==================== led_pattern_sequencer
$ cat config.mk
export PLATFORM = sky130hd
export DESIGN_NAME = led_pattern_sequencer
export DESIGN_NICKNAME = d
export VERILOG_FILES = /design/src/rtl/led_seq_pkg.sv /design/src/rtl/led_pattern_sequencer_tick_divider.sv /design/src/rtl/led_pattern_sequencer.sv
export SDC_FILE = /design/constraint.sdc
export NUM_CORES = 1
export LEC_CHECK = 0
export ABC_AREA = 0
export CORE_MARGIN = 5
export CORE_UTILIZATION = 53
export DETAILED_ROUTE_END_ITERATION = 10
export GPL_TIMING_DRIVEN = 0
export PLACE_DENSITY = 0.87
export SYNTH_ARGS = -nofsm -noshare
export SYNTH_HDL_FRONTEND = slang
export SYNTH_SLANG_ARGS = --single-unit
$ cat constraint.sdc
create_clock -name i_CLK -period 2.3 [get_ports i_CLK]
set_input_delay 0.575 -clock i_CLK [delete_from_list [all_inputs] [get_ports i_CLK]]
set_output_delay 0.575 -clock i_CLK [all_outputs]
set_load 0.02 [all_outputs]
$ cat src/rtl/led_seq_pkg.sv
// ============================================================================
// Module      : led_seq_pkg
// Description : Mode encodings and seed-pattern helper for the LED sequencer.
// Revision    : 1.0 - initial release
// ============================================================================
`default_nettype none

package led_seq_pkg;

  localparam int c_LED_MAX = 32;

  typedef logic [1:0] mode_t;

  localparam mode_t MODE_BLINK  = 2'd0;
  localparam mode_t MODE_ALT    = 2'd1;
  localparam mode_t MODE_CHASE  = 2'd2;
  localparam mode_t MODE_BOUNCE = 2'd3;

  // Seed applied whenever a mode is loaded; bits at or above n are zero.
  function automatic logic [c_LED_MAX-1:0] initial_pattern(input mode_t mode, input int n);
    logic [c_LED_MAX-1:0] v;
    v = '0;
    case (mode)
      MODE_ALT: begin
        for (int i = 0; i < c_LED_MAX; i++) begin
          if ((i < n) && ((i % 2) == 0)) v[i] = 1'b1;
        end
      end
      MODE_CHASE, MODE_BOUNCE: v[0] = 1'b1;
      default: v = '0;
    endcase
    return v;
  endfunction

endpackage

`default_nettype wire

$ cat src/rtl/led_pattern_sequencer_tick_divider.sv
// ============================================================================
// Module      : tick_divider
// Description : Enable-gated prescaler producing a step strobe every DIV cycles.
// Revision    : 1.0 - initial release
// ============================================================================
`default_nettype none

module tick_divider #(
  parameter int DIV = 4
) (
  input  logic i_CLK,
  input  logic i_RST_N,
  input  logic i_EN,
  input  logic i_CLR,
  output logic o_STEP
);

  localparam int c_W = (DIV > 1) ? $clog2(DIV) : 1;
  localparam logic [c_W-1:0] c_LAST = c_W'(DIV - 1);

  logic [c_W-1:0] r_cnt;
  logic           w_last;

  assign w_last = (r_cnt == c_LAST);

  always_ff @(posedge i_CLK or negedge i_RST_N) begin
    if (!i_RST_N) begin
      r_cnt <= '0;
    end else if (i_CLR) begin
      r_cnt <= '0;
    end else if (i_EN) begin
      r_cnt <= w_last ? '0 : r_cnt + 1'b1;
    end
  end

  // A clear wins over a coincident wrap so no step escapes alongside a load.
  assign o_STEP = i_EN & ~i_CLR & w_last;

endmodule

`default_nettype wire

$ cat src/rtl/led_pattern_sequencer.sv
// ============================================================================
// Module      : led_pattern_sequencer
// Description : Blink / alternate / chase / bounce LED engine with step prescaler.
// Revision    : 1.0 - initial release
// ============================================================================
`default_nettype none

module led_pattern_sequencer
  import led_seq_pkg::*;
#(
  parameter int CLK_HZ  = 50000000,
  parameter int STEP_HZ = 2,
  parameter int N_LED   = 4
) (
  input  logic             i_CLK,
  input  logic             i_RST_N,
  input  logic             i_EN,
  input  logic [1:0]       i_MODE,
  input  logic             i_MODE_LOAD,
  output logic [N_LED-1:0] o_LED,
  output logic             o_TICK,
  output logic [1:0]       o_MODE
);

  localparam int   c_DIV   = CLK_HZ / STEP_HZ;
  localparam logic c_DIR_UP = 1'b0;
  localparam logic c_DIR_DN = 1'b1;

  logic             w_step;
  logic [N_LED-1:0] r_led, w_led_nxt, w_seed, w_shl, w_shr, w_rotl;
  mode_t            r_mode, w_mode_nxt;
  logic             r_dir, w_dir_nxt;
  logic             r_tick, w_tick_nxt;

  tick_divider #(
    .DIV (c_DIV)
  ) u_tick_divider (
    .i_CLK   (i_CLK),
    .i_RST_N (i_RST_N),
    .i_EN    (i_EN),
    .i_CLR   (i_MODE_LOAD),
    .o_STEP  (w_step)
  );

  assign w_seed = N_LED'(initial_pattern(i_MODE, N_LED));
  assign w_shl  = r_led << 1;
  assign w_shr  = r_led >> 1;
  assign w_rotl = (r_led << 1) | (r_led >> (N_LED - 1));

  always_comb begin
    w_led_nxt  = r_led;
    w_mode_nxt = r_mode;
    w_dir_nxt  = r_dir;
    w_tick_nxt = 1'b0;
    if (i_MODE_LOAD) begin
      w_mode_nxt = i_MODE;
      w_led_nxt  = w_seed;
      w_dir_nxt  = c_DIR_UP;
    end else if (w_step) begin
      w_tick_nxt = 1'b1;
      case (r_mode)
        MODE_BLINK, MODE_ALT: w_led_nxt = ~r_led;
        MODE_CHASE:           w_led_nxt = w_rotl;
        default: begin
          // A single LED has nowhere to bounce to, so it simply holds.
          if (N_LED == 1) begin
            w_led_nxt = r_led;
          end else if (r_dir == c_DIR_UP) begin
            w_led_nxt = w_shl;
            if (w_shl[N_LED-1]) w_dir_nxt = c_DIR_DN;
          end else begin
            w_led_nxt = w_shr;
            if (w_shr[0]) w_dir_nxt = c_DIR_UP;
          end
        end
      endcase
    end
  end

  always_ff @(posedge i_CLK or negedge i_RST_N) begin
    if (!i_RST_N) begin
      r_led  <= '0;
      r_mode <= MODE_BLINK;
      r_dir  <= c_DIR_UP;
      r_tick <= 1'b0;
    end else begin
      r_led  <= w_led_nxt;
      r_mode <= w_mode_nxt;
      r_dir  <= w_dir_nxt;
      r_tick <= w_tick_nxt;
    end
  end

  assign o_LED  = r_led;
  assign o_TICK = r_tick;
  assign o_MODE = r_mode;

endmodule

`default_nettype wire

==================== uart_cfg
==> src/rtl/uart_cfg.sv <==
// UART with a runtime baud divisor, configurable frame format and FWFT TX/RX FIFOs.
// TX and RX FSMs share one state encoding:
//   state   | meaning
//   S_IDLE  | line idle, waiting for a queued byte (TX) or a low level (RX)
//   S_START | start bit
//   S_DATA  | data bits, LSB first
//   S_PAR   | parity bit (unused when PARITY=0)
//   S_STOP  | stop bit(s); RX leaves at the mid-stop sample

module uart_cfg_fifo #(
   parameter int W     = 8,
   parameter int DEPTH = 16,
   localparam int AW   = $clog2(DEPTH),
   localparam int CW   = $clog2(DEPTH) + 1
) (
   input  logic          clk,
   input  logic          rst,
   input  logic          push,
   input  logic [W-1:0]  wdata,
   input  logic          pop,
   output logic [W-1:0]  rdata,
   output logic          full,
   output logic          empty,
   output logic [CW-1:0] count
);
   logic [W-1:0]  mem [DEPTH];
   logic [AW-1:0] wptr, rptr;

   assign full  = (count == CW'(DEPTH));
   assign empty = (count == '0);
   assign rdata = mem[rptr];

   always_ff @(posedge clk) begin
      if (rst) begin
         wptr  <= '0;
         rptr  <= '0;
         count <= '0;
      end else begin
         if (push) wptr <= wptr + 1'b1;
         if (pop)  rptr <= rptr + 1'b1;
         if (push && !pop)      count <= count + 1'b1;
         else if (pop && !push) count <= count - 1'b1;
      end
   end

   always_ff @(posedge clk)
      if (push) mem[wptr] <= wdata;
endmodule

module uart_cfg #(
   parameter int DATA_BITS  = 8,
   parameter int PARITY     = 0,
   parameter int STOP_BITS  = 1,
   parameter int FIFO_DEPTH = 16,
   parameter int DIV_W      = 16,
   localparam int CW        = $clog2(FIFO_DEPTH) + 1
) (
   input  logic                 clk,
   input  logic                 rst,
   input  logic [DIV_W-1:0]     baud_div,
   input  logic                 rxd,
   output logic                 txd,
   input  logic                 tx_valid,
   input  logic [DATA_BITS-1:0] tx_data,
   output logic                 tx_ready,
   output logic                 rx_valid,
   output logic [DATA_BITS-1:0] rx_data,
   input  logic                 rx_ready,
   output logic                 rx_parity_err,
   output logic                 rx_frame_err,
   output logic                 rx_overrun,
   input  logic                 err_clr,
   output logic                 tx_busy,
   output logic [CW-1:0]        tx_count,
   output logic [CW-1:0]        rx_count
);
   typedef enum logic [2:0] {S_IDLE, S_START, S_DATA, S_PAR, S_STOP} state_t;

   localparam logic [2:0] LAST_BIT    = 3'(DATA_BITS - 1);
   localparam logic [5:0] TX_STOP_END = 6'(STOP_BITS * 16 - 1);
   localparam logic       PAR_ODD     = (PARITY == 2);
   localparam bit         HAS_PAR     = (PARITY != 0);

   // baud generator; >= lets a shrunk divisor wrap on the next cycle
   logic [DIV_W-1:0] baud_cnt;
   logic             tick16;

   assign tick16 = (baud_cnt >= baud_div);

   always_ff @(posedge clk)
      if (rst || tick16) baud_cnt <= '0;
      else               baud_cnt <= baud_cnt + 1'b1;

   state_t               tx_state, tx_next;
   logic [5:0]           tx_tcnt;
   logic [2:0]           tx_bit;
   logic [DATA_BITS-1:0] tx_sh, tx_head;
   logic                 tx_par, tx_empty, tx_full, tx_pop, tx_bit_end;

   uart_cfg_fifo #(.W(DATA_BITS), .DEPTH(FIFO_DEPTH)) u_tx_fifo (
      .clk, .rst, .push(tx_valid && tx_ready), .wdata(tx_data), .pop(tx_pop),
      .rdata(tx_head), .full(tx_full), .empty(tx_empty), .count(tx_count));

   assign tx_ready   = !tx_full;
   assign tx_bit_end = tick16 && (tx_tcnt == ((tx_state == S_STOP) ? TX_STOP_END : 6'd15));

   always_ff @(posedge clk)
      if (rst) tx_state <= S_IDLE;
      else     tx_state <= tx_next;

   always_comb begin
      tx_next = tx_state;
      tx_pop  = 1'b0;
      case (tx_state)
         S_IDLE:  if (tick16 && !tx_empty) begin tx_next = S_START; tx_pop = 1'b1; end
         S_START: if (tx_bit_end) tx_next = S_DATA;
         S_DATA:  if (tx_bit_end && tx_bit == LAST_BIT) tx_next = HAS_PAR ? S_PAR : S_STOP;
         S_PAR:   if (tx_bit_end) tx_next = S_STOP;
         S_STOP:  if (tx_bit_end) begin
                     if (!tx_empty) begin tx_next = S_START; tx_pop = 1'b1; end
                     else tx_next = S_IDLE;
                  end
         default: tx_next = S_IDLE;
      endcase
   end

   always_comb begin
      txd = 1'b1;
      case (tx_state)
         S_START: txd = 1'b0;
         S_DATA:  txd = tx_sh[0];
         S_PAR:   txd = tx_par;
         default: txd = 1'b1;
      endcase
   end

   assign tx_busy = (tx_state != S_IDLE);

   always_ff @(posedge clk) begin
      if (rst) begin
         tx_tcnt <= '0;
         tx_bit  <= '0;
         tx_sh   <= '0;
         tx_par  <= 1'b0;
      end else begin
         if (tx_pop) begin
            tx_sh  <= tx_head;
            tx_par <= (^tx_head) ^ PAR_ODD;
            tx_bit <= '0;
         end else if (tx_state == S_DATA && tx_bit_end) begin
            tx_sh  <= tx_sh >> 1;
            tx_bit <= tx_bit + 1'b1;
         end
         if (tick16) tx_tcnt <= (tx_bit_end || tx_state == S_IDLE) ? '0 : tx_tcnt + 1'b1;
      end
   end

   logic                 rxd_m, rxd_s;
   state_t               rx_state, rx_next;
   logic [3:0]           rx_tcnt;
   logic [2:0]           rx_bit;
   logic [DATA_BITS-1:0] rx_sh;
   logic                 rx_perr, rx_sample, rx_push, rx_wr, rx_pop, rx_full, rx_empty;
   logic [DATA_BITS+1:0] rx_head;

   always_ff @(posedge clk)
      if (rst) {rxd_m, rxd_s} <= 2'b11;
      else     {rxd_m, rxd_s} <= {rxd, rxd_m};

   // START resamples mid-bit after 8 ticks; later bits every 16 ticks from there
   assign rx_sample = tick16 && (rx_tcnt == ((rx_state == S_START) ? 4'd7 : 4'd15));

   always_ff @(posedge clk)
      if (rst) rx_state <= S_IDLE;
      else     rx_state <= rx_next;

   always_comb begin
      rx_next = rx_state;
      case (rx_state)
         S_IDLE:  if (tick16 && !rxd_s) rx_next = S_START;
         S_START: if (rx_sample) rx_next = rxd_s ? S_IDLE : S_DATA;
         S_DATA:  if (rx_sample && rx_bit == LAST_BIT) rx_next = HAS_PAR ? S_PAR : S_STOP;
         S_PAR:   if (rx_sample) rx_next = S_STOP;
         S_STOP:  if (rx_sample) rx_next = S_IDLE;
         default: rx_next = S_IDLE;
      endcase
   end

   always_comb begin
      rx_push = (rx_state == S_STOP) && rx_sample;
   end

   always_ff @(posedge clk) begin
      if (rst) begin
         rx_tcnt <= '0;
         rx_bit  <= '0;
         rx_sh   <= '0;
         rx_perr <= 1'b0;
      end else begin
         if (tick16) rx_tcnt <= (rx_sample || rx_state == S_IDLE) ? '0 : rx_tcnt + 1'b1;
         if (rx_state == S_IDLE) begin
            rx_bit  <= '0;
            rx_perr <= 1'b0;
         end
         if (rx_sample && rx_state == S_DATA) begin
            rx_sh  <= {rxd_s, rx_sh[DATA_BITS-1:1]};
            rx_bit <= rx_bit + 1'b1;
         end
         if (rx_sample && rx_state == S_PAR) rx_perr <= rxd_s ^ (^rx_sh) ^ PAR_ODD;
      end
   end

   // a pop in the same cycle frees the slot, so a full FIFO can still take the byte
   assign rx_pop = rx_valid && rx_ready;
   assign rx_wr  = rx_push && (!rx_full || rx_pop);

   uart_cfg_fifo #(.W(DATA_BITS + 2), .DEPTH(FIFO_DEPTH)) u_rx_fifo (
      .clk, .rst, .push(rx_wr), .wdata({rx_perr, !rxd_s, rx_sh}), .pop(rx_pop),
      .rdata(rx_head), .full(rx_full), .empty(rx_empty), .count(rx_count));

   assign rx_valid      = !rx_empty;
   assign rx_data       = rx_valid ? rx_head[DATA_BITS-1:0] : '0;
   assign rx_frame_err  = rx_valid && rx_head[DATA_BITS];
   assign rx_parity_err = rx_valid && rx_head[DATA_BITS+1];

   always_ff @(posedge clk)
      if (rst) rx_overrun <= 1'b0;
      else     rx_overrun <= (rx_push && rx_full && !rx_pop) || (rx_overrun && !err_clr);
endmodule

==> config.mk <==
export PLATFORM = sky130hd
export DESIGN_NAME = uart_cfg
export DESIGN_NICKNAME = d
export VERILOG_FILES = /design/src/rtl/uart_cfg.sv
export SDC_FILE = /design/constraint.sdc
export NUM_CORES = 1
export LEC_CHECK = 0
export ABC_AREA = 1
export CAP_MARGIN = 20
export CELL_PAD_IN_SITES_DETAIL_PLACEMENT = 0
export CELL_PAD_IN_SITES_GLOBAL_PLACEMENT = 1
export CORE_AREA = 2 2 192 241
export DETAILED_ROUTE_END_ITERATION = 10
export DIE_AREA = 0 0 194 243
export PLACE_DENSITY_LB_ADDON = 0.1
export SYNTH_ARGS = -nofsm -noshare
export SYNTH_HDL_FRONTEND = slang
export SYNTH_HIERARCHICAL = 1
export SYNTH_SLANG_ARGS = --single-unit
==> constraint.sdc <==
create_clock -name clk -period 6 [get_ports clk]
set_input_delay 0.9 -clock clk [delete_from_list [all_inputs] [get_ports clk]]
set_output_delay 0.9 -clock clk [all_outputs]
set_load 0.05 [all_outputs]
**led_pattern_sequencer: close-up of the layout**

Region (43, 43) to (63, 63) um. Cells in grey, sequential cells in the stronger grey; small squares are vias.
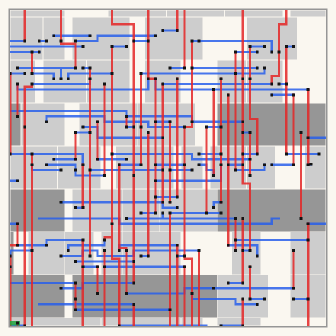
blue -> met1
red -> met2
green -> met3
cells with their middle in the window = 34
netlist names of flops here include = o_LED (2), r_dir (1)
sequential cells in the window = 3
most frequent = mux2i_1 (7), clkdlybuf4s50_1 (3), dfrtp_1 (3)

**led_pattern_sequencer: cell density map**

7 x 7 tiles, from white (low) to dark blue (high), 0 to 100% covered.
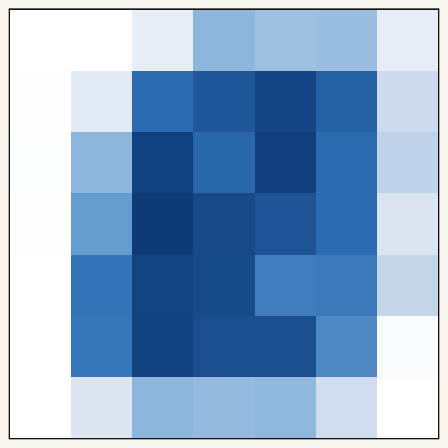
tiles over 75% full = 35%
densest ninth of the die = centre
emptiest ninth of the die = upper left
mean over tiles = 48%

==> flow_metrics.py, led_pattern_sequencer <==
# Synthesis and PnR figures
metrics = {
    "clock_network": {
        "holdBufCountCts": 0,
    },
    "layout": {
        "final_area_mm2": 0.00244,
        "nClkBuffers": 8,
    },
    "synth": {
        "syn_inst": 215,
        "ys_warn_count": 0,
        "synthAoiAreaFrac": 0.182,
    },
    "global_routing": {
        "grtUsageMet1": 0.268,
    },
    "pwr": {
        "p_sw_w": 0.000314,
        "combPwrFrac": 0.121,
        "p_per_area_mw_per_mm2": 488,
    },
    "final_timing": {
        "setup_viol": 15,
        "finalWorstSetupSlack_ns": -0.100,
        "fmax_ghz": 0.417,
    },
    "route": {
        "drc_errors": 1,
        "first_pass_iters": 8,
        "wl_met2_mm": 2.66,
    },
    "floorplanning": {
        "dieArea_mm2": 0.00499,
    },
    "run_status": {
        "violations": "design-rule violations, negative setup slack",
        "status": "finished, violations left",
    },
    "setup_path": {
        "crit_start": "u_tick_divider.r_cnt[0]$_DFFE_PN0P_",
        "slowest_delay_ns": 0.63,
        "critPathBufInv": 1,
    },
}
-- led_pattern_sequencer: synthesized netlist by cell type, types with 3 or more instances --
cell type  count  area, um2
dfrtp_1       33        826
nand2_1       26       97.6
a31oi_1       20        125
a21oi_1       14       70.1
nand3_1       13       65.1
nor2_1        12       45.0
o21ai_0       10       50.1
nand4_1        9       56.3
mux2i_1        8       80.1
inv_1          6       22.5
or3_1          6       37.5
nor4_1         5       31.3
a41oi_1        4       35.0
and2_1         3       18.8
buf_6          3       33.8
clkbuf_1       3       11.3
nor3_1         3       15.0
-- led_pattern_sequencer: worst max-delay path by stage --
| stage | endpoint | slack (ns) | depth (start not counted) |
|---|---|---|---|
| after floorplan | o_LED[0]$_DFFE_PN0P_ | 0.01 | 6 |
| after CTS | u_tick_divider.r_cnt[21]$_DFFE_PN0P_ | -0.13 | 7 |
| after global routing | o_LED[0]$_DFFE_PN0P_ | -0.18 | 7 |
| after global placement | u_tick_divider.r_cnt[16]$_DFFE_PN0P_ | -0.21 | 6 |
| final | o_LED[0]$_DFFE_PN0P_ | -0.10 | 7 |
| after detailed placement | u_tick_divider.r_cnt[20]$_DFFE_PN0P_ | -0.34 | 6 |
**uart_cfg: drive-strength map**

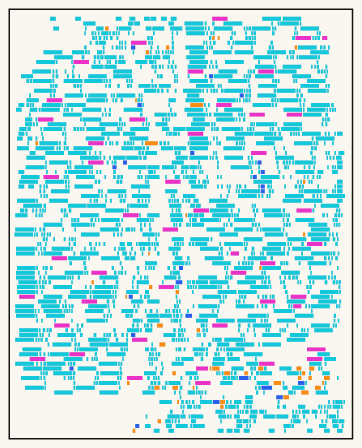
magenta -> drive 6 and up  # cells 46, share 2.3%
orange -> drive 2  # cells 48, share 2.4%
cyan -> drive 1 or less  # cells 1852, share 94%
blue -> drive 3 to 4  # cells 24, share 1.2%

**uart_cfg: pin placement**

Scale bar: 50 um. Pins as bars across the die edge, other pins in grey.
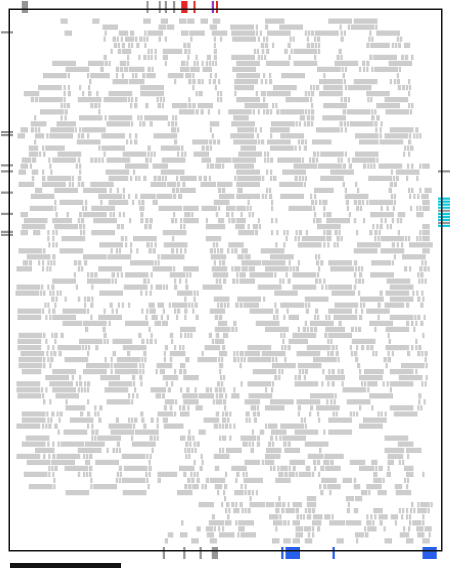
cyan -> rx_data  # pins 8, direction output, edge right
blue -> baud_div  # pins 16, direction input, edge bottom
red -> rx_count  # pins 5, direction output, edge top
purple -> rx_ready  # pins 1, direction input, edge top
all pins by edge = 22 bottom, 13 top, 11 right, 9 left

==> flow_metrics.py, uart_cfg <==
# Synthesis and PnR figures
metrics = {
    "run_status": {
        "status": "finished, final reports clean",
    },
    "final_timing": {
        "finalWorstSetupSlack_ns": 1.66,
        "holdWs_ns": 0.426,
        "finalHoldViolCount": 0,
    },
    "global_routing": {
        "grt_antenna_before_repair": 0,
        "grt_pass1_vias": 11795,
    },
    "synth": {
        "synth_area_mm2": 0.0177,
        "synth.most_common_cell": "nand2_1",
        "synthFlopType": "edfxtp_1",
        "syn_inst": 1899,
    },
    "setup_path": {
        "path_common_cell": "nand2_1",
        "end_kind": "output pin",
        "critPathCapture": "rx_data[3]",
    },
    "layout": {
        "layout-drive-gt1-share": 0.0599,
        "diodes": 0,
        "clock_area_frac": 0.0612,
        "seq_cells": 381,
    },
    "route": {
        "wl_mm": 41.6,
        "wl_met1_mm": 17.6,
    },
    "place": {
        "dp_cells": 2476,
        "io_buffer_count": 54,
        "preCtsSetupSlack_ns": 1.45,
        "hpwl_mm": 26.5,
    },
    "run": {
        "maxCapViolations": 0,
    },
    "pwr": {
        "seq_power_share": 0.470,
    },
}
[uart_cfg: power groups by stage]
| stage | combinational, W | clock (W) | sequential (W) |
|---|---|---|---|
| after global routing | 0.00106 | 0.00250 | 0.00291 |
| after global placement | 0.000960 | 0 | 0.00296 |
| final | 0.000945 | 0.00232 | 0.00290 |
| after floorplan | 0.000672 | 0 | 0.00299 |
| after detailed placement | 0.000963 | 0 | 0.00296 |
| after CTS | 0.000965 | 0.00241 | 0.00290 |
[uart_cfg: state kept, by name (all words and copies together) (netlist names), named ones only]
signal	cells
rx_bit	3
u_rx_fifo/wptr	4
tx_par	1
rxd_s	1
u_rx_fifo/mem	160
u_rx_fifo/count	5
rx_overrun	1
rx_perr	1
rx_sh	8
tx_tcnt	6
tx_bit	3
u_rx_fifo/rptr	4
u_tx_fifo/rptr	4
rx_tcnt	4
baud_cnt	16
rx_state	3
tx_sh	8
u_tx_fifo/mem	128
u_tx_fifo/count	5
u_tx_fifo/wptr	4
rxd_m	1
tx_state	3

==================== layer_inter_pingpong_control
**layer_inter_pingpong_control: cell placement**

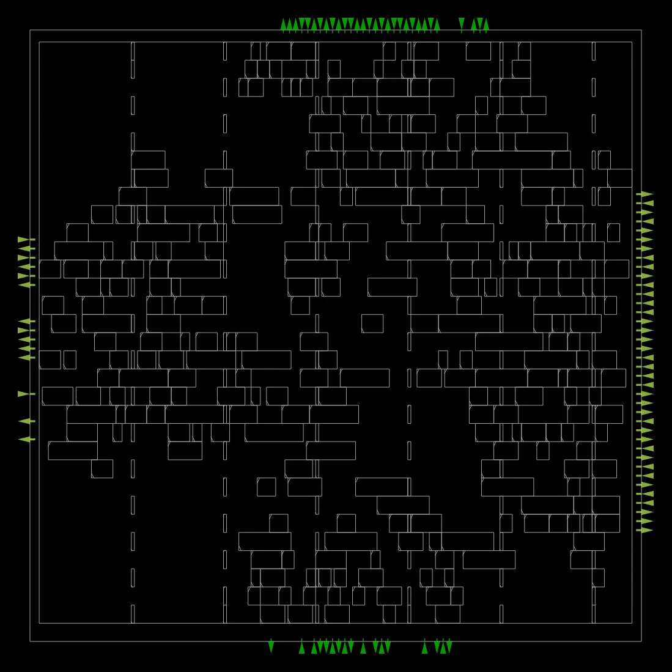

<file path="src/rtl/layer_inter_pingpong_control.sv">
// Ping-pong controller between a producer and a consumer CNN layer sharing two feature RAM banks.
// The producer fills empty banks while the consumer drains full ones, so both layers run concurrently.
`timescale 1ns/1ps
module layer_inter_pingpong_control #(
    parameter int ADDR_WIDTH = 9
) (
    input  logic                  clock,
    input  logic                  reset,
    input  logic                  enable,
    input  logic                  producer_done,
    input  logic                  consumer_done,
    input  logic                  wren_a_prod,
    input  logic                  wren_b_prod,
    input  logic [ADDR_WIDTH-1:0] address_a_prod,
    input  logic [ADDR_WIDTH-1:0] address_b_prod,
    input  logic                  rden_a_cons,
    input  logic                  rden_b_cons,
    input  logic [ADDR_WIDTH-1:0] address_a_cons,
    input  logic [ADDR_WIDTH-1:0] address_b_cons,
    output logic                  producer_enable,
    output logic                  producer_reset,
    output logic                  consumer_enable,
    output logic                  consumer_reset,
    output logic                  rden_a_bank0,
    output logic                  rden_b_bank0,
    output logic                  wren_a_bank0,
    output logic                  wren_b_bank0,
    output logic [ADDR_WIDTH-1:0] address_a_bank0,
    output logic [ADDR_WIDTH-1:0] address_b_bank0,
    output logic                  rden_a_bank1,
    output logic                  rden_b_bank1,
    output logic                  wren_a_bank1,
    output logic                  wren_b_bank1,
    output logic [ADDR_WIDTH-1:0] address_a_bank1,
    output logic [ADDR_WIDTH-1:0] address_b_bank1,
    output logic                  wr_bank,
    output logic                  rd_bank,
    output logic [1:0]            full,
    output logic                  dbg_prod_state,
    output logic                  dbg_cons_state
);

    typedef enum logic {P_IDLE = 1'b0, P_RUN = 1'b1} prod_state_t;
    typedef enum logic {C_IDLE = 1'b0, C_RUN = 1'b1} cons_state_t;

    prod_state_t prod_q;
    cons_state_t cons_q;
    logic        wr_bank_q, rd_bank_q;
    logic [1:0]  full_q;
    logic        pdone_prev_q, cdone_prev_q;
    logic        prod_en_q, prod_rst_q, cons_en_q, cons_rst_q;

    logic pdone_rise, cdone_rise;
    assign pdone_rise = producer_done & ~pdone_prev_q;
    assign cdone_rise = consumer_done & ~cdone_prev_q;

    // Both FSMs share one block; they touch different full bits because the
    // producer only ever owns an empty bank and the consumer only a full one.
    always_ff @(posedge clock) begin
        if (reset) begin
            prod_q       <= P_IDLE;
            cons_q       <= C_IDLE;
            wr_bank_q    <= 1'b0;
            rd_bank_q    <= 1'b0;
            full_q       <= 2'b00;
            pdone_prev_q <= 1'b0;
            cdone_prev_q <= 1'b0;
            prod_en_q    <= 1'b0;
            prod_rst_q   <= 1'b0;
            cons_en_q    <= 1'b0;
            cons_rst_q   <= 1'b0;
        end else begin
            pdone_prev_q <= producer_done;
            cdone_prev_q <= consumer_done;

            case (prod_q)
                P_IDLE: begin
                    if (enable && !full_q[wr_bank_q]) begin
                        prod_q     <= P_RUN;
                        prod_en_q  <= 1'b1;
                        prod_rst_q <= 1'b1;
                    end
                end
                P_RUN: begin
                    prod_rst_q <= 1'b0;
                    if (pdone_rise) begin
                        full_q[wr_bank_q] <= 1'b1;
                        wr_bank_q         <= ~wr_bank_q;
                        prod_en_q         <= 1'b0;
                        prod_q            <= P_IDLE;
                    end
                end
                default: prod_q <= P_IDLE;
            endcase

            case (cons_q)
                C_IDLE: begin
                    if (enable && full_q[rd_bank_q]) begin
                        cons_q     <= C_RUN;
                        cons_en_q  <= 1'b1;
                        cons_rst_q <= 1'b1;
                    end
                end
                C_RUN: begin
                    cons_rst_q <= 1'b0;
                    if (cdone_rise) begin
                        full_q[rd_bank_q] <= 1'b0;
                        rd_bank_q         <= ~rd_bank_q;
                        cons_en_q         <= 1'b0;
                        cons_q            <= C_IDLE;
                    end
                end
                default: cons_q <= C_IDLE;
            endcase
        end
    end

    logic [1:0]            rden_a, rden_b, wren_a, wren_b;
    logic [ADDR_WIDTH-1:0] addr_a [2];
    logic [ADDR_WIDTH-1:0] addr_b [2];

    always_comb begin
        rden_a = 2'b00;
        rden_b = 2'b00;
        wren_a = 2'b00;
        wren_b = 2'b00;
        addr_a[0] = '0;
        addr_a[1] = '0;
        addr_b[0] = '0;
        addr_b[1] = '0;
        if (prod_q == P_RUN) begin
            wren_a[wr_bank_q] = wren_a_prod;
            wren_b[wr_bank_q] = wren_b_prod;
            addr_a[wr_bank_q] = address_a_prod;
            addr_b[wr_bank_q] = address_b_prod;
        end
        if (cons_q == C_RUN) begin
            rden_a[rd_bank_q] = rden_a_cons;
            rden_b[rd_bank_q] = rden_b_cons;
            addr_a[rd_bank_q] = address_a_cons;
            addr_b[rd_bank_q] = address_b_cons;
        end
    end

    assign rden_a_bank0    = rden_a[0];
    assign rden_b_bank0    = rden_b[0];
    assign wren_a_bank0    = wren_a[0];
    assign wren_b_bank0    = wren_b[0];
    assign address_a_bank0 = addr_a[0];
    assign address_b_bank0 = addr_b[0];
    assign rden_a_bank1    = rden_a[1];
    assign rden_b_bank1    = rden_b[1];
    assign wren_a_bank1    = wren_a[1];
    assign wren_b_bank1    = wren_b[1];
    assign address_a_bank1 = addr_a[1];
    assign address_b_bank1 = addr_b[1];

    assign producer_enable = prod_en_q;
    assign producer_reset  = prod_rst_q;
    assign consumer_enable = cons_en_q;
    assign consumer_reset  = cons_rst_q;
    assign wr_bank         = wr_bank_q;
    assign rd_bank         = rd_bank_q;
    assign full            = full_q;
    assign dbg_prod_state  = prod_q;
    assign dbg_cons_state  = cons_q;

endmodule

</file>
<file path="config.mk">
export PLATFORM = sky130hd
export DESIGN_NAME = layer_inter_pingpong_control
export DESIGN_NICKNAME = d
export VERILOG_FILES = /design/src/rtl/layer_inter_pingpong_control.sv
export SDC_FILE = /design/constraint.sdc
export NUM_CORES = 1
export LEC_CHECK = 0
export CELL_PAD_IN_SITES_DETAIL_PLACEMENT = 0
export CELL_PAD_IN_SITES_GLOBAL_PLACEMENT = 2
export CORE_UTILIZATION = 17
export DETAILED_ROUTE_END_ITERATION = 6
export PLACE_DENSITY = 0.79
export SLEW_MARGIN = 20
export SYNTH_ARGS = -nofsm -noshare
export SYNTH_HDL_FRONTEND = slang
export SYNTH_SLANG_ARGS = --single-unit
</file>
<file path="constraint.sdc">
create_clock -name clock -period 1.4 [get_ports clock]
set_input_delay 0.28 -clock clock [delete_from_list [all_inputs] [get_ports clock]]
set_output_delay 0.28 -clock clock [all_outputs]
set_load 0.01 [all_outputs]
</file>
==================== dma_scheduler
==> src/rtl/dma_scheduler.sv <==
// Purpose: round-robin share of one DMA engine among NREQ requesters; programs src/dst/len/start, waits for irq, reports done.
// Latency: ack 1 cycle after a request is seen in IDLE; config writes on cycles 1-4; done one cycle after irq_done (or watchdog expiry).
// Backpressure: req is level and held until ack; no new grant until the scheduler returns to IDLE (never again after a timeout).
module dma_scheduler #(
    parameter int NREQ = 4,
    parameter int TO_W = 16
) (
    input  logic                 clk,
    input  logic                 reset_n,
    input  logic [NREQ-1:0]      req,
    input  logic [32*NREQ-1:0]   req_src,
    input  logic [32*NREQ-1:0]   req_dst,
    input  logic [32*NREQ-1:0]   req_len,
    output logic [NREQ-1:0]      ack,
    output logic [NREQ-1:0]      done,
    output logic                 err,
    output logic                 fault,
    output logic                 busy,
    output logic [2:0]           cur_id,
    output logic [31:0]          cfg_addr,
    output logic [31:0]          cfg_wdata,
    output logic                 cfg_we,
    input  logic                 irq_done
);

    typedef enum logic [2:0] {
        IDLE, W_SRC, W_DST, W_LEN, W_START, WAIT, DONE, HALT
    } state_t;

    state_t          state;
    state_t          state_nxt;
    logic [31:0]     src_q;
    logic [31:0]     dst_q;
    logic [31:0]     len_q;
    logic [2:0]      last_id;
    logic [TO_W-1:0] wd_cnt;
    logic            to_flag;
    logic            grant_vld;
    logic [2:0]      grant_id;
    logic            wd_expired;

    // Watchdog expiry only counts when the engine did not complete in the same cycle.
    assign wd_expired = (state == WAIT) && !irq_done && (wd_cnt == '1);
    assign busy       = (state != IDLE);

    // Round-robin search starting one past the last winner; the lowest offset wins.
    always_comb begin
        grant_vld = 1'b0;
        grant_id  = '0;
        for (int i = NREQ; i >= 1; i--) begin
            if (req[(int'(last_id) + i) % NREQ]) begin
                grant_vld = 1'b1;
                grant_id  = 3'((int'(last_id) + i) % NREQ);
            end
        end
    end

    // Next-state logic: the config writes advance unconditionally, WAIT ends on irq or watchdog.
    always_comb begin
        state_nxt = state;
        case (state)
            IDLE:    if (grant_vld) state_nxt = W_SRC;
            W_SRC:   state_nxt = W_DST;
            W_DST:   state_nxt = W_LEN;
            W_LEN:   state_nxt = W_START;
            W_START: state_nxt = WAIT;
            WAIT:    if (irq_done || (wd_cnt == '1)) state_nxt = DONE;
            DONE:    state_nxt = fault ? HALT : IDLE;
            HALT:    state_nxt = HALT;
            default: state_nxt = IDLE;
        endcase
    end

    // Moore outputs decoded from the state register, so reset drops cfg_we immediately.
    always_comb begin
        cfg_we    = 1'b0;
        cfg_addr  = 32'h0;
        cfg_wdata = 32'h0;
        done      = '0;
        err       = 1'b0;
        case (state)
            W_SRC: begin
                cfg_we    = 1'b1;
                cfg_addr  = 32'h0;
                cfg_wdata = src_q;
            end
            W_DST: begin
                cfg_we    = 1'b1;
                cfg_addr  = 32'h4;
                cfg_wdata = dst_q;
            end
            W_LEN: begin
                cfg_we    = 1'b1;
                cfg_addr  = 32'h8;
                cfg_wdata = len_q;
            end
            W_START: begin
                cfg_we    = 1'b1;
                cfg_addr  = 32'hC;
                cfg_wdata = 32'h1;
            end
            DONE: begin
                done = NREQ'(1) << cur_id;
                err  = to_flag;
            end
            default: ;
        endcase
    end

    // State register.
    always_ff @(posedge clk or negedge reset_n) begin
        if (!reset_n) state <= IDLE;
        else          state <= state_nxt;
    end

    // Grant: latch the descriptor and owner, pulse ack for one cycle.
    always_ff @(posedge clk or negedge reset_n) begin
        if (!reset_n) begin
            ack     <= '0;
            cur_id  <= '0;
            last_id <= 3'(NREQ - 1);
            src_q   <= '0;
            dst_q   <= '0;
            len_q   <= '0;
        end else begin
            ack <= '0;
            if (state == IDLE && grant_vld) begin
                ack     <= NREQ'(1) << grant_id;
                cur_id  <= grant_id;
                last_id <= grant_id;
                src_q   <= req_src[int'(grant_id)*32 +: 32];
                dst_q   <= req_dst[int'(grant_id)*32 +: 32];
                len_q   <= req_len[int'(grant_id)*32 +: 32];
            end
        end
    end

    // Watchdog: cleared entering WAIT, counts each WAIT cycle; expiry marks the job and sets the sticky fault.
    always_ff @(posedge clk or negedge reset_n) begin
        if (!reset_n) begin
            wd_cnt  <= '0;
            to_flag <= 1'b0;
            fault   <= 1'b0;
        end else begin
            if (state == W_START)   wd_cnt <= '0;
            else if (state == WAIT) wd_cnt <= wd_cnt + TO_W'(1);
            if (state == WAIT)      to_flag <= wd_expired;
            if (wd_expired)         fault <= 1'b1;
        end
    end

endmodule

==> config.mk <==
export PLATFORM = sky130hd
export DESIGN_NAME = dma_scheduler
export DESIGN_NICKNAME = d
export VERILOG_FILES = /design/src/rtl/dma_scheduler.sv
export SDC_FILE = /design/constraint.sdc
export NUM_CORES = 1
export LEC_CHECK = 0
export ABC_AREA = 0
export ABC_CLOCK_PERIOD_IN_PS = 2400
export CORE_AREA = 2 2 182 184
export DETAILED_ROUTE_END_ITERATION = 16
export DIE_AREA = 0 0 184 186
export SYNTH_ARGS = -nofsm -noshare
export SYNTH_HDL_FRONTEND = slang
export SYNTH_SLANG_ARGS = --single-unit
==> constraint.sdc <==
create_clock -name clk -period 2.4 [get_ports clk]
set_input_delay 0.48 -clock clk [delete_from_list [all_inputs] [get_ports clk]]
set_output_delay 0.48 -clock clk [all_outputs]
set_load 0.01 [all_outputs]
==================== incdec_counter
--- src/rtl/lau_pkg.sv ---
// Shared types for the arithmetic library.
package lau_pkg;

  // Implementation choice for prefix-based arithmetic cells.
  typedef enum logic {
    SLOW = 1'b0,
    FAST = 1'b1
  } speed_e;

endpackage

--- src/rtl/IncDecC.sv ---
// Combinational incrementer/decrementer. With CI=0 it passes A through.
// With CI=1 it adds one (DEC=0) or subtracts one (DEC=1).
// CO reports the carry out of all-ones or the borrow out of zero.
module IncDecC
  import lau_pkg::*;
#(
  parameter int     width = 8,
  parameter speed_e speed = FAST
) (
  input  logic [width-1:0] A,
  input  logic             CI,
  input  logic             DEC,
  output logic [width-1:0] Z,
  output logic             CO
);

  localparam int levels = $clog2(width);

  // Bit i toggles when every lower bit is 1 (increment) or 0 (decrement).
  // The decrement case is the same problem on inverted bits.
  logic [width-1:0] t;
  logic [width-1:0] pre;
  logic [width-1:0] lvl [0:levels];
  logic             acc;

  // Select the propagate bits for the requested direction.
  always_comb t = DEC ? ~A : A;

  // Inclusive AND-prefix of t: a log-depth tree for FAST, a ripple chain for SLOW.
  always_comb begin
    for (int l = 0; l <= levels; l++) lvl[l] = '0;
    pre = '0;
    acc = 1'b1;
    if (speed == FAST) begin
      lvl[0] = t;
      for (int l = 0; l < levels; l++) begin
        for (int i = 0; i < width; i++) begin
          if (i >= (1 << l)) lvl[l+1][i] = lvl[l][i] & lvl[l][i-(1<<l)];
          else               lvl[l+1][i] = lvl[l][i];
        end
      end
      pre = lvl[levels];
    end else begin
      for (int i = 0; i < width; i++) begin
        acc    = acc & t[i];
        pre[i] = acc;
      end
    end
  end

  // Toggle each bit whose lower bits all propagate; the full prefix is the carry/borrow.
  always_comb begin
    Z[0] = A[0] ^ CI;
    for (int i = 1; i < width; i++) Z[i] = A[i] ^ (CI & pre[i-1]);
    CO = CI & pre[width-1];
  end

endmodule

--- src/rtl/incdec_counter.sv ---
// Registered loadable up/down counter with a wrap or saturate policy,
// zero/max status, sticky overflow/underflow and a terminal-count pulse.
module incdec_counter
  import lau_pkg::*;
#(
  parameter int     width    = 8,
  parameter speed_e speed    = FAST,
  parameter bit     saturate = 1'b0,
  parameter int     rst_val  = 0
) (
  input  logic             CLK,
  input  logic             RST,
  input  logic             CLR,
  input  logic             LD,
  input  logic [width-1:0] D,
  input  logic             INC,
  input  logic             DEC,
  input  logic             CLR_FLAGS,
  output logic [width-1:0] Q,
  output logic             ZERO,
  output logic             MAX,
  output logic             TC,
  output logic             OVF,
  output logic             UNF
);

  localparam logic [width-1:0] rst_q = width'(rst_val);

  logic             step;
  logic             step_dec;
  logic [width-1:0] z;
  logic             co;
  logic             wrap_ev;
  logic             ovf_set;
  logic             unf_set;
  logic [width-1:0] q_nxt;

  // INC and DEC together cancel out and are treated as a hold.
  always_comb begin
    step     = INC ^ DEC;
    step_dec = DEC & ~INC;
  end

  IncDecC #(
    .width (width),
    .speed (speed)
  ) u_incdec (
    .A   (Q),
    .CI  (step),
    .DEC (step_dec),
    .Z   (z),
    .CO  (co)
  );

  // Wrap/saturate events; a step masked by CLR or LD never raises a flag.
  always_comb begin
    wrap_ev = step & co & ~CLR & ~LD;
    ovf_set = wrap_ev & ~step_dec;
    unf_set = wrap_ev & step_dec;
  end

  // Next-state mux: CLR over LD over step; saturation blocks only the wrapping step.
  always_comb begin
    q_nxt = Q;
    if (CLR)                         q_nxt = '0;
    else if (LD)                     q_nxt = D;
    else if (step && !(co && saturate)) q_nxt = z;
  end

  // State register; a set event beats a simultaneous CLR_FLAGS.
  always_ff @(posedge CLK) begin
    if (RST) begin
      Q   <= rst_q;
      TC  <= 1'b0;
      OVF <= 1'b0;
      UNF <= 1'b0;
    end else begin
      Q   <= q_nxt;
      TC  <= wrap_ev;
      OVF <= ovf_set | (OVF & ~CLR_FLAGS);
      UNF <= unf_set | (UNF & ~CLR_FLAGS);
    end
  end

  // Status decode straight from the registered count.
  always_comb begin
    ZERO = ~|Q;
    MAX  = &Q;
  end

endmodule

--- config.mk ---
export PLATFORM = sky130hd
export DESIGN_NAME = incdec_counter
export DESIGN_NICKNAME = d
export VERILOG_FILES = /design/src/rtl/lau_pkg.sv /design/src/rtl/IncDecC.sv /design/src/rtl/incdec_counter.sv
export SDC_FILE = /design/constraint.sdc
export NUM_CORES = 1
export LEC_CHECK = 0
export CORE_MARGIN = 5
export CORE_UTILIZATION = 45
export DETAILED_ROUTE_END_ITERATION = 12
export HOLD_SLACK_MARGIN = 0.12
export MAX_ROUTING_LAYER = met4
export PLACE_DENSITY = 0.77
export SLEW_MARGIN = 15
export SYNTH_ARGS = -nofsm -noshare
export SYNTH_HDL_FRONTEND = slang
export SYNTH_HIERARCHICAL = 1
export SYNTH_SLANG_ARGS = --single-unit
--- constraint.sdc ---
create_clock -name CLK -period 2.7 [get_ports CLK]
set_input_delay 0.27 -clock CLK [delete_from_list [all_inputs] [get_ports CLK]]
set_output_delay 0.27 -clock CLK [all_outputs]
set_load 0.01 [all_outputs]
==================== dmem_be
$ cat config.mk
export PLATFORM = sky130hd
export DESIGN_NAME = dmem_be
export DESIGN_NICKNAME = d
export VERILOG_FILES = /design/src/rtl/dmem_be.sv
export SDC_FILE = /design/constraint.sdc
export NUM_CORES = 2
export LEC_CHECK = 0
export ABC_AREA = 1
export ABC_CLOCK_PERIOD_IN_PS = 5600
export CAP_MARGIN = 10
export CORE_MARGIN = 3
export CORE_UTILIZATION = 59
export DETAILED_ROUTE_END_ITERATION = 10
export PLACE_DENSITY = 0.72
export SLEW_MARGIN = 0
export SYNTH_ARGS = -nofsm -noshare
export SYNTH_HDL_FRONTEND = slang
export SYNTH_SLANG_ARGS = --single-unit
$ cat constraint.sdc
create_clock -name clk -period 5.6 [get_ports clk]
set_clock_uncertainty 0.15 [all_clocks]
set_input_delay 1.12 -clock clk [delete_from_list [all_inputs] [get_ports clk]]
set_output_delay 1.12 -clock clk [all_outputs]
set_load 0.02 [all_outputs]
$ cat src/rtl/dmem_be.sv
// Byte-addressable data memory for the single-cycle MIPS datapath.
// Loads and flags register on the rising edge; array writes land on the
// falling edge. After reset a sequencer zeroes the array one word per cycle
// while busy is high.
module dmem_be #(
    parameter int          DEPTH = 64,
    parameter logic [31:0] BASE  = 32'h0000_0000
) (
    input  logic        clk,
    input  logic        rstn,
    input  logic        we,
    input  logic [1:0]  size,
    input  logic        sext,
    input  logic [31:0] addr,
    input  logic [31:0] din,
    output logic [31:0] dout,
    output logic        busy,
    output logic        misalign,
    output logic        oor
);
    localparam int          IW   = $clog2(DEPTH);
    localparam logic [31:0] SPAN = 32'(4 * DEPTH);

    typedef enum logic {CLEAR, READY} state_t;

    state_t          state_reg;
    logic [IW-1:0]   ptr_reg;
    logic [31:0]     mem [DEPTH];

    // Store accepted at the rising edge, committed on the following falling edge
    logic            wr_en_reg;
    logic [IW-1:0]   wr_idx_reg;
    logic [3:0]      wr_be_reg;
    logic [31:0]     wr_data_reg;

    logic [31:0]     off;
    logic [IW-1:0]   widx;
    logic [1:0]      lane;
    logic            mis_c;
    logic            oor_c;
    logic            err_c;
    logic [31:0]     rword;
    logic [31:0]     load_c;
    logic [3:0]      be_c;
    logic [31:0]     wdata_c;
    logic [7:0]      byte_sel;
    logic [15:0]     half_sel;

    assign off   = addr - BASE;
    assign widx  = off[IW+1:2];
    assign lane  = off[1:0];
    assign oor_c = (addr < BASE) || (off >= SPAN);
    assign err_c = mis_c || oor_c;
    assign busy  = (state_reg == CLEAR);

    // Alignment check; the reserved size always counts as misaligned
    always_comb begin
        mis_c = 1'b0;
        case (size)
            2'b00:   mis_c = 1'b0;
            2'b01:   mis_c = addr[0];
            2'b10:   mis_c = (addr[1:0] != 2'b00);
            default: mis_c = 1'b1;
        endcase
    end

    // Load path: pick the lane(s) out of the addressed word and extend
    always_comb begin
        rword    = mem[widx];
        byte_sel = rword[{lane, 3'b000} +: 8];
        half_sel = lane[1] ? rword[31:16] : rword[15:0];
        case (size)
            2'b00:   load_c = {{24{sext & byte_sel[7]}}, byte_sel};
            2'b01:   load_c = {{16{sext & half_sel[15]}}, half_sel};
            default: load_c = rword;
        endcase
    end

    // Store path: lane enables plus store data replicated into every lane
    always_comb begin
        case (size)
            2'b00: begin
                be_c    = 4'b0001 << lane;
                wdata_c = {4{din[7:0]}};
            end
            2'b01: begin
                be_c    = lane[1] ? 4'b1100 : 4'b0011;
                wdata_c = {2{din[15:0]}};
            end
            default: begin
                be_c    = 4'b1111;
                wdata_c = din;
            end
        endcase
    end

    // Clear sequencer, registered load data, error flags and store capture
    always_ff @(posedge clk) begin
        if (!rstn) begin
            state_reg   <= CLEAR;
            ptr_reg     <= '0;
            dout        <= '0;
            misalign    <= 1'b0;
            oor         <= 1'b0;
            wr_en_reg   <= 1'b0;
            wr_idx_reg  <= '0;
            wr_be_reg   <= '0;
            wr_data_reg <= '0;
        end else if (state_reg == CLEAR) begin
            dout      <= '0;
            misalign  <= 1'b0;
            oor       <= 1'b0;
            wr_en_reg <= 1'b0;
            ptr_reg   <= ptr_reg + 1'b1;
            if (ptr_reg == IW'(DEPTH - 1))
                state_reg <= READY;
        end else begin
            misalign    <= mis_c;
            oor         <= oor_c;
            wr_en_reg   <= we && !err_c;
            wr_idx_reg  <= widx;
            wr_be_reg   <= be_c;
            wr_data_reg <= wdata_c;
            if (!we)
                dout <= err_c ? 32'h0 : load_c;
        end
    end

    // Falling-edge array write: a clear word while busy, otherwise the accepted store
    always_ff @(negedge clk) begin
        if (state_reg == CLEAR) begin
            mem[ptr_reg] <= '0;
        end else if (wr_en_reg) begin
            for (int i = 0; i < 4; i++) begin
                if (wr_be_reg[i])
                    mem[wr_idx_reg][8*i +: 8] <= wr_data_reg[8*i +: 8];
            end
        end
    end

endmodule

==================== mem_arbiter
### config.mk
export PLATFORM = sky130hd
export DESIGN_NAME = mem_arbiter
export DESIGN_NICKNAME = d
export VERILOG_FILES = /design/src/rtl/mem_arbiter.sv
export SDC_FILE = /design/constraint.sdc
export NUM_CORES = 1
export LEC_CHECK = 0
export CORE_ASPECT_RATIO = 0.5
export CORE_UTILIZATION = 38
export CTS_BUF_LIST = sky130_fd_sc_hd__clkbuf_4 sky130_fd_sc_hd__clkbuf_8
export DETAILED_ROUTE_END_ITERATION = 10
export GPL_TIMING_DRIVEN = 0
export PLACE_DENSITY = 0.88
export SYNTH_ARGS = -nofsm -noshare
export SYNTH_HDL_FRONTEND = slang
export SYNTH_SLANG_ARGS = --single-unit
### constraint.sdc
create_clock -name clk -period 4.5 [get_ports clk]
set_clock_uncertainty 0.15 [all_clocks]
set_input_delay 0.675 -clock clk [delete_from_list [all_inputs] [get_ports clk]]
set_output_delay 0.675 -clock clk [all_outputs]
set_load 0.05 [all_outputs]
### src/rtl/mem_arbiter.sv
// Shares one memory port between instruction fetch (I) and load/store (D) requesters.
// Latency: grant in IDLE -> REQ next cycle -> WAIT; requester sees data 3 cycles after its request at the earliest.
// Backpressure: m_mem_rdy=0 holds REQ and m_valid=0 holds WAIT, with the registered m_* outputs held stable.
module mem_arbiter #(
  parameter int nbits       = 32,
  parameter int MAX_D_BURST = 4
) (
  input  logic             clk,
  input  logic             rst,
  // fetch side
  input  logic             i_proc_req,
  input  logic [nbits-1:0] i_addr,
  input  logic             i_flush,
  output logic             i_mem_rdy,
  output logic             i_valid,
  output logic [nbits-1:0] i_rdata,
  // load/store side
  input  logic             d_proc_req,
  input  logic             d_we,
  input  logic [nbits-1:0] d_addr,
  input  logic [nbits-1:0] d_wdata,
  output logic             d_mem_rdy,
  output logic             d_valid,
  output logic [nbits-1:0] d_rdata,
  // memory side
  output logic             m_proc_req,
  output logic             m_we,
  output logic [nbits-1:0] m_addr,
  output logic [nbits-1:0] m_wdata,
  input  logic             m_mem_rdy,
  input  logic             m_valid,
  input  logic [nbits-1:0] m_rdata,
  // status
  output logic             owner,
  output logic             busy,
  output logic             protocol_err
);

  typedef enum logic [1:0] {
    IDLE = 2'd0,
    REQ  = 2'd1,
    WAIT = 2'd2
  } state_t;

  localparam logic [3:0] MAX_B = 4'(MAX_D_BURST);

  state_t     state;
  state_t     state_nx;
  logic [3:0] d_streak;
  logic       drop;

  logic       hs;        // memory accepts the request this cycle
  logic       resp;      // memory response for the current transaction
  logic       arb_en;    // cycle in which a new grant may be issued
  logic       d_blocked; // D has used up its burst while I waits
  logic       grant_d;
  logic       grant_i;
  logic       i_kill;    // I-side pulses are hidden for a flushed fetch

  assign hs        = (state == REQ)  && m_mem_rdy;
  assign resp      = (state == WAIT) && m_valid;
  assign arb_en    = (state == IDLE) || resp;
  assign d_blocked = i_proc_req && (d_streak == MAX_B);
  assign grant_d   = arb_en && d_proc_req && !d_blocked;
  assign grant_i   = arb_en && !grant_d && i_proc_req;

  // A flush in the same cycle as a pulse suppresses it, as does an earlier flush.
  assign i_kill    = drop || i_flush;

  assign m_proc_req = (state == REQ);
  assign busy       = (state != IDLE);

  assign i_mem_rdy  = hs && !owner && !i_kill;
  assign d_mem_rdy  = hs && owner;
  assign i_valid    = resp && !owner && !i_kill;
  assign d_valid    = resp && owner;
  assign i_rdata    = i_valid ? m_rdata : '0;
  assign d_rdata    = d_valid ? m_rdata : '0;

  // State register.
  always_ff @(posedge clk or posedge rst) begin
    if (rst) begin
      state <= IDLE;
    end else begin
      state <= state_nx;
    end
  end

  // Next-state logic: REQ waits for acceptance, WAIT for the response, then re-arbitrate.
  always_comb begin
    state_nx = state;
    case (state)
      IDLE: begin
        if (grant_d || grant_i) begin
          state_nx = REQ;
        end
      end
      REQ: begin
        if (m_mem_rdy) begin
          state_nx = WAIT;
        end
      end
      WAIT: begin
        if (m_valid) begin
          state_nx = (grant_d || grant_i) ? REQ : IDLE;
        end
      end
      default: begin
        state_nx = IDLE;
      end
    endcase
  end

  // Capture the winning request; these registers only move on a grant so they stay stable across stalls.
  always_ff @(posedge clk or posedge rst) begin
    if (rst) begin
      owner   <= 1'b0;
      m_we    <= 1'b0;
      m_addr  <= '0;
      m_wdata <= '0;
    end else if (grant_d) begin
      owner   <= 1'b1;
      m_we    <= d_we;
      m_addr  <= d_addr;
      m_wdata <= d_wdata;
    end else if (grant_i) begin
      owner   <= 1'b0;
      m_we    <= 1'b0;
      m_addr  <= i_addr;
      m_wdata <= '0;
    end
  end

  // Count D grants taken while I is waiting; an I grant or an uncontended D grant resets the count.
  always_ff @(posedge clk or posedge rst) begin
    if (rst) begin
      d_streak <= 4'd0;
    end else if (grant_d) begin
      if (!i_proc_req) begin
        d_streak <= 4'd0;
      end else if (d_streak < MAX_B) begin
        d_streak <= d_streak + 4'd1;
      end
    end else if (grant_i) begin
      d_streak <= 4'd0;
    end
  end

  // Mark an in-flight fetch as flushed; the mark lasts until its response retires it.
  always_ff @(posedge clk or posedge rst) begin
    if (rst) begin
      drop <= 1'b0;
    end else if (resp) begin
      drop <= 1'b0;
    end else if ((state != IDLE) && !owner && i_flush) begin
      drop <= 1'b1;
    end
  end

  // Sticky flag for a memory response arriving when none is outstanding.
  always_ff @(posedge clk or posedge rst) begin
    if (rst) begin
      protocol_err <= 1'b0;
    end else if (m_valid && (state != WAIT)) begin
      protocol_err <= 1'b1;
    end
  end

endmodule


==> screenshots <==
Cell density map.
(a)
18 x 19 tiles, from white (low) to dark blue (high), 0 to 100% covered.
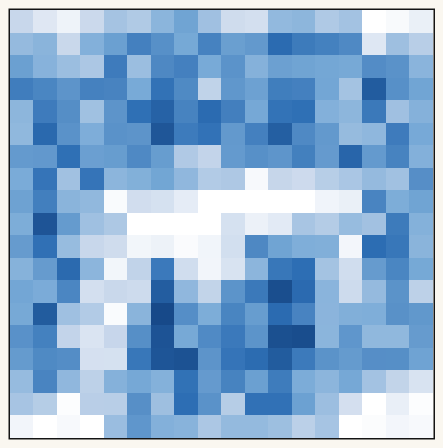
(b)
11 x 11 tiles, from white (low) to dark blue (high), 0 to 100% covered.
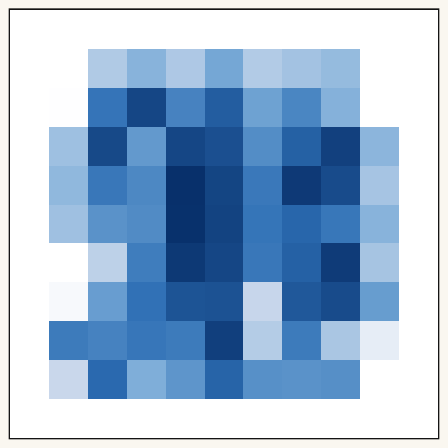
(c)
39 x 39 tiles, from white (low) to dark blue (high), 0 to 100% covered.
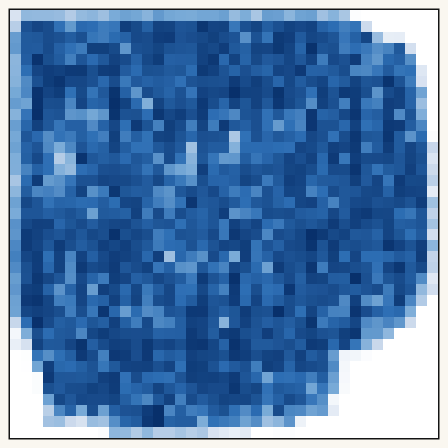
(d)
9 x 9 tiles, from white (low) to dark blue (high), 0 to 100% covered.
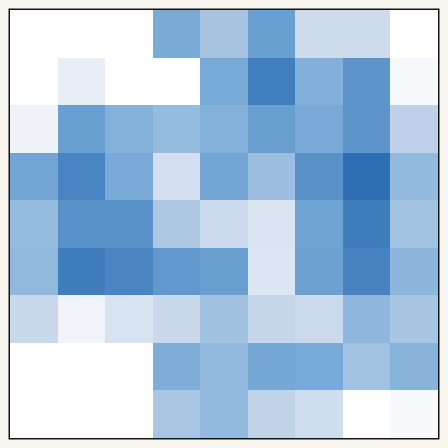
(e)
14 x 7 tiles, from white (low) to dark blue (high), 0 to 100% covered.
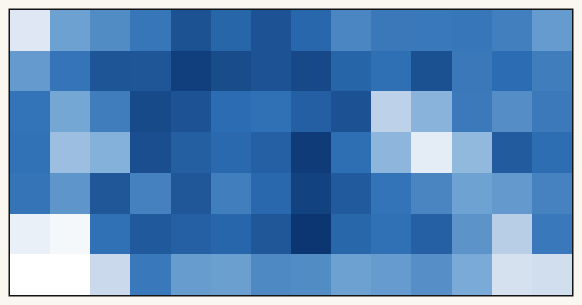
dma_scheduler -> (a)
incdec_counter -> (b)
dmem_be -> (c)
mem_arbiter -> (e)
layer_inter_pingpong_control -> (d)
The one with the lowest utilization is (d).

**mem_arbiter: close-up of the layout**

Region (96, 44) to (116, 64) um. Cells in grey, sequential cells in the stronger grey; small squares are vias.
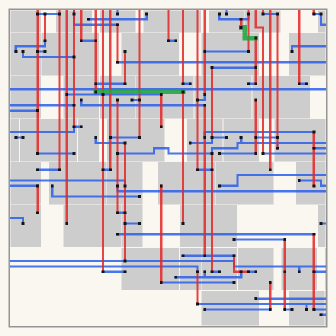
green -> met3
red -> met2
blue -> met1
most frequent = clkdlybuf4s50_1 (21), and2_1 (16), clkbuf_1 (3)
cells with their middle in the window = 40
sequential cells in the window = 0

==> flow_metrics.py, mem_arbiter <==
# Synthesis and PnR figures
metrics = {
    "setup_path": {
        "worstSetupStartpointType": "primary input",
        "path_class": "primary input to output pin",
        "cp_cell_sequence": "clkdlybuf4s50_1 -> nand2_1 -> nor4_2 -> clkbuf_1 -> and2_1 -> clkdlybuf4s50_1",
        "path_max_fanout": 10,
    },
    "route": {
        "drc_errors": 4,
    },
    "final_timing": {
        "setup_tns_ns": 0,
        "rsz0062_at_grt": "no",
        "setup_viol": 0,
        "slew_violations": 0,
    },
    "synth": {
        "synthAdderAreaFrac": 0.00677,
        "ys_area_mm2": 0.00369,
        "synthArstFlopShare": 1.00,
        "synth-xor-area-share": 0.00237,
        "syn-num-nets": 478,
        "synthTopLogicFamily": "AND-OR/OR-AND gates",
    },
    "clock_network": {
        "cts_tree": "done",
    },
    "run_status": {
        "status": "finished, violations left",
        "violations": "design-rule violations",
    },
    "floorplanning": {
        "core.rowCount": 25,
    },
    "global_routing": {
        "grt_start_max_net_pins": 51,
    },
    "layout": {
        "seq_area_mm2": 0.00185,
        "mostFrequentLayoutCell": "clkdlybuf4s50_1",
        "fillCellCount": 688,
    },
    "pwr": {
        "max-vdd-ir-drop_uv": 441,
    },
}
## mem_arbiter: routing by layer
metal / global-route usage / wire, um / up-vias / part of all wire
met5: 0 / 0 / - / 0
met4: 0.0597 / 153 / 0 / 0.012
met3: 0.0455 / 507 / 15 / 0.041
met2: 0.436 / 6380 / 100 / 0.51
met1: 0.320 / 5370 / 1770 / 0.43
li1: - / - / 1736 / -
## mem_arbiter: per-stage QoR
| step | power [W] | setup slack (ns) |
|---|---|---|
| final | 0.00442 | 0.504 |
| after global placement | 0.00381 | 0.529 |
| after detailed placement | 0.00386 | 0.497 |
| after floorplan | 0.00291 | 0.766 |
| after CTS | 0.00444 | 0.484 |
| after global routing | 0.00462 | 0.349 |
## mem_arbiter: flip-flops by register name, indices dropped and copies added (netlist names)
register,cells
drop,1
m_wdata,32
m_we,1
m_addr,32
owner,1
d_streak,4
protocol_err,1
state,2
## mem_arbiter: report_power, final
part	total, W	switching, W	internal [W]
registers	0.00114	0.000189	0.000955
clock network	0.000571	0.000247	0.000324
logic	0.00271	0.00171	0.000998
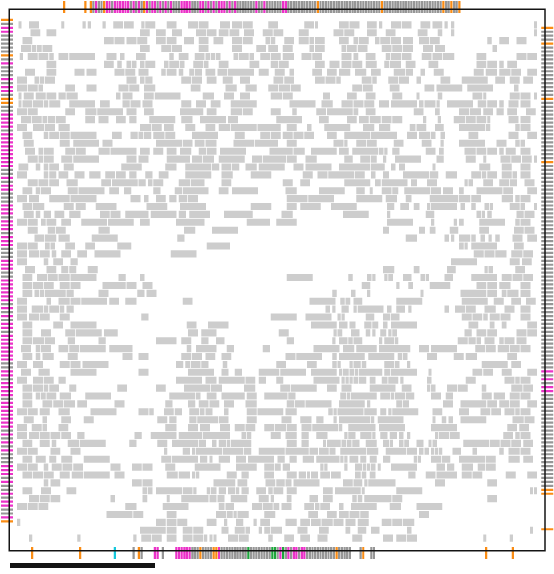
**Above:** dma_scheduler (pin placement).
Scale bar: 50 um. Pins as bars across the die edge, other pins in grey.
magenta -> req_len  # pins 128, direction input, edge 75 left, 34 top, 15 bottom, 4 right
orange -> cfg_addr  # pins 32, direction output, edge 10 bottom, 10 top, 7 right, 5 left
cyan -> clk  # pins 1, direction input, edge bottom
green -> done  # pins 4, direction output, edge bottom

**dma_scheduler: close-up of the layout**

Region (128, 130) to (148, 150) um. Cells in grey, sequential cells in the stronger grey; small squares are vias.
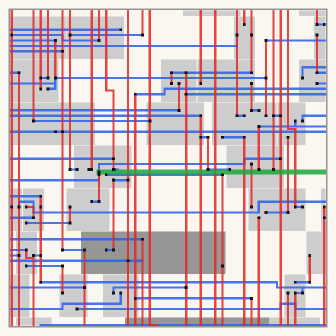
red -> met2
green -> met3
blue -> met1
most frequent = nor2_1 (5), clkdlybuf4s50_1 (4)
netlist names of flops here include = src_q (1)
sequential cells in the window = 1
cells with their middle in the window = 22

==> flow_metrics.py, dma_scheduler <==
# Synthesis and PnR figures
metrics = {
    "run_status": {
        "status": "finished, violations left",
        "violations": "negative setup slack",
    },
    "global_routing": {
        "grt_usage": 0.239,
    },
    "final_timing": {
        "clock_skew_ns": 0.00901,
        "finalHoldViolCount": 0,
        "finalWorstSetupSlack_ns": -0.115,
        "setup_viol": 20,
    },
    "route": {
        "wl_mm": 42.6,
    },
    "layout": {
        "syn_to_final_growth_pct": 62.6,
        "final_net_count": 1885,
    },
    "run": {
        "maxCapViolations": 0,
    },
    "synth": {
        "synthArstFlopShare": 1.00,
    },
    "floorplanning": {
        "core_mm2": 0.0322,
    },
    "setup_path": {
        "reg2reg_depth": 7,
        "path_class": "register to output pin",
    },
}
[dma_scheduler: routing by layer]
metal,wire [um],part of all wire,vias up,global-route usage
met4,837,0.020,6,0.0730
met1,17500,0.41,4815,0.294
met5,41,0.00096,-,0
met3,2730,0.064,53,0.0434
li1,-,-,4726,-
met2,21500,0.50,416,0.425
[dma_scheduler: worst paths after layout]
| check | slack (ns) | to |
|---|---|---|
| worst max-delay path | -0.12 | cfg_wdata[17] |
| min in group clk | 0.49 | to_flag$_DFFE_PN0N_ |
| worst min-delay path | 0.02 | ack[1]$_DFF_PN0_ |
| max in group asynchronous | 1.72 | state[0]$_DFFE_PN0P_ |
| worst min register to register | 0.49 | to_flag$_DFFE_PN0N_ |
| worst max register to register | 0.10 | dst_q[29]$_DFFE_PN0P_ |
[dma_scheduler: cells by family after synthesis]
kind of cell	synth area share
and+or+nand+nor	0.200
muxes	0.241
AOI/OAI and AO/OA	0.143
buffers and inverters	0.101
DFF	0.313
adders and majority gates	0.00125
other	0.000375
xor gates and xnor gates	0.000875
[dma_scheduler: where the power goes]
group	total, W	internal, W	switching (W)
clock network	0.00277	0.00169	0.00108
registers	0.00259	0.00234	0.000242
logic	0.00244	0.00147	0.000979
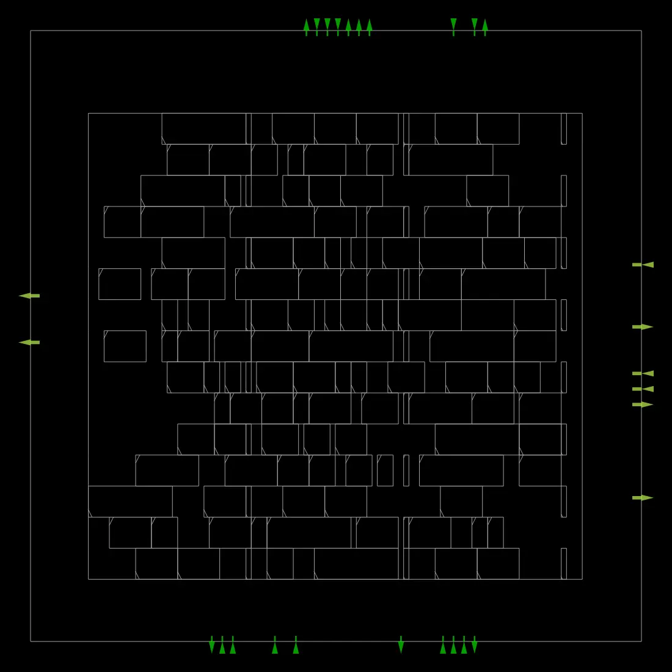
**Above:** incdec_counter (cell placement).
Flops: 11
fin util: 0.659
Post-Layout Cell Count: 143
floorplan core area: 0.00176 mm2

==> flow_metrics.py, incdec_counter <==
# Synthesis and PnR figures
metrics = {
    "synth": {
        "synthAoiAreaFrac": 0.157,
        "synthTopCellsByCount": "dfxtp_1, nand2_1, mux2_4, o211a_1",
        "synthAdderAreaFrac": 0.0147,
        "synth-xor-area-share": 0.103,
        "numSynthFlops": 11,
        "ys_area_um2": 851,
        "synthMuxAreaShare": 0.153,
    },
    "layout": {
        "final_area_mm2": 0.00116,
    },
    "place": {
        "dp_cells": 139,
        "preCtsSetupSlack_ns": 0.144,
    },
    "clock_network": {
        "cts_tree": "done",
        "cts_max_level": 1,
    },
    "route": {
        "met3_length_um": 51,
        "first_iter_violations": 10,
        "wl_met1_um": 922,
        "num_vias": 732,
    },
    "final_timing": {
        "rsz0062_at_grt": "no",
        "finalHoldViolCount": 0,
        "period_needed_ns": 2.29,
        "setup_tns_ns": 0,
    },
    "run_status": {
        "status": "finished, final reports clean",
    },
    "min_path": {
        "holdPathStages": 1,
    },
    "floorplanning": {
        "io_pins": 28,
        "die_w_um": 53.5,
    },
    "setup_path": {
        "critPathBufInv": 1,
        "slowest_delay_ns": 0.51,
        "cp_cell_sequence": "clkdlybuf4s50_1 -> ha_1 -> or4b_4 -> o22ai_4 -> nand2_1 -> xnor2_1 -> mux2_4 -> o211a_1",
    },
    "global_routing": {
        "grt_pass1_wl_mm": 3.17,
    },
    "pwr": {
        "max-vdd-ir-drop_uv": 227,
        "p_per_area_mw_per_mm2": 367,
    },
}
incdec_counter: placed cells by master, fill, tap and decap left out:
master           synthesis  final
o22ai_4                  1      1
xor2_1                   4      4
mux2i_1                  1      1
ha_1                     1      1
nor3b_1                  2      2
or4_1                    2      2
mux2_4                   8      8
or2b_1                   2      2
inv_1                    2      2
nand4_1                  2      2
nor2_1                   7      7
o21ai_0                  1      1
xnor2_1                  6      6
clkdlybuf4s50_1          0     27
dfxtp_1                 11     11
and3_1                   1      1
clkbuf_1                 0      1
nand2_1                  9      9
a32o_1                   2      2
and2_1                   2      2
buf_4                    2      2
or4b_2                   1      1
o211a_1                  8      8
or4b_4                   1      1
o21ai_2                  1      1
nand2b_1                 7      7
nor2b_1                  1      1
nand4b_1                 2      2
clkbuf_4                 0      3
incdec_counter: power breakdown:
part,internal [W],switching (W)
Sequential,0.000168,0.0000132
Clock,0.0000572,0.0000593
Combinational,0.0000797,0.0000490
incdec_counter: layout make-up:
class	count	area, um2
multi-input combinational	72	592
clock buffer	4	26.3
fill	156	602
inverter	2	7.51
sequential	11	220
timing repair buffer	29	285
tap	25	31.3
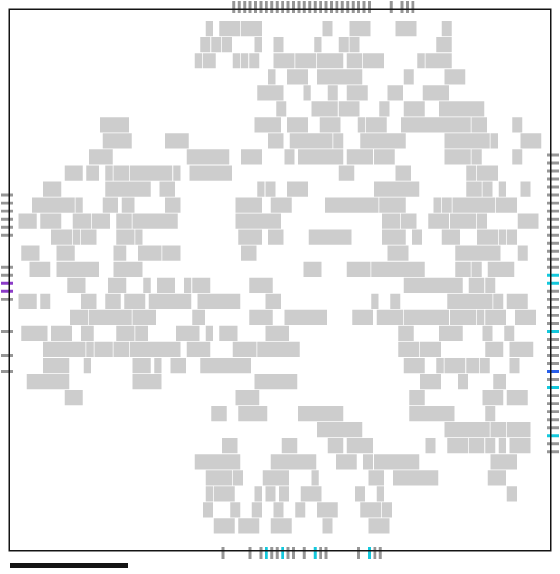
**Above:** layer_inter_pingpong_control (pin placement).
Scale bar: 20 um. Pins as bars across the die edge, other pins in grey.
blue -> rden_b_bank1  # pins 1, direction output, edge right
purple -> full  # pins 2, direction output, edge left
cyan -> address_b_bank1  # pins 9, direction output, edge 5 right, 4 bottom
all pins by edge = 38 right, 30 top, 17 bottom, 14 left

## Picture notes: 'cell placement' of layer_inter_pingpong_control
num rows: 32
fraction of area in registers: 0.0838
Post-Layout Cell Count: 393
Tap Count: 102

==> flow_metrics.py, layer_inter_pingpong_control <==
# Synthesis and PnR figures
metrics = {
    "route": {
        "drt-wirelength-per-cell_um": 15.6,
        "wl_mm": 6.13,
    },
    "synth": {
        "yosys-stat-cells": 168,
        "numSynthFlops": 12,
        "synth.most_common_cell": "o31ai_2",
        "ys_types": 27,
    },
    "setup_path": {
        "cp_top_family": "buffers and inverters",
        "slowest_delay_ns": 0.36,
        "path_max_fanout": 6,
    },
    "place": {
        "gp_congestion": 0.732,
    },
    "run_status": {
        "status": "finished, violations left",
        "violations": "negative setup slack",
    },
    "final_timing": {
        "rsz0062_at_grt": "yes",
        "setup_viol": 42,
        "finalWorstSetupSlack_ns": -0.285,
        "period_needed_ns": 1.68,
        "fmax_ghz": 0.594,
    },
    "layout": {
        "buffers": 134,
    },
    "clock_network": {
        "holdBufCountCts": 0,
        "numCtsBuffers": 3,
    },
    "pwr": {
        "powerComb_w": 0.000658,
    },
}
[layer_inter_pingpong_control: layer usage]
metal | share of wire | vias to the layer above
met4 | 0.021 | 0
met3 | 0.060 | 11
met1 | 0.44 | 848
li1 | - | 864
met2 | 0.48 | 67
met5 | 0 | -
[layer_inter_pingpong_control: layout by cell type (no fill, tap or decap), types with 2 or more instances in the layout]
| cell type | instances |
|---|---|
| a221oi_1 | 2 |
| and2_4 | 6 |
| and3_1 | 2 |
| and3b_1 | 2 |
| buf_12 | 8 |
| buf_2 | 42 |
| buf_4 | 15 |
| buf_6 | 12 |
| clkbuf_16 | 2 |
| clkbuf_8 | 4 |
| clkdlybuf4s50_1 | 44 |
| dfxtp_1 | 8 |
| dfxtp_2 | 2 |
| dfxtp_4 | 2 |
| dlygate4sd2_1 | 6 |
| dlymetal6s2s_1 | 2 |
| inv_1 | 26 |
| mux2_2 | 3 |
| nand3_1 | 10 |
| nand3_2 | 8 |
| nand3b_1 | 18 |
| nor2_1 | 7 |
| nor2b_1 | 6 |
| o2bb2ai_1 | 2 |
| o31ai_2 | 18 |
| o31ai_4 | 18 |
| o32ai_1 | 4 |
**dmem_be: close-up of the layout**

Region (281, 281) to (301, 301) um. Cells in grey, sequential cells in the stronger grey; small squares are vias.
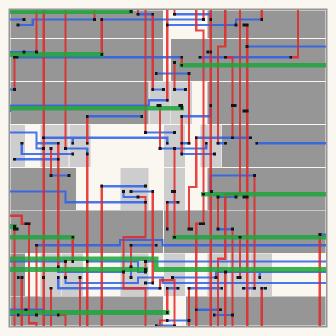
green -> met3
blue -> met1
red -> met2
sequential cells in the window = 12
netlist names of flops here include = mem (12)
most frequent = edfxtp_1 (12), inv_1 (8)
cells with their middle in the window = 27

**dmem_be: cell placement**

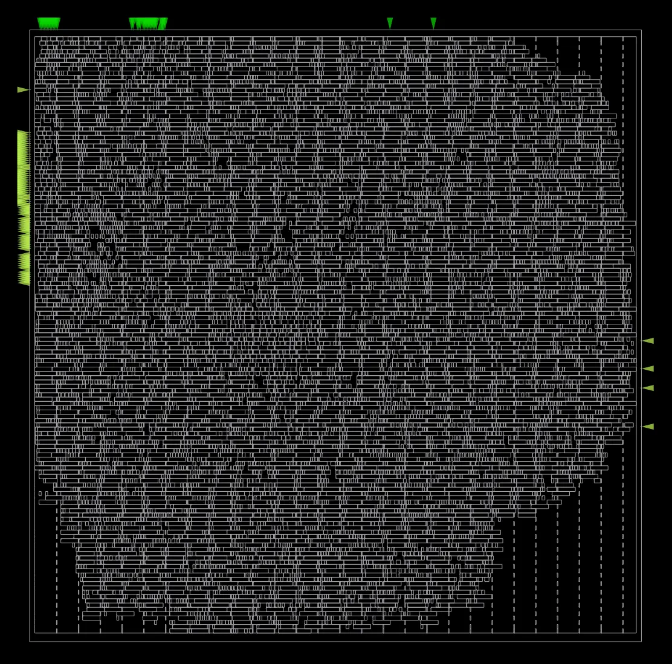
Tap Count: 1903
num rows: 139
Filler cells: 8625

==> flow_metrics.py, dmem_be <==
# Synthesis and PnR figures
metrics = {
    "layout": {
        "largest_reg_flops": 2048,
        "final_net_count": 9563,
        "fin_cells": 11571,
        "seq_area_mm2": 0.0632,
        "syn_to_final_growth_pct": 26.8,
    },
    "global_routing": {
        "top_usage_layer": "met2",
    },
    "run_status": {
        "status": "finished, violations left",
        "violations": "negative setup slack",
    },
    "floorplanning": {
        "die_w_um": 388,
    },
    "final_timing": {
        "slew_violations": 0,
        "finalWorstSetupSlack_ns": -0.0623,
        "setup_viol": 455,
    },
    "run": {
        "maxCapViolations": 0,
    },
    "setup_path": {
        "end_kind": "register",
        "cp_cell_sequence": "or4_4 -> nand3_4 -> nand2_2 -> o21ai_2 -> buf_4 -> nand2_2 -> nor2_4 -> buf_12 -> nand2_4 -> buf_6 -> nor2_4 -> buf_6",
    },
    "route": {
        "drc_errors": 0,
        "wl_mm": 273,
    },
    "min_path": {
        "hp-class": "register to register",
    },
}
-- dmem_be: final timing paths --
| check | end | cells past startpoint | start |
|---|---|---|---|
| hold reg to reg | dout[3]$_SDFFE_PN0N_ | 2 | dout[3]$_SDFFE_PN0N_ |
| setup reg to reg | mem[57][5]$_DFFE_NP_ | 12 | wr_be_reg[2]$_SDFFE_PN0P_ |
| setup / recovery | mem[57][5]$_DFFE_NP_ | 12 | wr_be_reg[2]$_SDFFE_PN0P_ |
| hold / removal | dout[3]$_SDFFE_PN0N_ | 2 | dout[3]$_SDFFE_PN0N_ |
-- dmem_be: what timing repair did --
item / CTS / global route
endpoints found under the hold margin: 0 / 0
endpoints found under the setup margin: 2487 / 1948
gates resized: 186 / 341
setup buffers: 0 / 3
pin swaps: 2 / 12
gates cloned: 1 / 0
-- dmem_be: power groups by stage --
stage | Sequential, W | Combinational [W] | Clock, W
5_1_grt | 0.0174 | 0.00191 | 0.0225
4_1_cts | 0.0174 | 0.00173 | 0.0206
2_1_floorplan | 0.0176 | 0.00103 | 0.00216
3_3_place_gp | 0.0176 | 0.00168 | 0.00216
6_report | 0.0174 | 0.00182 | 0.0205
3_5_place_dp | 0.0176 | 0.00170 | 0.00216

==================== alu_op_sequencer_flat
**alu_op_sequencer_flat: close-up of the layout**

Region (41, 41) to (61, 61) um. Cells in grey, sequential cells in the stronger grey; small squares are vias.
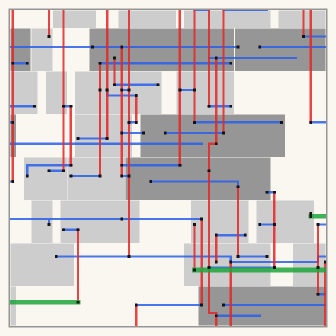

`src/rtl/alu_op_sequencer_if.sv`:
```
// Instruction handshake plus the operand/opcode bus driven into the 8-bit ALU.
interface alu_op_sequencer_if #(
   parameter int DATA_W   = 8,
   parameter int OPCODE_W = 16
);
   logic                instr_valid;
   logic                instr_ready;
   logic [3:0]          instr_code;
   logic [DATA_W-1:0]   instr_a;
   logic [DATA_W-1:0]   instr_b;
   logic [DATA_W-1:0]   A;
   logic [DATA_W-1:0]   B;
   logic [OPCODE_W-1:0] opcode;
   logic                alu_busy;
   logic                done;
   logic                illegal;
   logic [7:0]          instr_count;

   modport master (
      output instr_valid, instr_code, instr_a, instr_b,
      input  instr_ready, A, B, opcode, alu_busy, done, illegal, instr_count
   );

   modport slave (
      input  instr_valid, instr_code, instr_a, instr_b,
      output instr_ready, A, B, opcode, alu_busy, done, illegal, instr_count
   );
endinterface

```
`src/rtl/alu_op_sequencer.sv`:
```
// Sequences one instruction at a time into the ALU: operands first, then a one-hot
// opcode for EXEC_CYCLES cycles, then back to zero so repeated ops re-evaluate.
//
//   state     | meaning
//   S_IDLE    | instr_ready high, waiting for a handshake
//   S_LOAD    | operands on A/B, opcode still 0 so they settle first
//   S_DECODE  | classify code; illegal codes skip execution
//   S_EXECUTE | opcode one-hot, dwell set by down-counter
//   S_RETIRE  | opcode 0, done pulse, instr_count advanced
module alu_op_sequencer #(
   parameter int DATA_W      = 8,
   parameter int OPCODE_W    = 16,
   parameter int EXEC_CYCLES = 2
) (
   input logic               clk,
   input logic               rst_n,
   alu_op_sequencer_if.slave bus
);

   localparam int EXEC_EFF = (EXEC_CYCLES < 1) ? 1 : EXEC_CYCLES;
   localparam int CNT_W    = (EXEC_EFF > 1) ? $clog2(EXEC_EFF) : 1;

   typedef enum logic [2:0] {
      S_IDLE,
      S_LOAD,
      S_DECODE,
      S_EXECUTE,
      S_RETIRE
   } state_t;

   state_t              state_q;
   state_t              state_d;
   logic [3:0]          code_q;
   logic [CNT_W-1:0]    cnt_q;
   logic [OPCODE_W-1:0] opcode_dec;
   logic                accept;

   always_comb begin
      state_d    = state_q;
      accept     = 1'b0;
      opcode_dec = '0;
      opcode_dec[code_q[2:0]] = 1'b1;
      case (state_q)
         S_IDLE: begin
            if (bus.instr_valid && bus.instr_ready) begin
               accept  = 1'b1;
               state_d = S_LOAD;
            end
         end
         S_LOAD:    state_d = S_DECODE;
         S_DECODE:  state_d = code_q[3] ? S_RETIRE : S_EXECUTE;
         S_EXECUTE: begin
            if (cnt_q == '0) begin
               state_d = S_RETIRE;
            end
         end
         S_RETIRE:  state_d = S_IDLE;
         default:   state_d = S_IDLE;
      endcase
   end

   always_ff @(posedge clk or negedge rst_n) begin
      if (!rst_n) begin
         state_q         <= S_IDLE;
         code_q          <= '0;
         cnt_q           <= '0;
         bus.instr_ready <= 1'b0;
         bus.A           <= '0;
         bus.B           <= '0;
         bus.opcode      <= '0;
         bus.alu_busy    <= 1'b0;
         bus.done        <= 1'b0;
         bus.illegal     <= 1'b0;
         bus.instr_count <= '0;
      end else begin
         state_q         <= state_d;
         bus.instr_ready <= (state_d == S_IDLE);
         // Operands are captured on the handshake edge so they are already stable in LOAD.
         if (accept) begin
            code_q <= bus.instr_code;
            bus.A  <= bus.instr_a[DATA_W-1:0];
            bus.B  <= bus.instr_b[DATA_W-1:0];
         end
         if (state_q == S_DECODE) begin
            cnt_q <= CNT_W'(EXEC_EFF - 1);
         end else if (state_q == S_EXECUTE && cnt_q != '0) begin
            cnt_q <= cnt_q - 1'b1;
         end
         bus.opcode   <= (state_d == S_EXECUTE) ? opcode_dec : '0;
         bus.alu_busy <= (state_d == S_EXECUTE);
         bus.done     <= (state_d == S_RETIRE);
         bus.illegal  <= (state_d == S_RETIRE) && code_q[3];
         if (state_d == S_RETIRE) begin
            bus.instr_count <= bus.instr_count + 8'd1;
         end
      end
   end

endmodule

```
`src/flat_wrapper.sv`:
```
// flat-port wrapper written by rule: the top's interface ports become plain ports
module alu_op_sequencer_flat 
#(
   parameter int DATA_W      = 8,
   parameter int OPCODE_W    = 16,
   parameter int EXEC_CYCLES = 2
)
  (clk, rst_n, bus_instr_valid, bus_instr_code, bus_instr_a, bus_instr_b, bus_instr_ready, bus_A, bus_B, bus_opcode, bus_alu_busy, bus_done, bus_illegal, bus_instr_count);
  alu_op_sequencer_if #(.DATA_W(DATA_W), .OPCODE_W(OPCODE_W)) bus_i ();
  input logic clk;
  input logic rst_n;
  input wire logic [$bits(bus_i.instr_valid)-1:0] bus_instr_valid;
  input wire logic [$bits(bus_i.instr_code)-1:0] bus_instr_code;
  input wire logic [$bits(bus_i.instr_a)-1:0] bus_instr_a;
  input wire logic [$bits(bus_i.instr_b)-1:0] bus_instr_b;
  output wire logic [$bits(bus_i.instr_ready)-1:0] bus_instr_ready;
  output wire logic [$bits(bus_i.A)-1:0] bus_A;
  output wire logic [$bits(bus_i.B)-1:0] bus_B;
  output wire logic [$bits(bus_i.opcode)-1:0] bus_opcode;
  output wire logic [$bits(bus_i.alu_busy)-1:0] bus_alu_busy;
  output wire logic [$bits(bus_i.done)-1:0] bus_done;
  output wire logic [$bits(bus_i.illegal)-1:0] bus_illegal;
  output wire logic [$bits(bus_i.instr_count)-1:0] bus_instr_count;
  assign bus_i.instr_valid = bus_instr_valid;
  assign bus_i.instr_code = bus_instr_code;
  assign bus_i.instr_a = bus_instr_a;
  assign bus_i.instr_b = bus_instr_b;
  assign bus_instr_ready = bus_i.instr_ready;
  assign bus_A = bus_i.A;
  assign bus_B = bus_i.B;
  assign bus_opcode = bus_i.opcode;
  assign bus_alu_busy = bus_i.alu_busy;
  assign bus_done = bus_i.done;
  assign bus_illegal = bus_i.illegal;
  assign bus_instr_count = bus_i.instr_count;
  alu_op_sequencer #(.DATA_W(DATA_W), .OPCODE_W(OPCODE_W), .EXEC_CYCLES(EXEC_CYCLES)) u_core (.clk(clk), .rst_n(rst_n), .bus(bus_i));
endmodule
```
`config.mk`:
```
export PLATFORM = sky130hd
export DESIGN_NAME = alu_op_sequencer_flat
export DESIGN_NICKNAME = d
export VERILOG_FILES = /design/src/rtl/alu_op_sequencer_if.sv /design/src/rtl/alu_op_sequencer.sv /design/src/flat_wrapper.sv
export SDC_FILE = /design/constraint.sdc
export NUM_CORES = 1
export LEC_CHECK = 0
export CAP_MARGIN = 20
export CORE_MARGIN = 2
export CORE_UTILIZATION = 45
export DETAILED_ROUTE_END_ITERATION = 10
export GPL_TIMING_DRIVEN = 0
export PLACE_DENSITY_LB_ADDON = 0.05
export SETUP_SLACK_MARGIN = 0.4
export SYNTH_ARGS = -nofsm -noshare
export SYNTH_HDL_FRONTEND = slang
export SYNTH_SLANG_ARGS = --single-unit
```
`constraint.sdc`:
```
create_clock -name clk -period 2.7 [get_ports clk]
set_clock_uncertainty 0.2 [all_clocks]
set_input_delay 0.405 -clock clk [delete_from_list [all_inputs] [get_ports clk]]
set_output_delay 0.405 -clock clk [all_outputs]
set_load 0.01 [all_outputs]
```
==================== xadc_scheduler
`config.mk`:
```
export PLATFORM = sky130hd
export DESIGN_NAME = xadc_scheduler
export DESIGN_NICKNAME = d
export VERILOG_FILES = /design/src/rtl/xadc_scheduler_pkg.sv /design/src/rtl/xadc_scheduler_rr_arbiter.sv /design/src/rtl/xadc_scheduler.sv
export SDC_FILE = /design/constraint.sdc
export NUM_CORES = 1
export LEC_CHECK = 0
export ABC_AREA = 1
export CORE_MARGIN = 3
export CORE_UTILIZATION = 40
export DETAILED_ROUTE_END_ITERATION = 7
export PLACE_DENSITY = 0.69
export REMOVE_ABC_BUFFERS = 1
export SLEW_MARGIN = 20
export SYNTH_ARGS = -nofsm -noshare
export SYNTH_HDL_FRONTEND = slang
export SYNTH_SLANG_ARGS = --single-unit
```
`constraint.sdc`:
```
create_clock -name ACLK -period 2.1 [get_ports ACLK]
set_input_delay 0.42 -clock ACLK [delete_from_list [all_inputs] [get_ports ACLK]]
set_output_delay 0.42 -clock ACLK [all_outputs]
set_load 0.01 [all_outputs]
```
`src/rtl/xadc_scheduler_pkg.sv`:
```
// Shared station-system definitions for the XADC DRP scheduler: FSM encoding,
// default channel addresses and the on-chip temperature scale.
package xadc_scheduler_pkg;

    typedef enum logic [1:0] {
        StIdle,
        StIssue,
        StWait,
        StDeliver
    } state_e;

    localparam logic [6:0] DefCh0Addr = 7'h00;  // on-chip temperature
    localparam logic [6:0] DefCh1Addr = 7'h03;  // VP/VN
    localparam logic [6:0] DefCh2Addr = 7'h10;  // VAUX0
    localparam logic [6:0] DefCh3Addr = 7'h11;  // VAUX1

    localparam int unsigned TempCountsPerDeg = 68;

    function automatic logic [1:0] onehot_to_idx(input logic [3:0] oh);
        logic [1:0] idx;
        idx = '0;
        for (int i = 0; i < 4; i++) begin
            if (oh[i]) idx = 2'(i);
        end
        return idx;
    endfunction

endpackage

```
`src/rtl/xadc_scheduler_rr_arbiter.sv`:
```
// Combinational 4-way round-robin arbiter; search starts just above last_served.
module rr_arbiter (
    input  logic [3:0] req,
    input  logic [1:0] last_served,
    output logic [3:0] grant
);

    logic [1:0] shift;
    logic [7:0] rotated;
    logic [3:0] lowest;
    logic [7:0] restored;

    // Rotate so the highest-priority requester sits at bit 0, take the lowest
    // set bit, then rotate that one-hot back into place.
    always_comb begin
        shift    = last_served + 2'd1;
        rotated  = {req, req} >> shift;
        lowest   = rotated[3:0] & (~rotated[3:0] + 4'd1);
        restored = {lowest, lowest} << shift;
        grant    = restored[7:4];
    end

endmodule

```
`src/rtl/xadc_scheduler.sv`:
```
// Round-robin scheduler sharing one XADC DRP read port among four requesters,
// with a saturating drdy timeout.
module xadc_scheduler
    import xadc_scheduler_pkg::*;
#(
    parameter logic [6:0]  CH0_ADDR = DefCh0Addr,
    parameter logic [6:0]  CH1_ADDR = DefCh1Addr,
    parameter logic [6:0]  CH2_ADDR = DefCh2Addr,
    parameter logic [6:0]  CH3_ADDR = DefCh3Addr,
    parameter int unsigned TIMEOUT  = 255
) (
    input  logic        ACLK,
    input  logic        reset,
    input  logic [3:0]  req,
    output logic [3:0]  grant,
    output logic [3:0]  done,
    output logic [11:0] result,
    output logic        err,
    output logic [6:0]  daddr,
    output logic        den,
    input  logic        drdy,
    input  logic [15:0] do_in
);

    localparam int unsigned CntW = $clog2(TIMEOUT + 1);

    state_e          state_q, state_d;
    logic [3:0]      arb_grant;
    logic [3:0]      grant_q;
    logic [1:0]      last_q;
    logic [CntW-1:0] cnt_q;
    logic [11:0]     result_q;
    logic            err_q;
    logic [6:0]      daddr_q;
    logic [6:0]      chan_addr;
    logic            timed_out;
    logic            unused_do;

    assign unused_do = ^do_in[3:0];
    assign timed_out = (cnt_q == CntW'(TIMEOUT - 1));

    rr_arbiter u_arb (
        .req         (req),
        .last_served (last_q),
        .grant       (arb_grant)
    );

    always_comb begin
        chan_addr = CH0_ADDR;
        case (onehot_to_idx(arb_grant))
            2'd0:    chan_addr = CH0_ADDR;
            2'd1:    chan_addr = CH1_ADDR;
            2'd2:    chan_addr = CH2_ADDR;
            default: chan_addr = CH3_ADDR;
        endcase
    end

    always_ff @(posedge ACLK or posedge reset) begin
        if (reset) begin
            state_q <= StIdle;
        end else begin
            state_q <= state_d;
        end
    end

    always_comb begin
        state_d = state_q;
        unique case (state_q)
            StIdle:    if (|req) state_d = StIssue;
            StIssue:   state_d = StWait;
            StWait:    if (drdy || timed_out) state_d = StDeliver;
            StDeliver: state_d = StIdle;
            default:   state_d = StIdle;
        endcase
    end

    always_ff @(posedge ACLK or posedge reset) begin
        if (reset) begin
            grant_q  <= '0;
            last_q   <= 2'd3;
            cnt_q    <= '0;
            result_q <= '0;
            err_q    <= 1'b0;
            daddr_q  <= '0;
        end else begin
            case (state_q)
                StIdle: begin
                    if (|req) begin
                        grant_q <= arb_grant;
                        daddr_q <= chan_addr;
                    end
                end
                StIssue: cnt_q <= '0;
                StWait: begin
                    if (cnt_q != CntW'(TIMEOUT)) cnt_q <= cnt_q + CntW'(1);
                    // drdy wins over a timeout landing in the same cycle
                    if (drdy) begin
                        result_q <= do_in[15:4];
                        err_q    <= 1'b0;
                    end else if (timed_out) begin
                        result_q <= '0;
                        err_q    <= 1'b1;
                    end
                end
                StDeliver: begin
                    last_q  <= onehot_to_idx(grant_q);
                    grant_q <= '0;
                end
                default: ;
            endcase
        end
    end

    always_comb begin
        den  = (state_q == StIssue);
        done = (state_q == StDeliver) ? grant_q : 4'b0000;
        err  = (state_q == StDeliver) && err_q;
    end

    assign grant  = grant_q;
    assign result = result_q;
    assign daddr  = daddr_q;

endmodule

```
==================== alu_32
File: config.mk
export PLATFORM = sky130hd
export DESIGN_NAME = alu_32
export DESIGN_NICKNAME = d
export VERILOG_FILES = /design/src/rtl/alu_pkg.sv /design/src/rtl/alu_addsub.sv /design/src/rtl/alu_32.sv
export SDC_FILE = /design/constraint.sdc
export NUM_CORES = 1
export LEC_CHECK = 0
export CAP_MARGIN = 20
export CORE_AREA = 4 4 133 135
export DETAILED_ROUTE_END_ITERATION = 8
export DIE_AREA = 0 0 137 139
export GPL_ROUTABILITY_DRIVEN = 1
export HOLD_SLACK_MARGIN = 0.02
export PLACE_DENSITY = 0.53
export RECOVER_POWER = 50
export SETUP_SLACK_MARGIN = 0.15
export SLEW_MARGIN = 15
export SYNTH_ARGS = -nofsm -noshare
export SYNTH_HDL_FRONTEND = slang
export SYNTH_SLANG_ARGS = --single-unit
File: constraint.sdc
create_clock -name clk -period 6.6 [get_ports clk]
set_clock_uncertainty 0.2 [all_clocks]
set_input_delay 0.66 -clock clk [delete_from_list [all_inputs] [get_ports clk]]
set_output_delay 0.66 -clock clk [all_outputs]
set_load 0.02 [all_outputs]
File: src/rtl/alu_pkg.sv
// ----------------------------------------------------------------------------
// alu_pkg
// Shared constants for the 32-bit ALU slice.
//   WIDTH   : default operand/result width.
//   OP_*    : 4-bit operation select codes driven on alu_control_code.
// ----------------------------------------------------------------------------
package alu_pkg;

  localparam int WIDTH = 32;

  localparam logic [3:0] OP_AND  = 4'b0000;
  localparam logic [3:0] OP_OR   = 4'b0001;
  localparam logic [3:0] OP_ADD  = 4'b0010;
  localparam logic [3:0] OP_SUB  = 4'b0110;
  localparam logic [3:0] OP_NOR  = 4'b1001;
  localparam logic [3:0] OP_NAND = 4'b1100;
  localparam logic [3:0] OP_XOR  = 4'b1101;

  // True for the two arithmetic codes, the only ones allowed to load flags.
  function automatic logic is_arith(input logic [3:0] op);
    return (op == OP_ADD) || (op == OP_SUB);
  endfunction

endpackage

File: src/rtl/alu_addsub.sv
// ----------------------------------------------------------------------------
// alu_addsub
// Combinational two's-complement adder/subtractor with flag candidates.
//   a, b  : signed operands (WIDTH bits)
//   sub   : 1 selects a - b, 0 selects a + b
//   sum   : result modulo 2^WIDTH, no saturation
//   v     : signed overflow for the selected operation
//   n     : sign bit of sum
//   z     : 1 when sum is all zeros
// ----------------------------------------------------------------------------
module alu_addsub #(
  parameter int WIDTH = 32
) (
  input  logic [WIDTH-1:0] a,
  input  logic [WIDTH-1:0] b,
  input  logic             sub,
  output logic [WIDTH-1:0] sum,
  output logic             v,
  output logic             n,
  output logic             z
);

  logic sign_a;
  logic sign_b;
  logic sign_s;

  assign sum    = sub ? (a - b) : (a + b);
  assign sign_a = a[WIDTH-1];
  assign sign_b = b[WIDTH-1];
  assign sign_s = sum[WIDTH-1];

  // Addition overflows when like-signed operands give a differently signed
  // sum; subtraction overflows when unlike-signed operands do the same.
  assign v = sub ? ((sign_a != sign_b) && (sign_s != sign_a))
                 : ((sign_a == sign_b) && (sign_s != sign_a));
  assign n = sign_s;
  assign z = (sum == '0);

endmodule

File: src/rtl/alu_32.sv
// ----------------------------------------------------------------------------
// alu_32
// 32-bit ALU: combinational result, registered V/N/Z flags.
//   clk              : rising-edge clock for the flag register only
//   rst_n            : asynchronous active-low reset, clears the flags
//   result           : combinational operation result (zero-cycle latency)
//   v_flag/n_flag/z_flag : flags loaded on ADD/SUB edges, held otherwise
//   op1, op2         : signed operands
//   alu_control_code : operation select (see alu_pkg OP_*)
// Unlisted codes drive result to zero and leave the flags untouched.
// ----------------------------------------------------------------------------
module alu_32 #(
  parameter int WIDTH = alu_pkg::WIDTH
) (
  input  logic             clk,
  input  logic             rst_n,
  output logic [WIDTH-1:0] result,
  output logic             v_flag,
  output logic             n_flag,
  output logic             z_flag,
  input  logic [WIDTH-1:0] op1,
  input  logic [WIDTH-1:0] op2,
  input  logic [3:0]       alu_control_code
);

  import alu_pkg::*;

  logic [WIDTH-1:0] arith_sum;
  logic             arith_v;
  logic             arith_n;
  logic             arith_z;
  logic             load_flags;

  alu_addsub #(.WIDTH(WIDTH)) u_addsub (
    .a   (op1),
    .b   (op2),
    .sub (alu_control_code == OP_SUB),
    .sum (arith_sum),
    .v   (arith_v),
    .n   (arith_n),
    .z   (arith_z)
  );

  always_comb begin
    result = '0;
    case (alu_control_code)
      OP_AND:  result = op1 & op2;
      OP_OR:   result = op1 | op2;
      OP_ADD:  result = arith_sum;
      OP_SUB:  result = arith_sum;
      OP_NOR:  result = ~(op1 | op2);
      OP_NAND: result = ~(op1 & op2);
      OP_XOR:  result = op1 ^ op2;
      default: result = '0;
    endcase
  end

  assign load_flags = is_arith(alu_control_code);

  // Flags reflect the result present at the edge, so they trail result by
  // one clock; there is intentionally no combinational bypass.
  always_ff @(posedge clk or negedge rst_n) begin
    if (!rst_n) begin
      v_flag <= 1'b0;
      n_flag <= 1'b0;
      z_flag <= 1'b0;
    end else if (load_flags) begin
      v_flag <= arith_v;
      n_flag <= arith_n;
      z_flag <= arith_z;
    end
  end

endmodule

==================== sequence_player
**config.mk**
```make
export PLATFORM = sky130hd
export DESIGN_NAME = sequence_player
export DESIGN_NICKNAME = d
export VERILOG_FILES = /design/src/rtl/game_pkg.sv /design/src/rtl/game_lfsr16.sv /design/src/rtl/sequence_player.sv
export SDC_FILE = /design/constraint.sdc
export NUM_CORES = 1
export LEC_CHECK = 0
export ABC_AREA = 0
export CAP_MARGIN = 20
export CORE_UTILIZATION = 35
export CTS_CLUSTER_SIZE = 20
export DETAILED_ROUTE_END_ITERATION = 10
export SYNTH_ARGS = -nofsm -noshare
export SYNTH_HDL_FRONTEND = slang
export SYNTH_SLANG_ARGS = --single-unit
```
**constraint.sdc**
```tcl
create_clock -name clk -period 2.8 [get_ports clk]
set_input_delay 0.28 -clock clk [delete_from_list [all_inputs] [get_ports clk]]
set_output_delay 0.28 -clock clk [all_outputs]
set_load 0.01 [all_outputs]
```
**src/rtl/game_pkg.sv**
```systemverilog
// Shared definitions for the memory-game datapath: colour codes, default
// LFSR seed, player FSM states and the sequence LFSR step function.
package game_pkg;

  localparam logic [1:0] COL_RED    = 2'd0;
  localparam logic [1:0] COL_BLUE   = 2'd1;
  localparam logic [1:0] COL_YELLOW = 2'd2;
  localparam logic [1:0] COL_GREEN  = 2'd3;

  // A zero seed would lock the LFSR, so it is replaced by this value.
  localparam logic [15:0] LFSR_DEFAULT_SEED = 16'hACE1;

  typedef enum logic [2:0] {
    PS_IDLE,
    PS_LOAD,
    PS_SHOW,
    PS_GAP,
    PS_DONE
  } player_state_e;

  // One Fibonacci step, taps 16/14/13/11.
  function automatic logic [15:0] lfsr16_next(input logic [15:0] v);
    return {v[14:0], v[15] ^ v[13] ^ v[12] ^ v[10]};
  endfunction

endpackage

```
**src/rtl/game_lfsr16.sv**
```systemverilog
// 16-bit sequence LFSR shared by the player and the input checker so that
// replay and check stay bit-identical. Load has priority over advance.
module game_lfsr16
  import game_pkg::*;
(
  input  logic        clk,
  input  logic        rst_n,
  input  logic        load,
  input  logic [15:0] load_val,
  input  logic        advance,
  output logic [15:0] q
);

  logic [15:0] q_q, q_d;

  // Select the next LFSR value: reload, step, or hold.
  always_comb begin
    q_d = q_q;
    if (load) begin
      q_d = load_val;
    end else if (advance) begin
      q_d = lfsr16_next(q_q);
    end
  end

  // LFSR state register.
  always_ff @(posedge clk) begin
    if (!rst_n) begin
      q_q <= '0;
    end else begin
      q_q <= q_d;
    end
  end

  assign q = q_q;

endmodule

```
**src/rtl/sequence_player.sv**
```systemverilog
// Replays a seeded pseudo-random colour sequence, one step at a time: each
// step shows a colour with colour_valid for ON_CYCLES, then a blank gap.
module sequence_player
  import game_pkg::*;
#(
  parameter int LFSR_W     = 16,
  parameter int LEN_W      = 5,
  parameter int ON_CYCLES  = 4,
  parameter int GAP_CYCLES = 2
) (
  input  logic              clk,
  input  logic              rst_n,
  input  logic              start,
  input  logic              abort,
  input  logic [LFSR_W-1:0] seed,
  input  logic [LEN_W-1:0]  len,
  output logic [1:0]        colour,
  output logic              colour_valid,
  output logic [LEN_W-1:0]  step,
  output logic              busy,
  output logic              done
);

  localparam int MAX_CYC = (ON_CYCLES > GAP_CYCLES) ? ON_CYCLES : GAP_CYCLES;
  localparam int CNT_W   = $clog2(MAX_CYC + 1);
  localparam logic [CNT_W-1:0] ON_LAST  = CNT_W'(ON_CYCLES - 1);
  localparam logic [CNT_W-1:0] GAP_LAST = CNT_W'(GAP_CYCLES - 1);

  player_state_e     state_q, state_d;
  logic [CNT_W-1:0]  cnt_q, cnt_d;
  logic [LEN_W-1:0]  len_q, len_d;
  logic [LEN_W-1:0]  step_q, step_d;
  logic [1:0]        colour_q, colour_d;
  logic              valid_q, valid_d;
  logic              busy_q, busy_d;
  logic              done_q, done_d;

  logic [LFSR_W-1:0] lfsr_q, lfsr_nxt, seed_eff;
  logic              accept, last_step, lfsr_load, lfsr_adv;
  logic              unused_lfsr_bits;

  assign accept    = (state_q == PS_IDLE) && start && !abort;
  assign last_step = (step_q == len_q - LEN_W'(1));
  assign lfsr_load = accept && (len != '0);
  assign lfsr_adv  = !abort && (state_q == PS_GAP) && (cnt_q == '0) && !last_step;
  assign seed_eff  = (seed == '0) ? LFSR_DEFAULT_SEED : seed;
  assign lfsr_nxt  = lfsr16_next(lfsr_q);
  assign unused_lfsr_bits = ^lfsr_nxt[LFSR_W-1:2];

  game_lfsr16 u_lfsr (
    .clk      (clk),
    .rst_n    (rst_n),
    .load     (lfsr_load),
    .load_val (seed_eff),
    .advance  (lfsr_adv),
    .q        (lfsr_q)
  );

  // State register.
  always_ff @(posedge clk) begin
    if (!rst_n) begin
      state_q <= PS_IDLE;
    end else begin
      state_q <= state_d;
    end
  end

  // Next-state logic; abort beats everything, including a start in IDLE.
  always_comb begin
    state_d = state_q;
    if (abort) begin
      state_d = PS_IDLE;
    end else begin
      case (state_q)
        PS_IDLE: if (start) state_d = (len == '0) ? PS_DONE : PS_LOAD;
        PS_LOAD: state_d = PS_SHOW;
        PS_SHOW: if (cnt_q == '0) state_d = PS_GAP;
        PS_GAP:  if (cnt_q == '0) state_d = last_step ? PS_DONE : PS_SHOW;
        PS_DONE: state_d = PS_IDLE;
        default: state_d = PS_IDLE;
      endcase
    end
  end

  // Output and datapath next values; flags follow the state being entered.
  always_comb begin
    len_d    = len_q;
    step_d   = step_q;
    colour_d = colour_q;
    cnt_d    = cnt_q;
    if (lfsr_load) begin
      len_d  = len;
      step_d = '0;
    end
    if (!abort && (state_q == PS_LOAD)) begin
      colour_d = lfsr_q[1:0];
    end
    if (lfsr_adv) begin
      step_d   = step_q + LEN_W'(1);
      colour_d = lfsr_nxt[1:0];
    end
    // The on/gap counter reloads on every state entry and counts down to 0.
    if (state_d != state_q) begin
      case (state_d)
        PS_SHOW: cnt_d = ON_LAST;
        PS_GAP:  cnt_d = GAP_LAST;
        default: cnt_d = '0;
      endcase
    end else if (cnt_q != '0) begin
      cnt_d = cnt_q - CNT_W'(1);
    end
    valid_d = (state_d == PS_SHOW);
    busy_d  = (state_d == PS_LOAD) || (state_d == PS_SHOW) || (state_d == PS_GAP);
    done_d  = (state_d == PS_DONE);
  end

  // Output and datapath registers.
  always_ff @(posedge clk) begin
    if (!rst_n) begin
      cnt_q    <= '0;
      len_q    <= '0;
      step_q   <= '0;
      colour_q <= '0;
      valid_q  <= 1'b0;
      busy_q   <= 1'b0;
      done_q   <= 1'b0;
    end else begin
      cnt_q    <= cnt_d;
      len_q    <= len_d;
      step_q   <= step_d;
      colour_q <= colour_d;
      valid_q  <= valid_d;
      busy_q   <= busy_d;
      done_q   <= done_d;
    end
  end

  assign colour       = colour_q;
  assign colour_valid = valid_q;
  assign step         = step_q;
  assign busy         = busy_q;
  assign done         = done_q;

endmodule

```

==> screenshots <==
Drive-strength map.
panel A
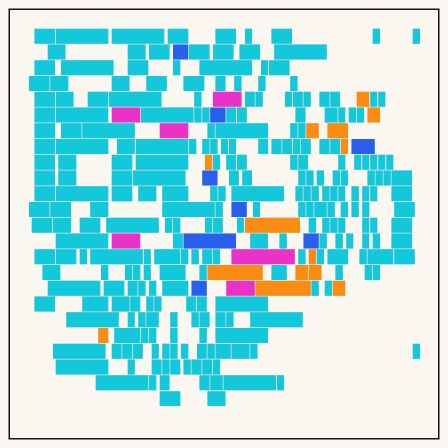
panel B
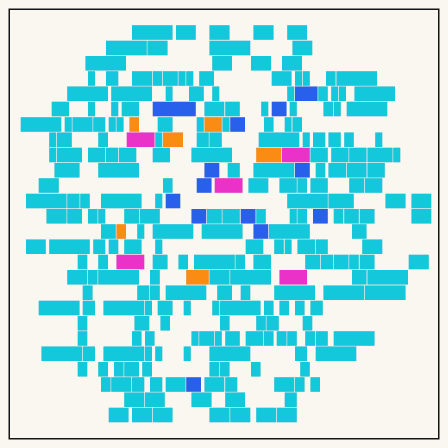
panel C
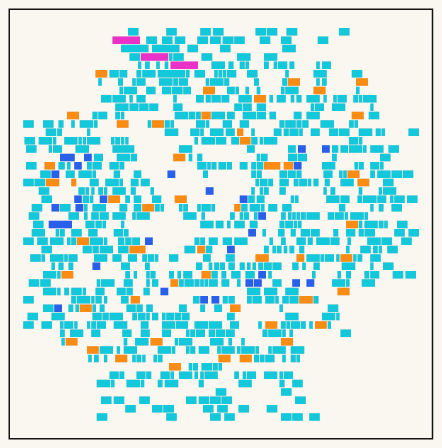
panel D
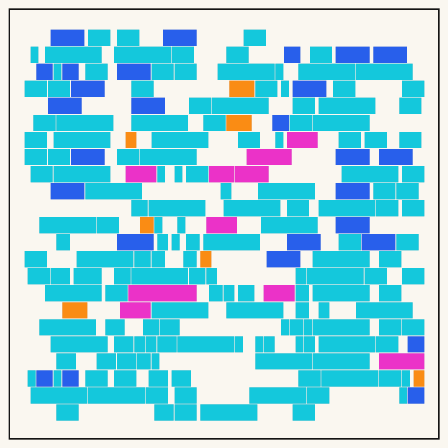
panel D: alu_op_sequencer_flat
panel B: sequence_player
panel C: alu_32
panel A: xadc_scheduler

**xadc_scheduler: cell placement**

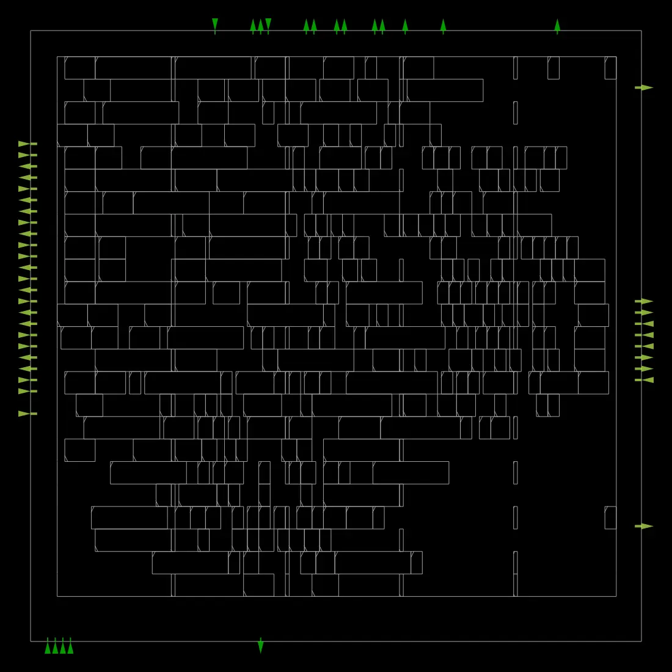
num rows: 24
Tap Count: 52

==> flow_metrics.py, xadc_scheduler <==
# Synthesis and PnR figures
metrics = {
    "synth": {
        "synthArstFlopShare": 1.00,
        "ys_types": 30,
        "numSynthFlops": 32,
        "synth_area_mm2": 0.00184,
        "largest_area_cell": "dfrtp_1",
    },
    "layout": {
        "clock_area_frac": 0.0454,
        "n_all_inverters": 33,
        "logic_area_um2": 878,
        "buffers": 48,
        "fillCellCount": 422,
    },
    "setup_path": {
        "path_max_fanout": 8,
        "end_kind": "output pin",
        "critPathCapture": "done[1]",
        "reg2reg_depth": 12,
        "required_ns": 1.68,
        "slowest_delay_ns": 0.52,
    },
    "run_status": {
        "status": "finished, final reports clean",
    },
    "route": {
        "num_vias": 1648,
        "wl_mm": 3.90,
        "highest_layer": "met4",
    },
    "floorplanning": {
        "die_h_um": 73.9,
    },
    "final_timing": {
        "holdWs_ns": 0.479,
    },
    "pwr": {
        "total_power_w": 0.00356,
    },
}
-- xadc_scheduler: layout by cell type (no fill, tap or decap) --
cell type	count
nand3_1	21
a21oi_1	3
clkbuf_8	5
buf_4	5
dfrtp_1	29
o221ai_1	1
a211oi_1	1
nor3_1	2
nor2_1	10
o22ai_1	1
xnor2_1	1
ha_4	1
o21ai_1	4
nor2_4	1
nand4_1	2
bufinv_16	1
a31oi_1	1
inv_1	30
inv_2	3
nand2_1	79
a22o_1	12
ha_1	6
xor2_1	2
nand3_2	1
o21ai_0	8
conb_1	4
nor2_2	1
nand2_2	5
dlymetal6s2s_1	1
clkinvlp_4	1
clkinv_2	1
o211ai_1	1
dfrtp_2	1
dfstp_2	2
clkdlybuf4s50_1	42
-- xadc_scheduler: logic make-up after synthesis --
| kind of cell | after synthesis | share of synthesized area |
|---|---|---|
| AND/OR/NAND/NOR | 122 | 0.282 |
| XOR/XNOR | 3 | 0.0143 |
| adder cells (fa/ha/maj) | 7 | 0.0475 |
| buffers and inverters | 42 | 0.100 |
| flip-flops | 32 | 0.436 |
| other | 1 | 0.00203 |
| AND-OR/OR-AND | 32 | 0.117 |
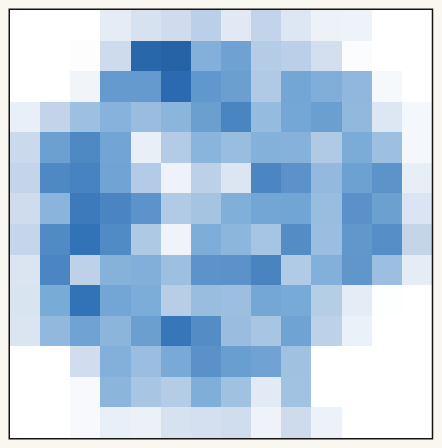
**Above:** alu_32 (cell density map).
14 x 14 tiles, from white (low) to dark blue (high), 0 to 100% covered.
fullest tile = 80%
emptiest ninth of the die = lower right
mean over tiles = 32%
tiles over 75% full = 1.5%

==> flow_metrics.py, alu_32 <==
# Synthesis and PnR figures
metrics = {
    "setup_path": {
        "cp_cell_sequence": "clkdlybuf4s50_1 -> clkbuf_1 -> or2_0 -> nor3_2 -> clkbuf_2 -> a221oi_1 -> o21ai_0 -> clkdlybuf4s50_1",
        "critPathArrivalTime_ns": 5.37,
    },
    "final_timing": {
        "rsz0062_at_grt": "no",
        "slew_violations": 31,
        "setup_tns_ns": 0,
        "period_needed_ns": 6.23,
    },
    "synth": {
        "synth_area_mm2": 0.00487,
        "ys_types": 65,
        "synthAdderAreaFrac": 0.251,
    },
    "place": {
        "hpwl_mm": 13.3,
    },
    "layout": {
        "mostFrequentLayoutCell": "ha_1",
        "final_cell_mix": "ha_1, clkdlybuf4s50_1, o21ai_0",
    },
    "route": {
        "highest_layer": "met4",
        "met3_length_um": 567,
        "wl_met2_mm": 7.99,
        "viasPerCell": 5.22,
    },
    "run_status": {
        "violations": "max-capacitance violations, max-slew violations",
        "status": "finished, violations left",
    },
    "clock_network": {
        "numCtsBuffers": 3,
    },
    "pwr": {
        "p_leak_nw": 2.92,
    },
    "floorplanning": {
        "die_w_um": 137,
        "die_h_um": 139,
        "core_mm2": 0.0165,
        "initCoreUtil": 0.296,
    },
    "global_routing": {
        "grtUsageMet1": 0.240,
        "grt_usage": 0.171,
    },
    "run": {
        "maxCapViolations": 1,
    },
}
alu_32: layout make-up:
| class | instances | area (um2) |
|---|---|---|
| inverters | 72 | 270 |
| well taps | 220 | 275 |
| clock buffers | 4 | 78.8 |
| fillers | 1756 | 10100 |
| flip-flops and latches | 3 | 75.1 |
| repair buffers | 133 | 1260 |
| multi-input cells | 582 | 4430 |
alu_32: worst paths after layout:
check	startpoint	to	slack, ns	cells past startpoint
worst max register to register	z_flag$_DFFE_PN0P_	z_flag$_DFFE_PN0P_	5.78	2
min in group asynchronous	rst_n	z_flag$_DFFE_PN0P_	0.50	1
max in group asynchronous	rst_n	v_flag$_DFFE_PN0P_	5.55	1
worst max-delay path	alu_control_code[2]	result[24]	0.37	8
worst min register to register	v_flag$_DFFE_PN0P_	v_flag$_DFFE_PN0P_	0.27	2
worst min-delay path	v_flag$_DFFE_PN0P_	v_flag$_DFFE_PN0P_	0.27	2
alu_32: where the power goes:
part / internal [W] / switching [W]
sequential: 0.0000215 / 0.00000150
clock: 0.0000796 / 0.0000154
combinational: 0.000258 / 0.000305
alu_32: flip-flops by register name (all words and copies together), names as in the netlist:
name    count
n_flag      1
v_flag      1
z_flag      1
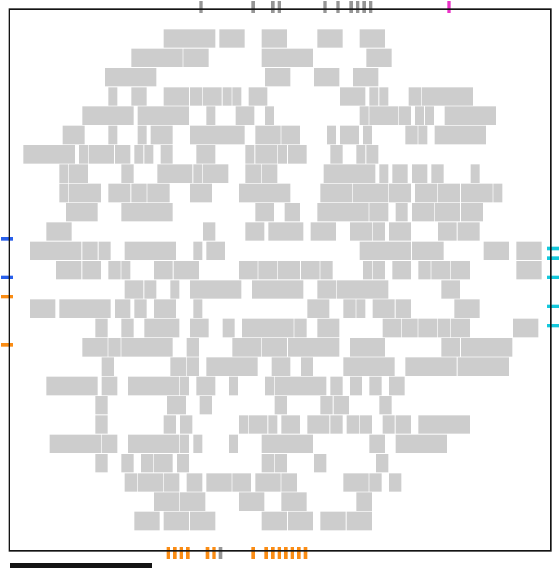
**Above:** sequence_player (pin placement).
Scale bar: 20 um. Pins as bars across the die edge, other pins in grey.
magenta -> clk  # pins 1, direction input, edge top
cyan -> step  # pins 5, direction output, edge right
orange -> seed  # pins 16, direction input, edge 14 bottom, 2 left
blue -> colour  # pins 2, direction output, edge left

**sequence_player: close-up of the layout**

Region (47, 47) to (67, 67) um. Cells in grey, sequential cells in the stronger grey; small squares are vias.
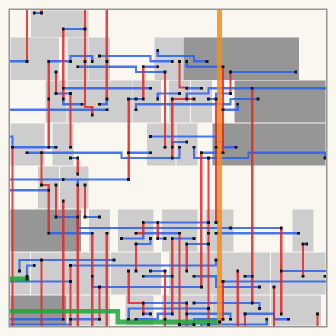
green -> met3
red -> met2
orange -> met4
blue -> met1
most frequent = nand2_1 (9), a21oi_1 (4), dfxtp_1 (4)
netlist names of flops here include = len_q (4)
cells with their middle in the window = 35
sequential cells in the window = 4

==> flow_metrics.py, sequence_player <==
# Synthesis and PnR figures
metrics = {
    "run_status": {
        "status": "finished, final reports clean",
    },
    "setup_path": {
        "cp_top_family": "AND-OR/OR-AND gates",
        "critPathBufInv": 1,
        "cp.depth": 7,
        "critPathCapture": "u_lfsr.q[10]$_SDFFE_PN0P_",
    },
    "synth": {
        "yosys-stat-cells": 230,
        "ys_seq_frac": 0.385,
        "synthTopLogicFamily": "AND-OR/OR-AND gates",
        "ys_area_mm2": 0.00192,
        "synth.most_common_cell": "dfxtp_1",
        "synthAdderAreaFrac": 0.0260,
        "synth_area_mm2": 0.00192,
        "simple_gate_share": 0.217,
    },
    "layout": {
        "fin_cells": 338,
        "layout-drive-gt1-share": 0.0896,
        "diodes": 0,
    },
    "route": {
        "viasPerCell": 5.34,
        "drc_errors": 0,
        "drt.antenna.violating_nets": 0,
        "wl_mm": 4.66,
    },
    "final_timing": {
        "setup_tns_ns": 0,
        "rsz0062_at_grt": "no",
        "setup_viol": 0,
    },
    "pwr": {
        "p_per_area_mw_per_mm2": 506,
        "clkPwrFrac": 0.297,
    },
    "floorplanning": {
        "dieArea_mm2": 0.00579,
    },
    "clock_network": {
        "numCtsBuffers": 5,
    },
    "global_routing": {
        "grt_antenna_before_repair": 0,
    },
    "place": {
        "preCtsSetupSlack_ns": 0.408,
    },
}
## sequence_player: flip-flops by register name, indices dropped and copies added, names as in the netlist
signal,cells
u_lfsr.q,16
len_q,5
step,5
cnt_q,3
state_q,3
colour,2
busy,1
colour_valid,1
done,1
## sequence_player: power groups by stage
| stage | Sequential (W) | Clock, W | Combinational [W] |
|---|---|---|---|
| after floorplan | 0.000598 | 0 | 0.000199 |
| after global placement | 0.000604 | 0 | 0.000276 |
| after detailed placement | 0.000604 | 0 | 0.000280 |
| after CTS | 0.000592 | 0.000379 | 0.000280 |
| after global routing | 0.000597 | 0.000410 | 0.000312 |
| final | 0.000592 | 0.000368 | 0.000279 |
## sequence_player: cell type report
class	count	area (um2)	share of cell area
clock inverter	3	17.5	0.00716
sequential	37	741	0.303
timing repair buffer	44	415	0.170
multi-input combinational	172	1090	0.446
inverter	7	26.3	0.0107
clock buffer	5	68.8	0.0281
tap	70	87.6	0.0358
## sequence_player: worst min-delay path, cell delays in order (launching register included)
cell     delay (ns)
dfxtp_1        0.31
nand3_1        0.06
a31oi_1        0.07
**alu_op_sequencer_flat: cell density map**

7 x 7 tiles, from white (low) to dark blue (high), 0 to 100% covered.
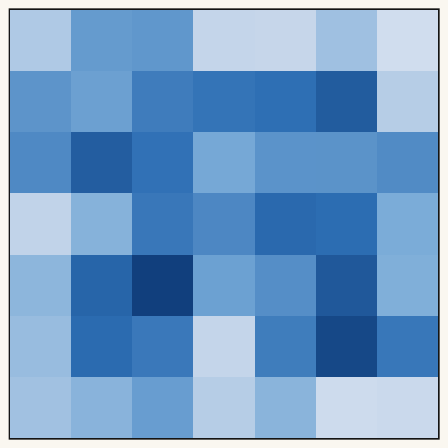
tiles over 75% full = 18%
fullest tile = 94%
mean over tiles = 56%

**alu_op_sequencer_flat: cell placement**

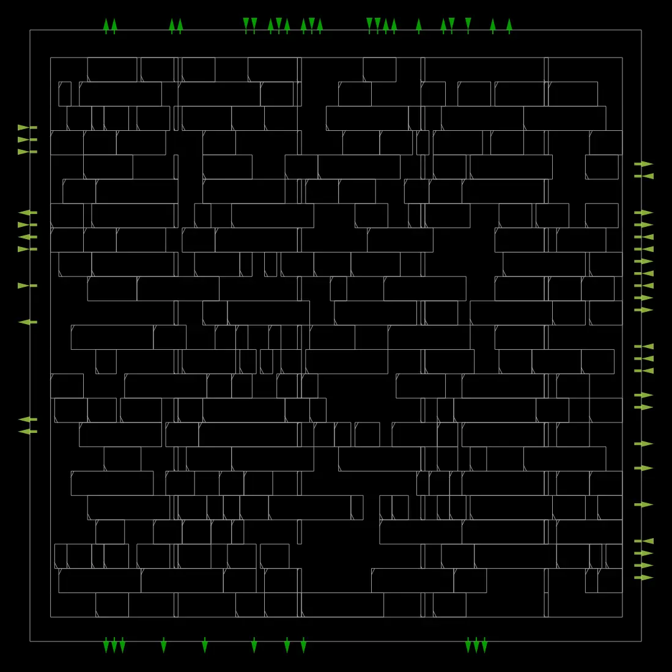
Flops: 44
Tap Count: 50
fin util: 0.667

Notes on 'close-up of the layout' of alu_op_sequencer_flat above:
blue -> met1
red -> met2
green -> met3
sequential cells in the window = 5
netlist names of flops here include = u_core.bus.A (4), u_core.bus.B (1)
most frequent = clkdlybuf4s50_1 (5), dfrtp_1 (5)
cells with their middle in the window = 18

==> flow_metrics.py, alu_op_sequencer_flat <==
# Synthesis and PnR figures
metrics = {
    "run_status": {
        "status": "finished, final reports clean",
    },
    "final_timing": {
        "finalHoldViolCount": 0,
        "rsz0062_at_grt": "no",
        "period_needed_ns": 1.89,
    },
    "layout": {
        "mostFrequentLayoutCell": "clkdlybuf4s50_1",
        "largest_cell_class": "sequential cells",
        "clock_area_frac": 0.0404,
        "fillCellCount": 302,
    },
    "route": {
        "wl_mm": 3.48,
        "drt.antenna.violating_nets": 0,
    },
    "synth": {
        "synthTopLogicFamily": "multiplexers",
        "top_cells_by_area": "dfrtp_1, mux2_4, buf_4",
    },
    "pwr": {
        "p_clk_w": 0.000484,
    },
    "clock_network": {
        "cts-resized-gates": 0,
    },
    "floorplanning": {
        "io_pins": 67,
    },
}
## alu_op_sequencer_flat: routing by layer
metal	up-vias	global-route usage	wire [um]
li1	575	-	-
met1	550	0.203	1460
met2	39	0.265	1710
met3	6	0.0609	262
met4	0	0.0600	46
met5	-	0	0
## alu_op_sequencer_flat: cell usage after synthesis (all sizes together)
cell type and instances:
and2 2, nand2 3, dfrtp 44, nor4b 2, o2111ai 1, mux2 21, o211ai 2, nand3b 1
ha 1, and4b 2, a21oi 1, xor2 5, or2b 1, nor2 8, inv 1, nand3 1
buf 12, and2b 1, xnor2 2, o21bai 1, nor2b 2, and4 1, nor3 7, nor4 2
o21ai 2, nand2b 3, conb 1
## alu_op_sequencer_flat: metrics by stage
| step | setup slack [ns] | setup TNS [ns] |
|---|---|---|
| 6_report | 0.810 | 0 |
| 5_1_grt | 0.740 | 0 |
| 4_1_cts | 0.793 | 0 |
| 3_5_place_dp | 0.721 | 0 |
| 3_3_place_gp | -0.0334 | -1.38 |
| 2_1_floorplan | 1.09 | 0 |


==> notes/layouts.md <==
Pictures saved along the way, in no particular order.

Cell density map.
image #1
8 x 8 tiles, from white (low) to dark blue (high), 0 to 100% covered.
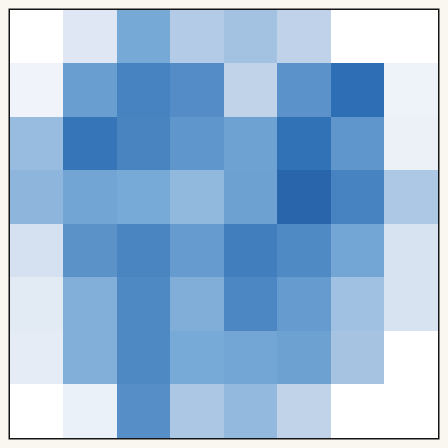
image #2
19 x 24 tiles, from white (low) to dark blue (high), 0 to 100% covered.
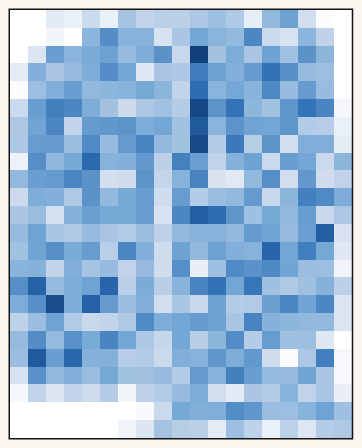
image #3
7 x 7 tiles, from white (low) to dark blue (high), 0 to 100% covered.
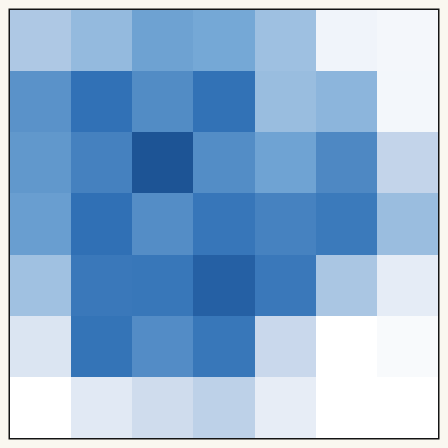
Image #2 is uart_cfg.
Image #3 is xadc_scheduler.
Image #1 is sequence_player.
Of these, highest utilization: image #3


==> gallery <==
Close-up of the layout.
Plate I
Region (136, 172) to (156, 192) um. Cells in grey, sequential cells in the stronger grey; small squares are vias.
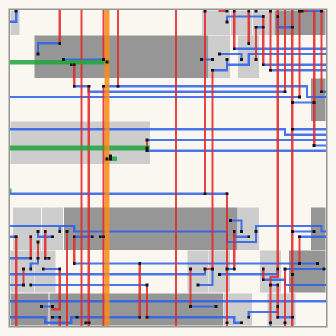
Plate II
Region (93, 94) to (113, 114) um. Cells in grey, sequential cells in the stronger grey; small squares are vias.
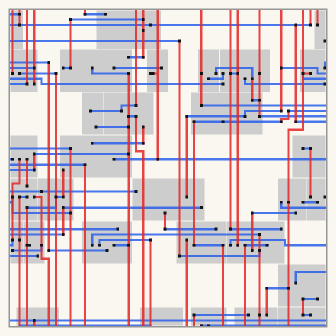
Plate III
Region (45, 45) to (65, 65) um. Cells in grey, sequential cells in the stronger grey; small squares are vias.
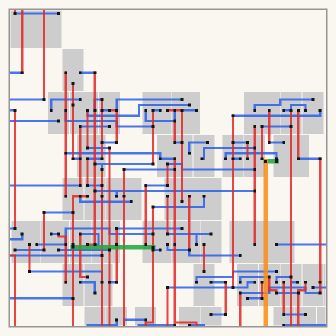
Plate IV
Region (30, 30) to (50, 50) um. Cells in grey, sequential cells in the stronger grey; small squares are vias.
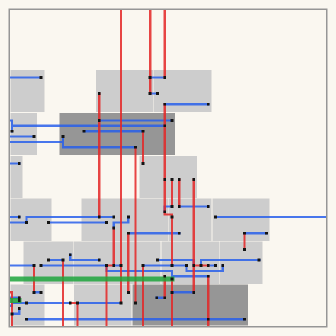
Plate V
Region (59, 59) to (79, 79) um. Cells in grey, sequential cells in the stronger grey; small squares are vias.
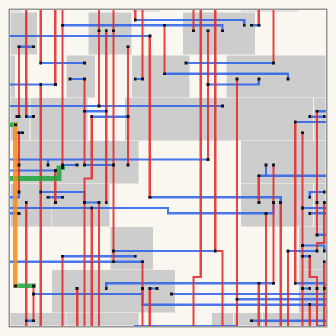
layer_inter_pingpong_control -> Plate V
uart_cfg -> Plate I
xadc_scheduler -> Plate III
alu_32 -> Plate II
incdec_counter -> Plate IV

Key to Plate IV:
red -> met2
blue -> met1
green -> met3
most frequent = clkdlybuf4s50_1 (5)
netlist names of flops here include = Q (2)
sequential cells in the window = 2
cells with their middle in the window = 17

Power is estimated from default activity; no workload was simulated.
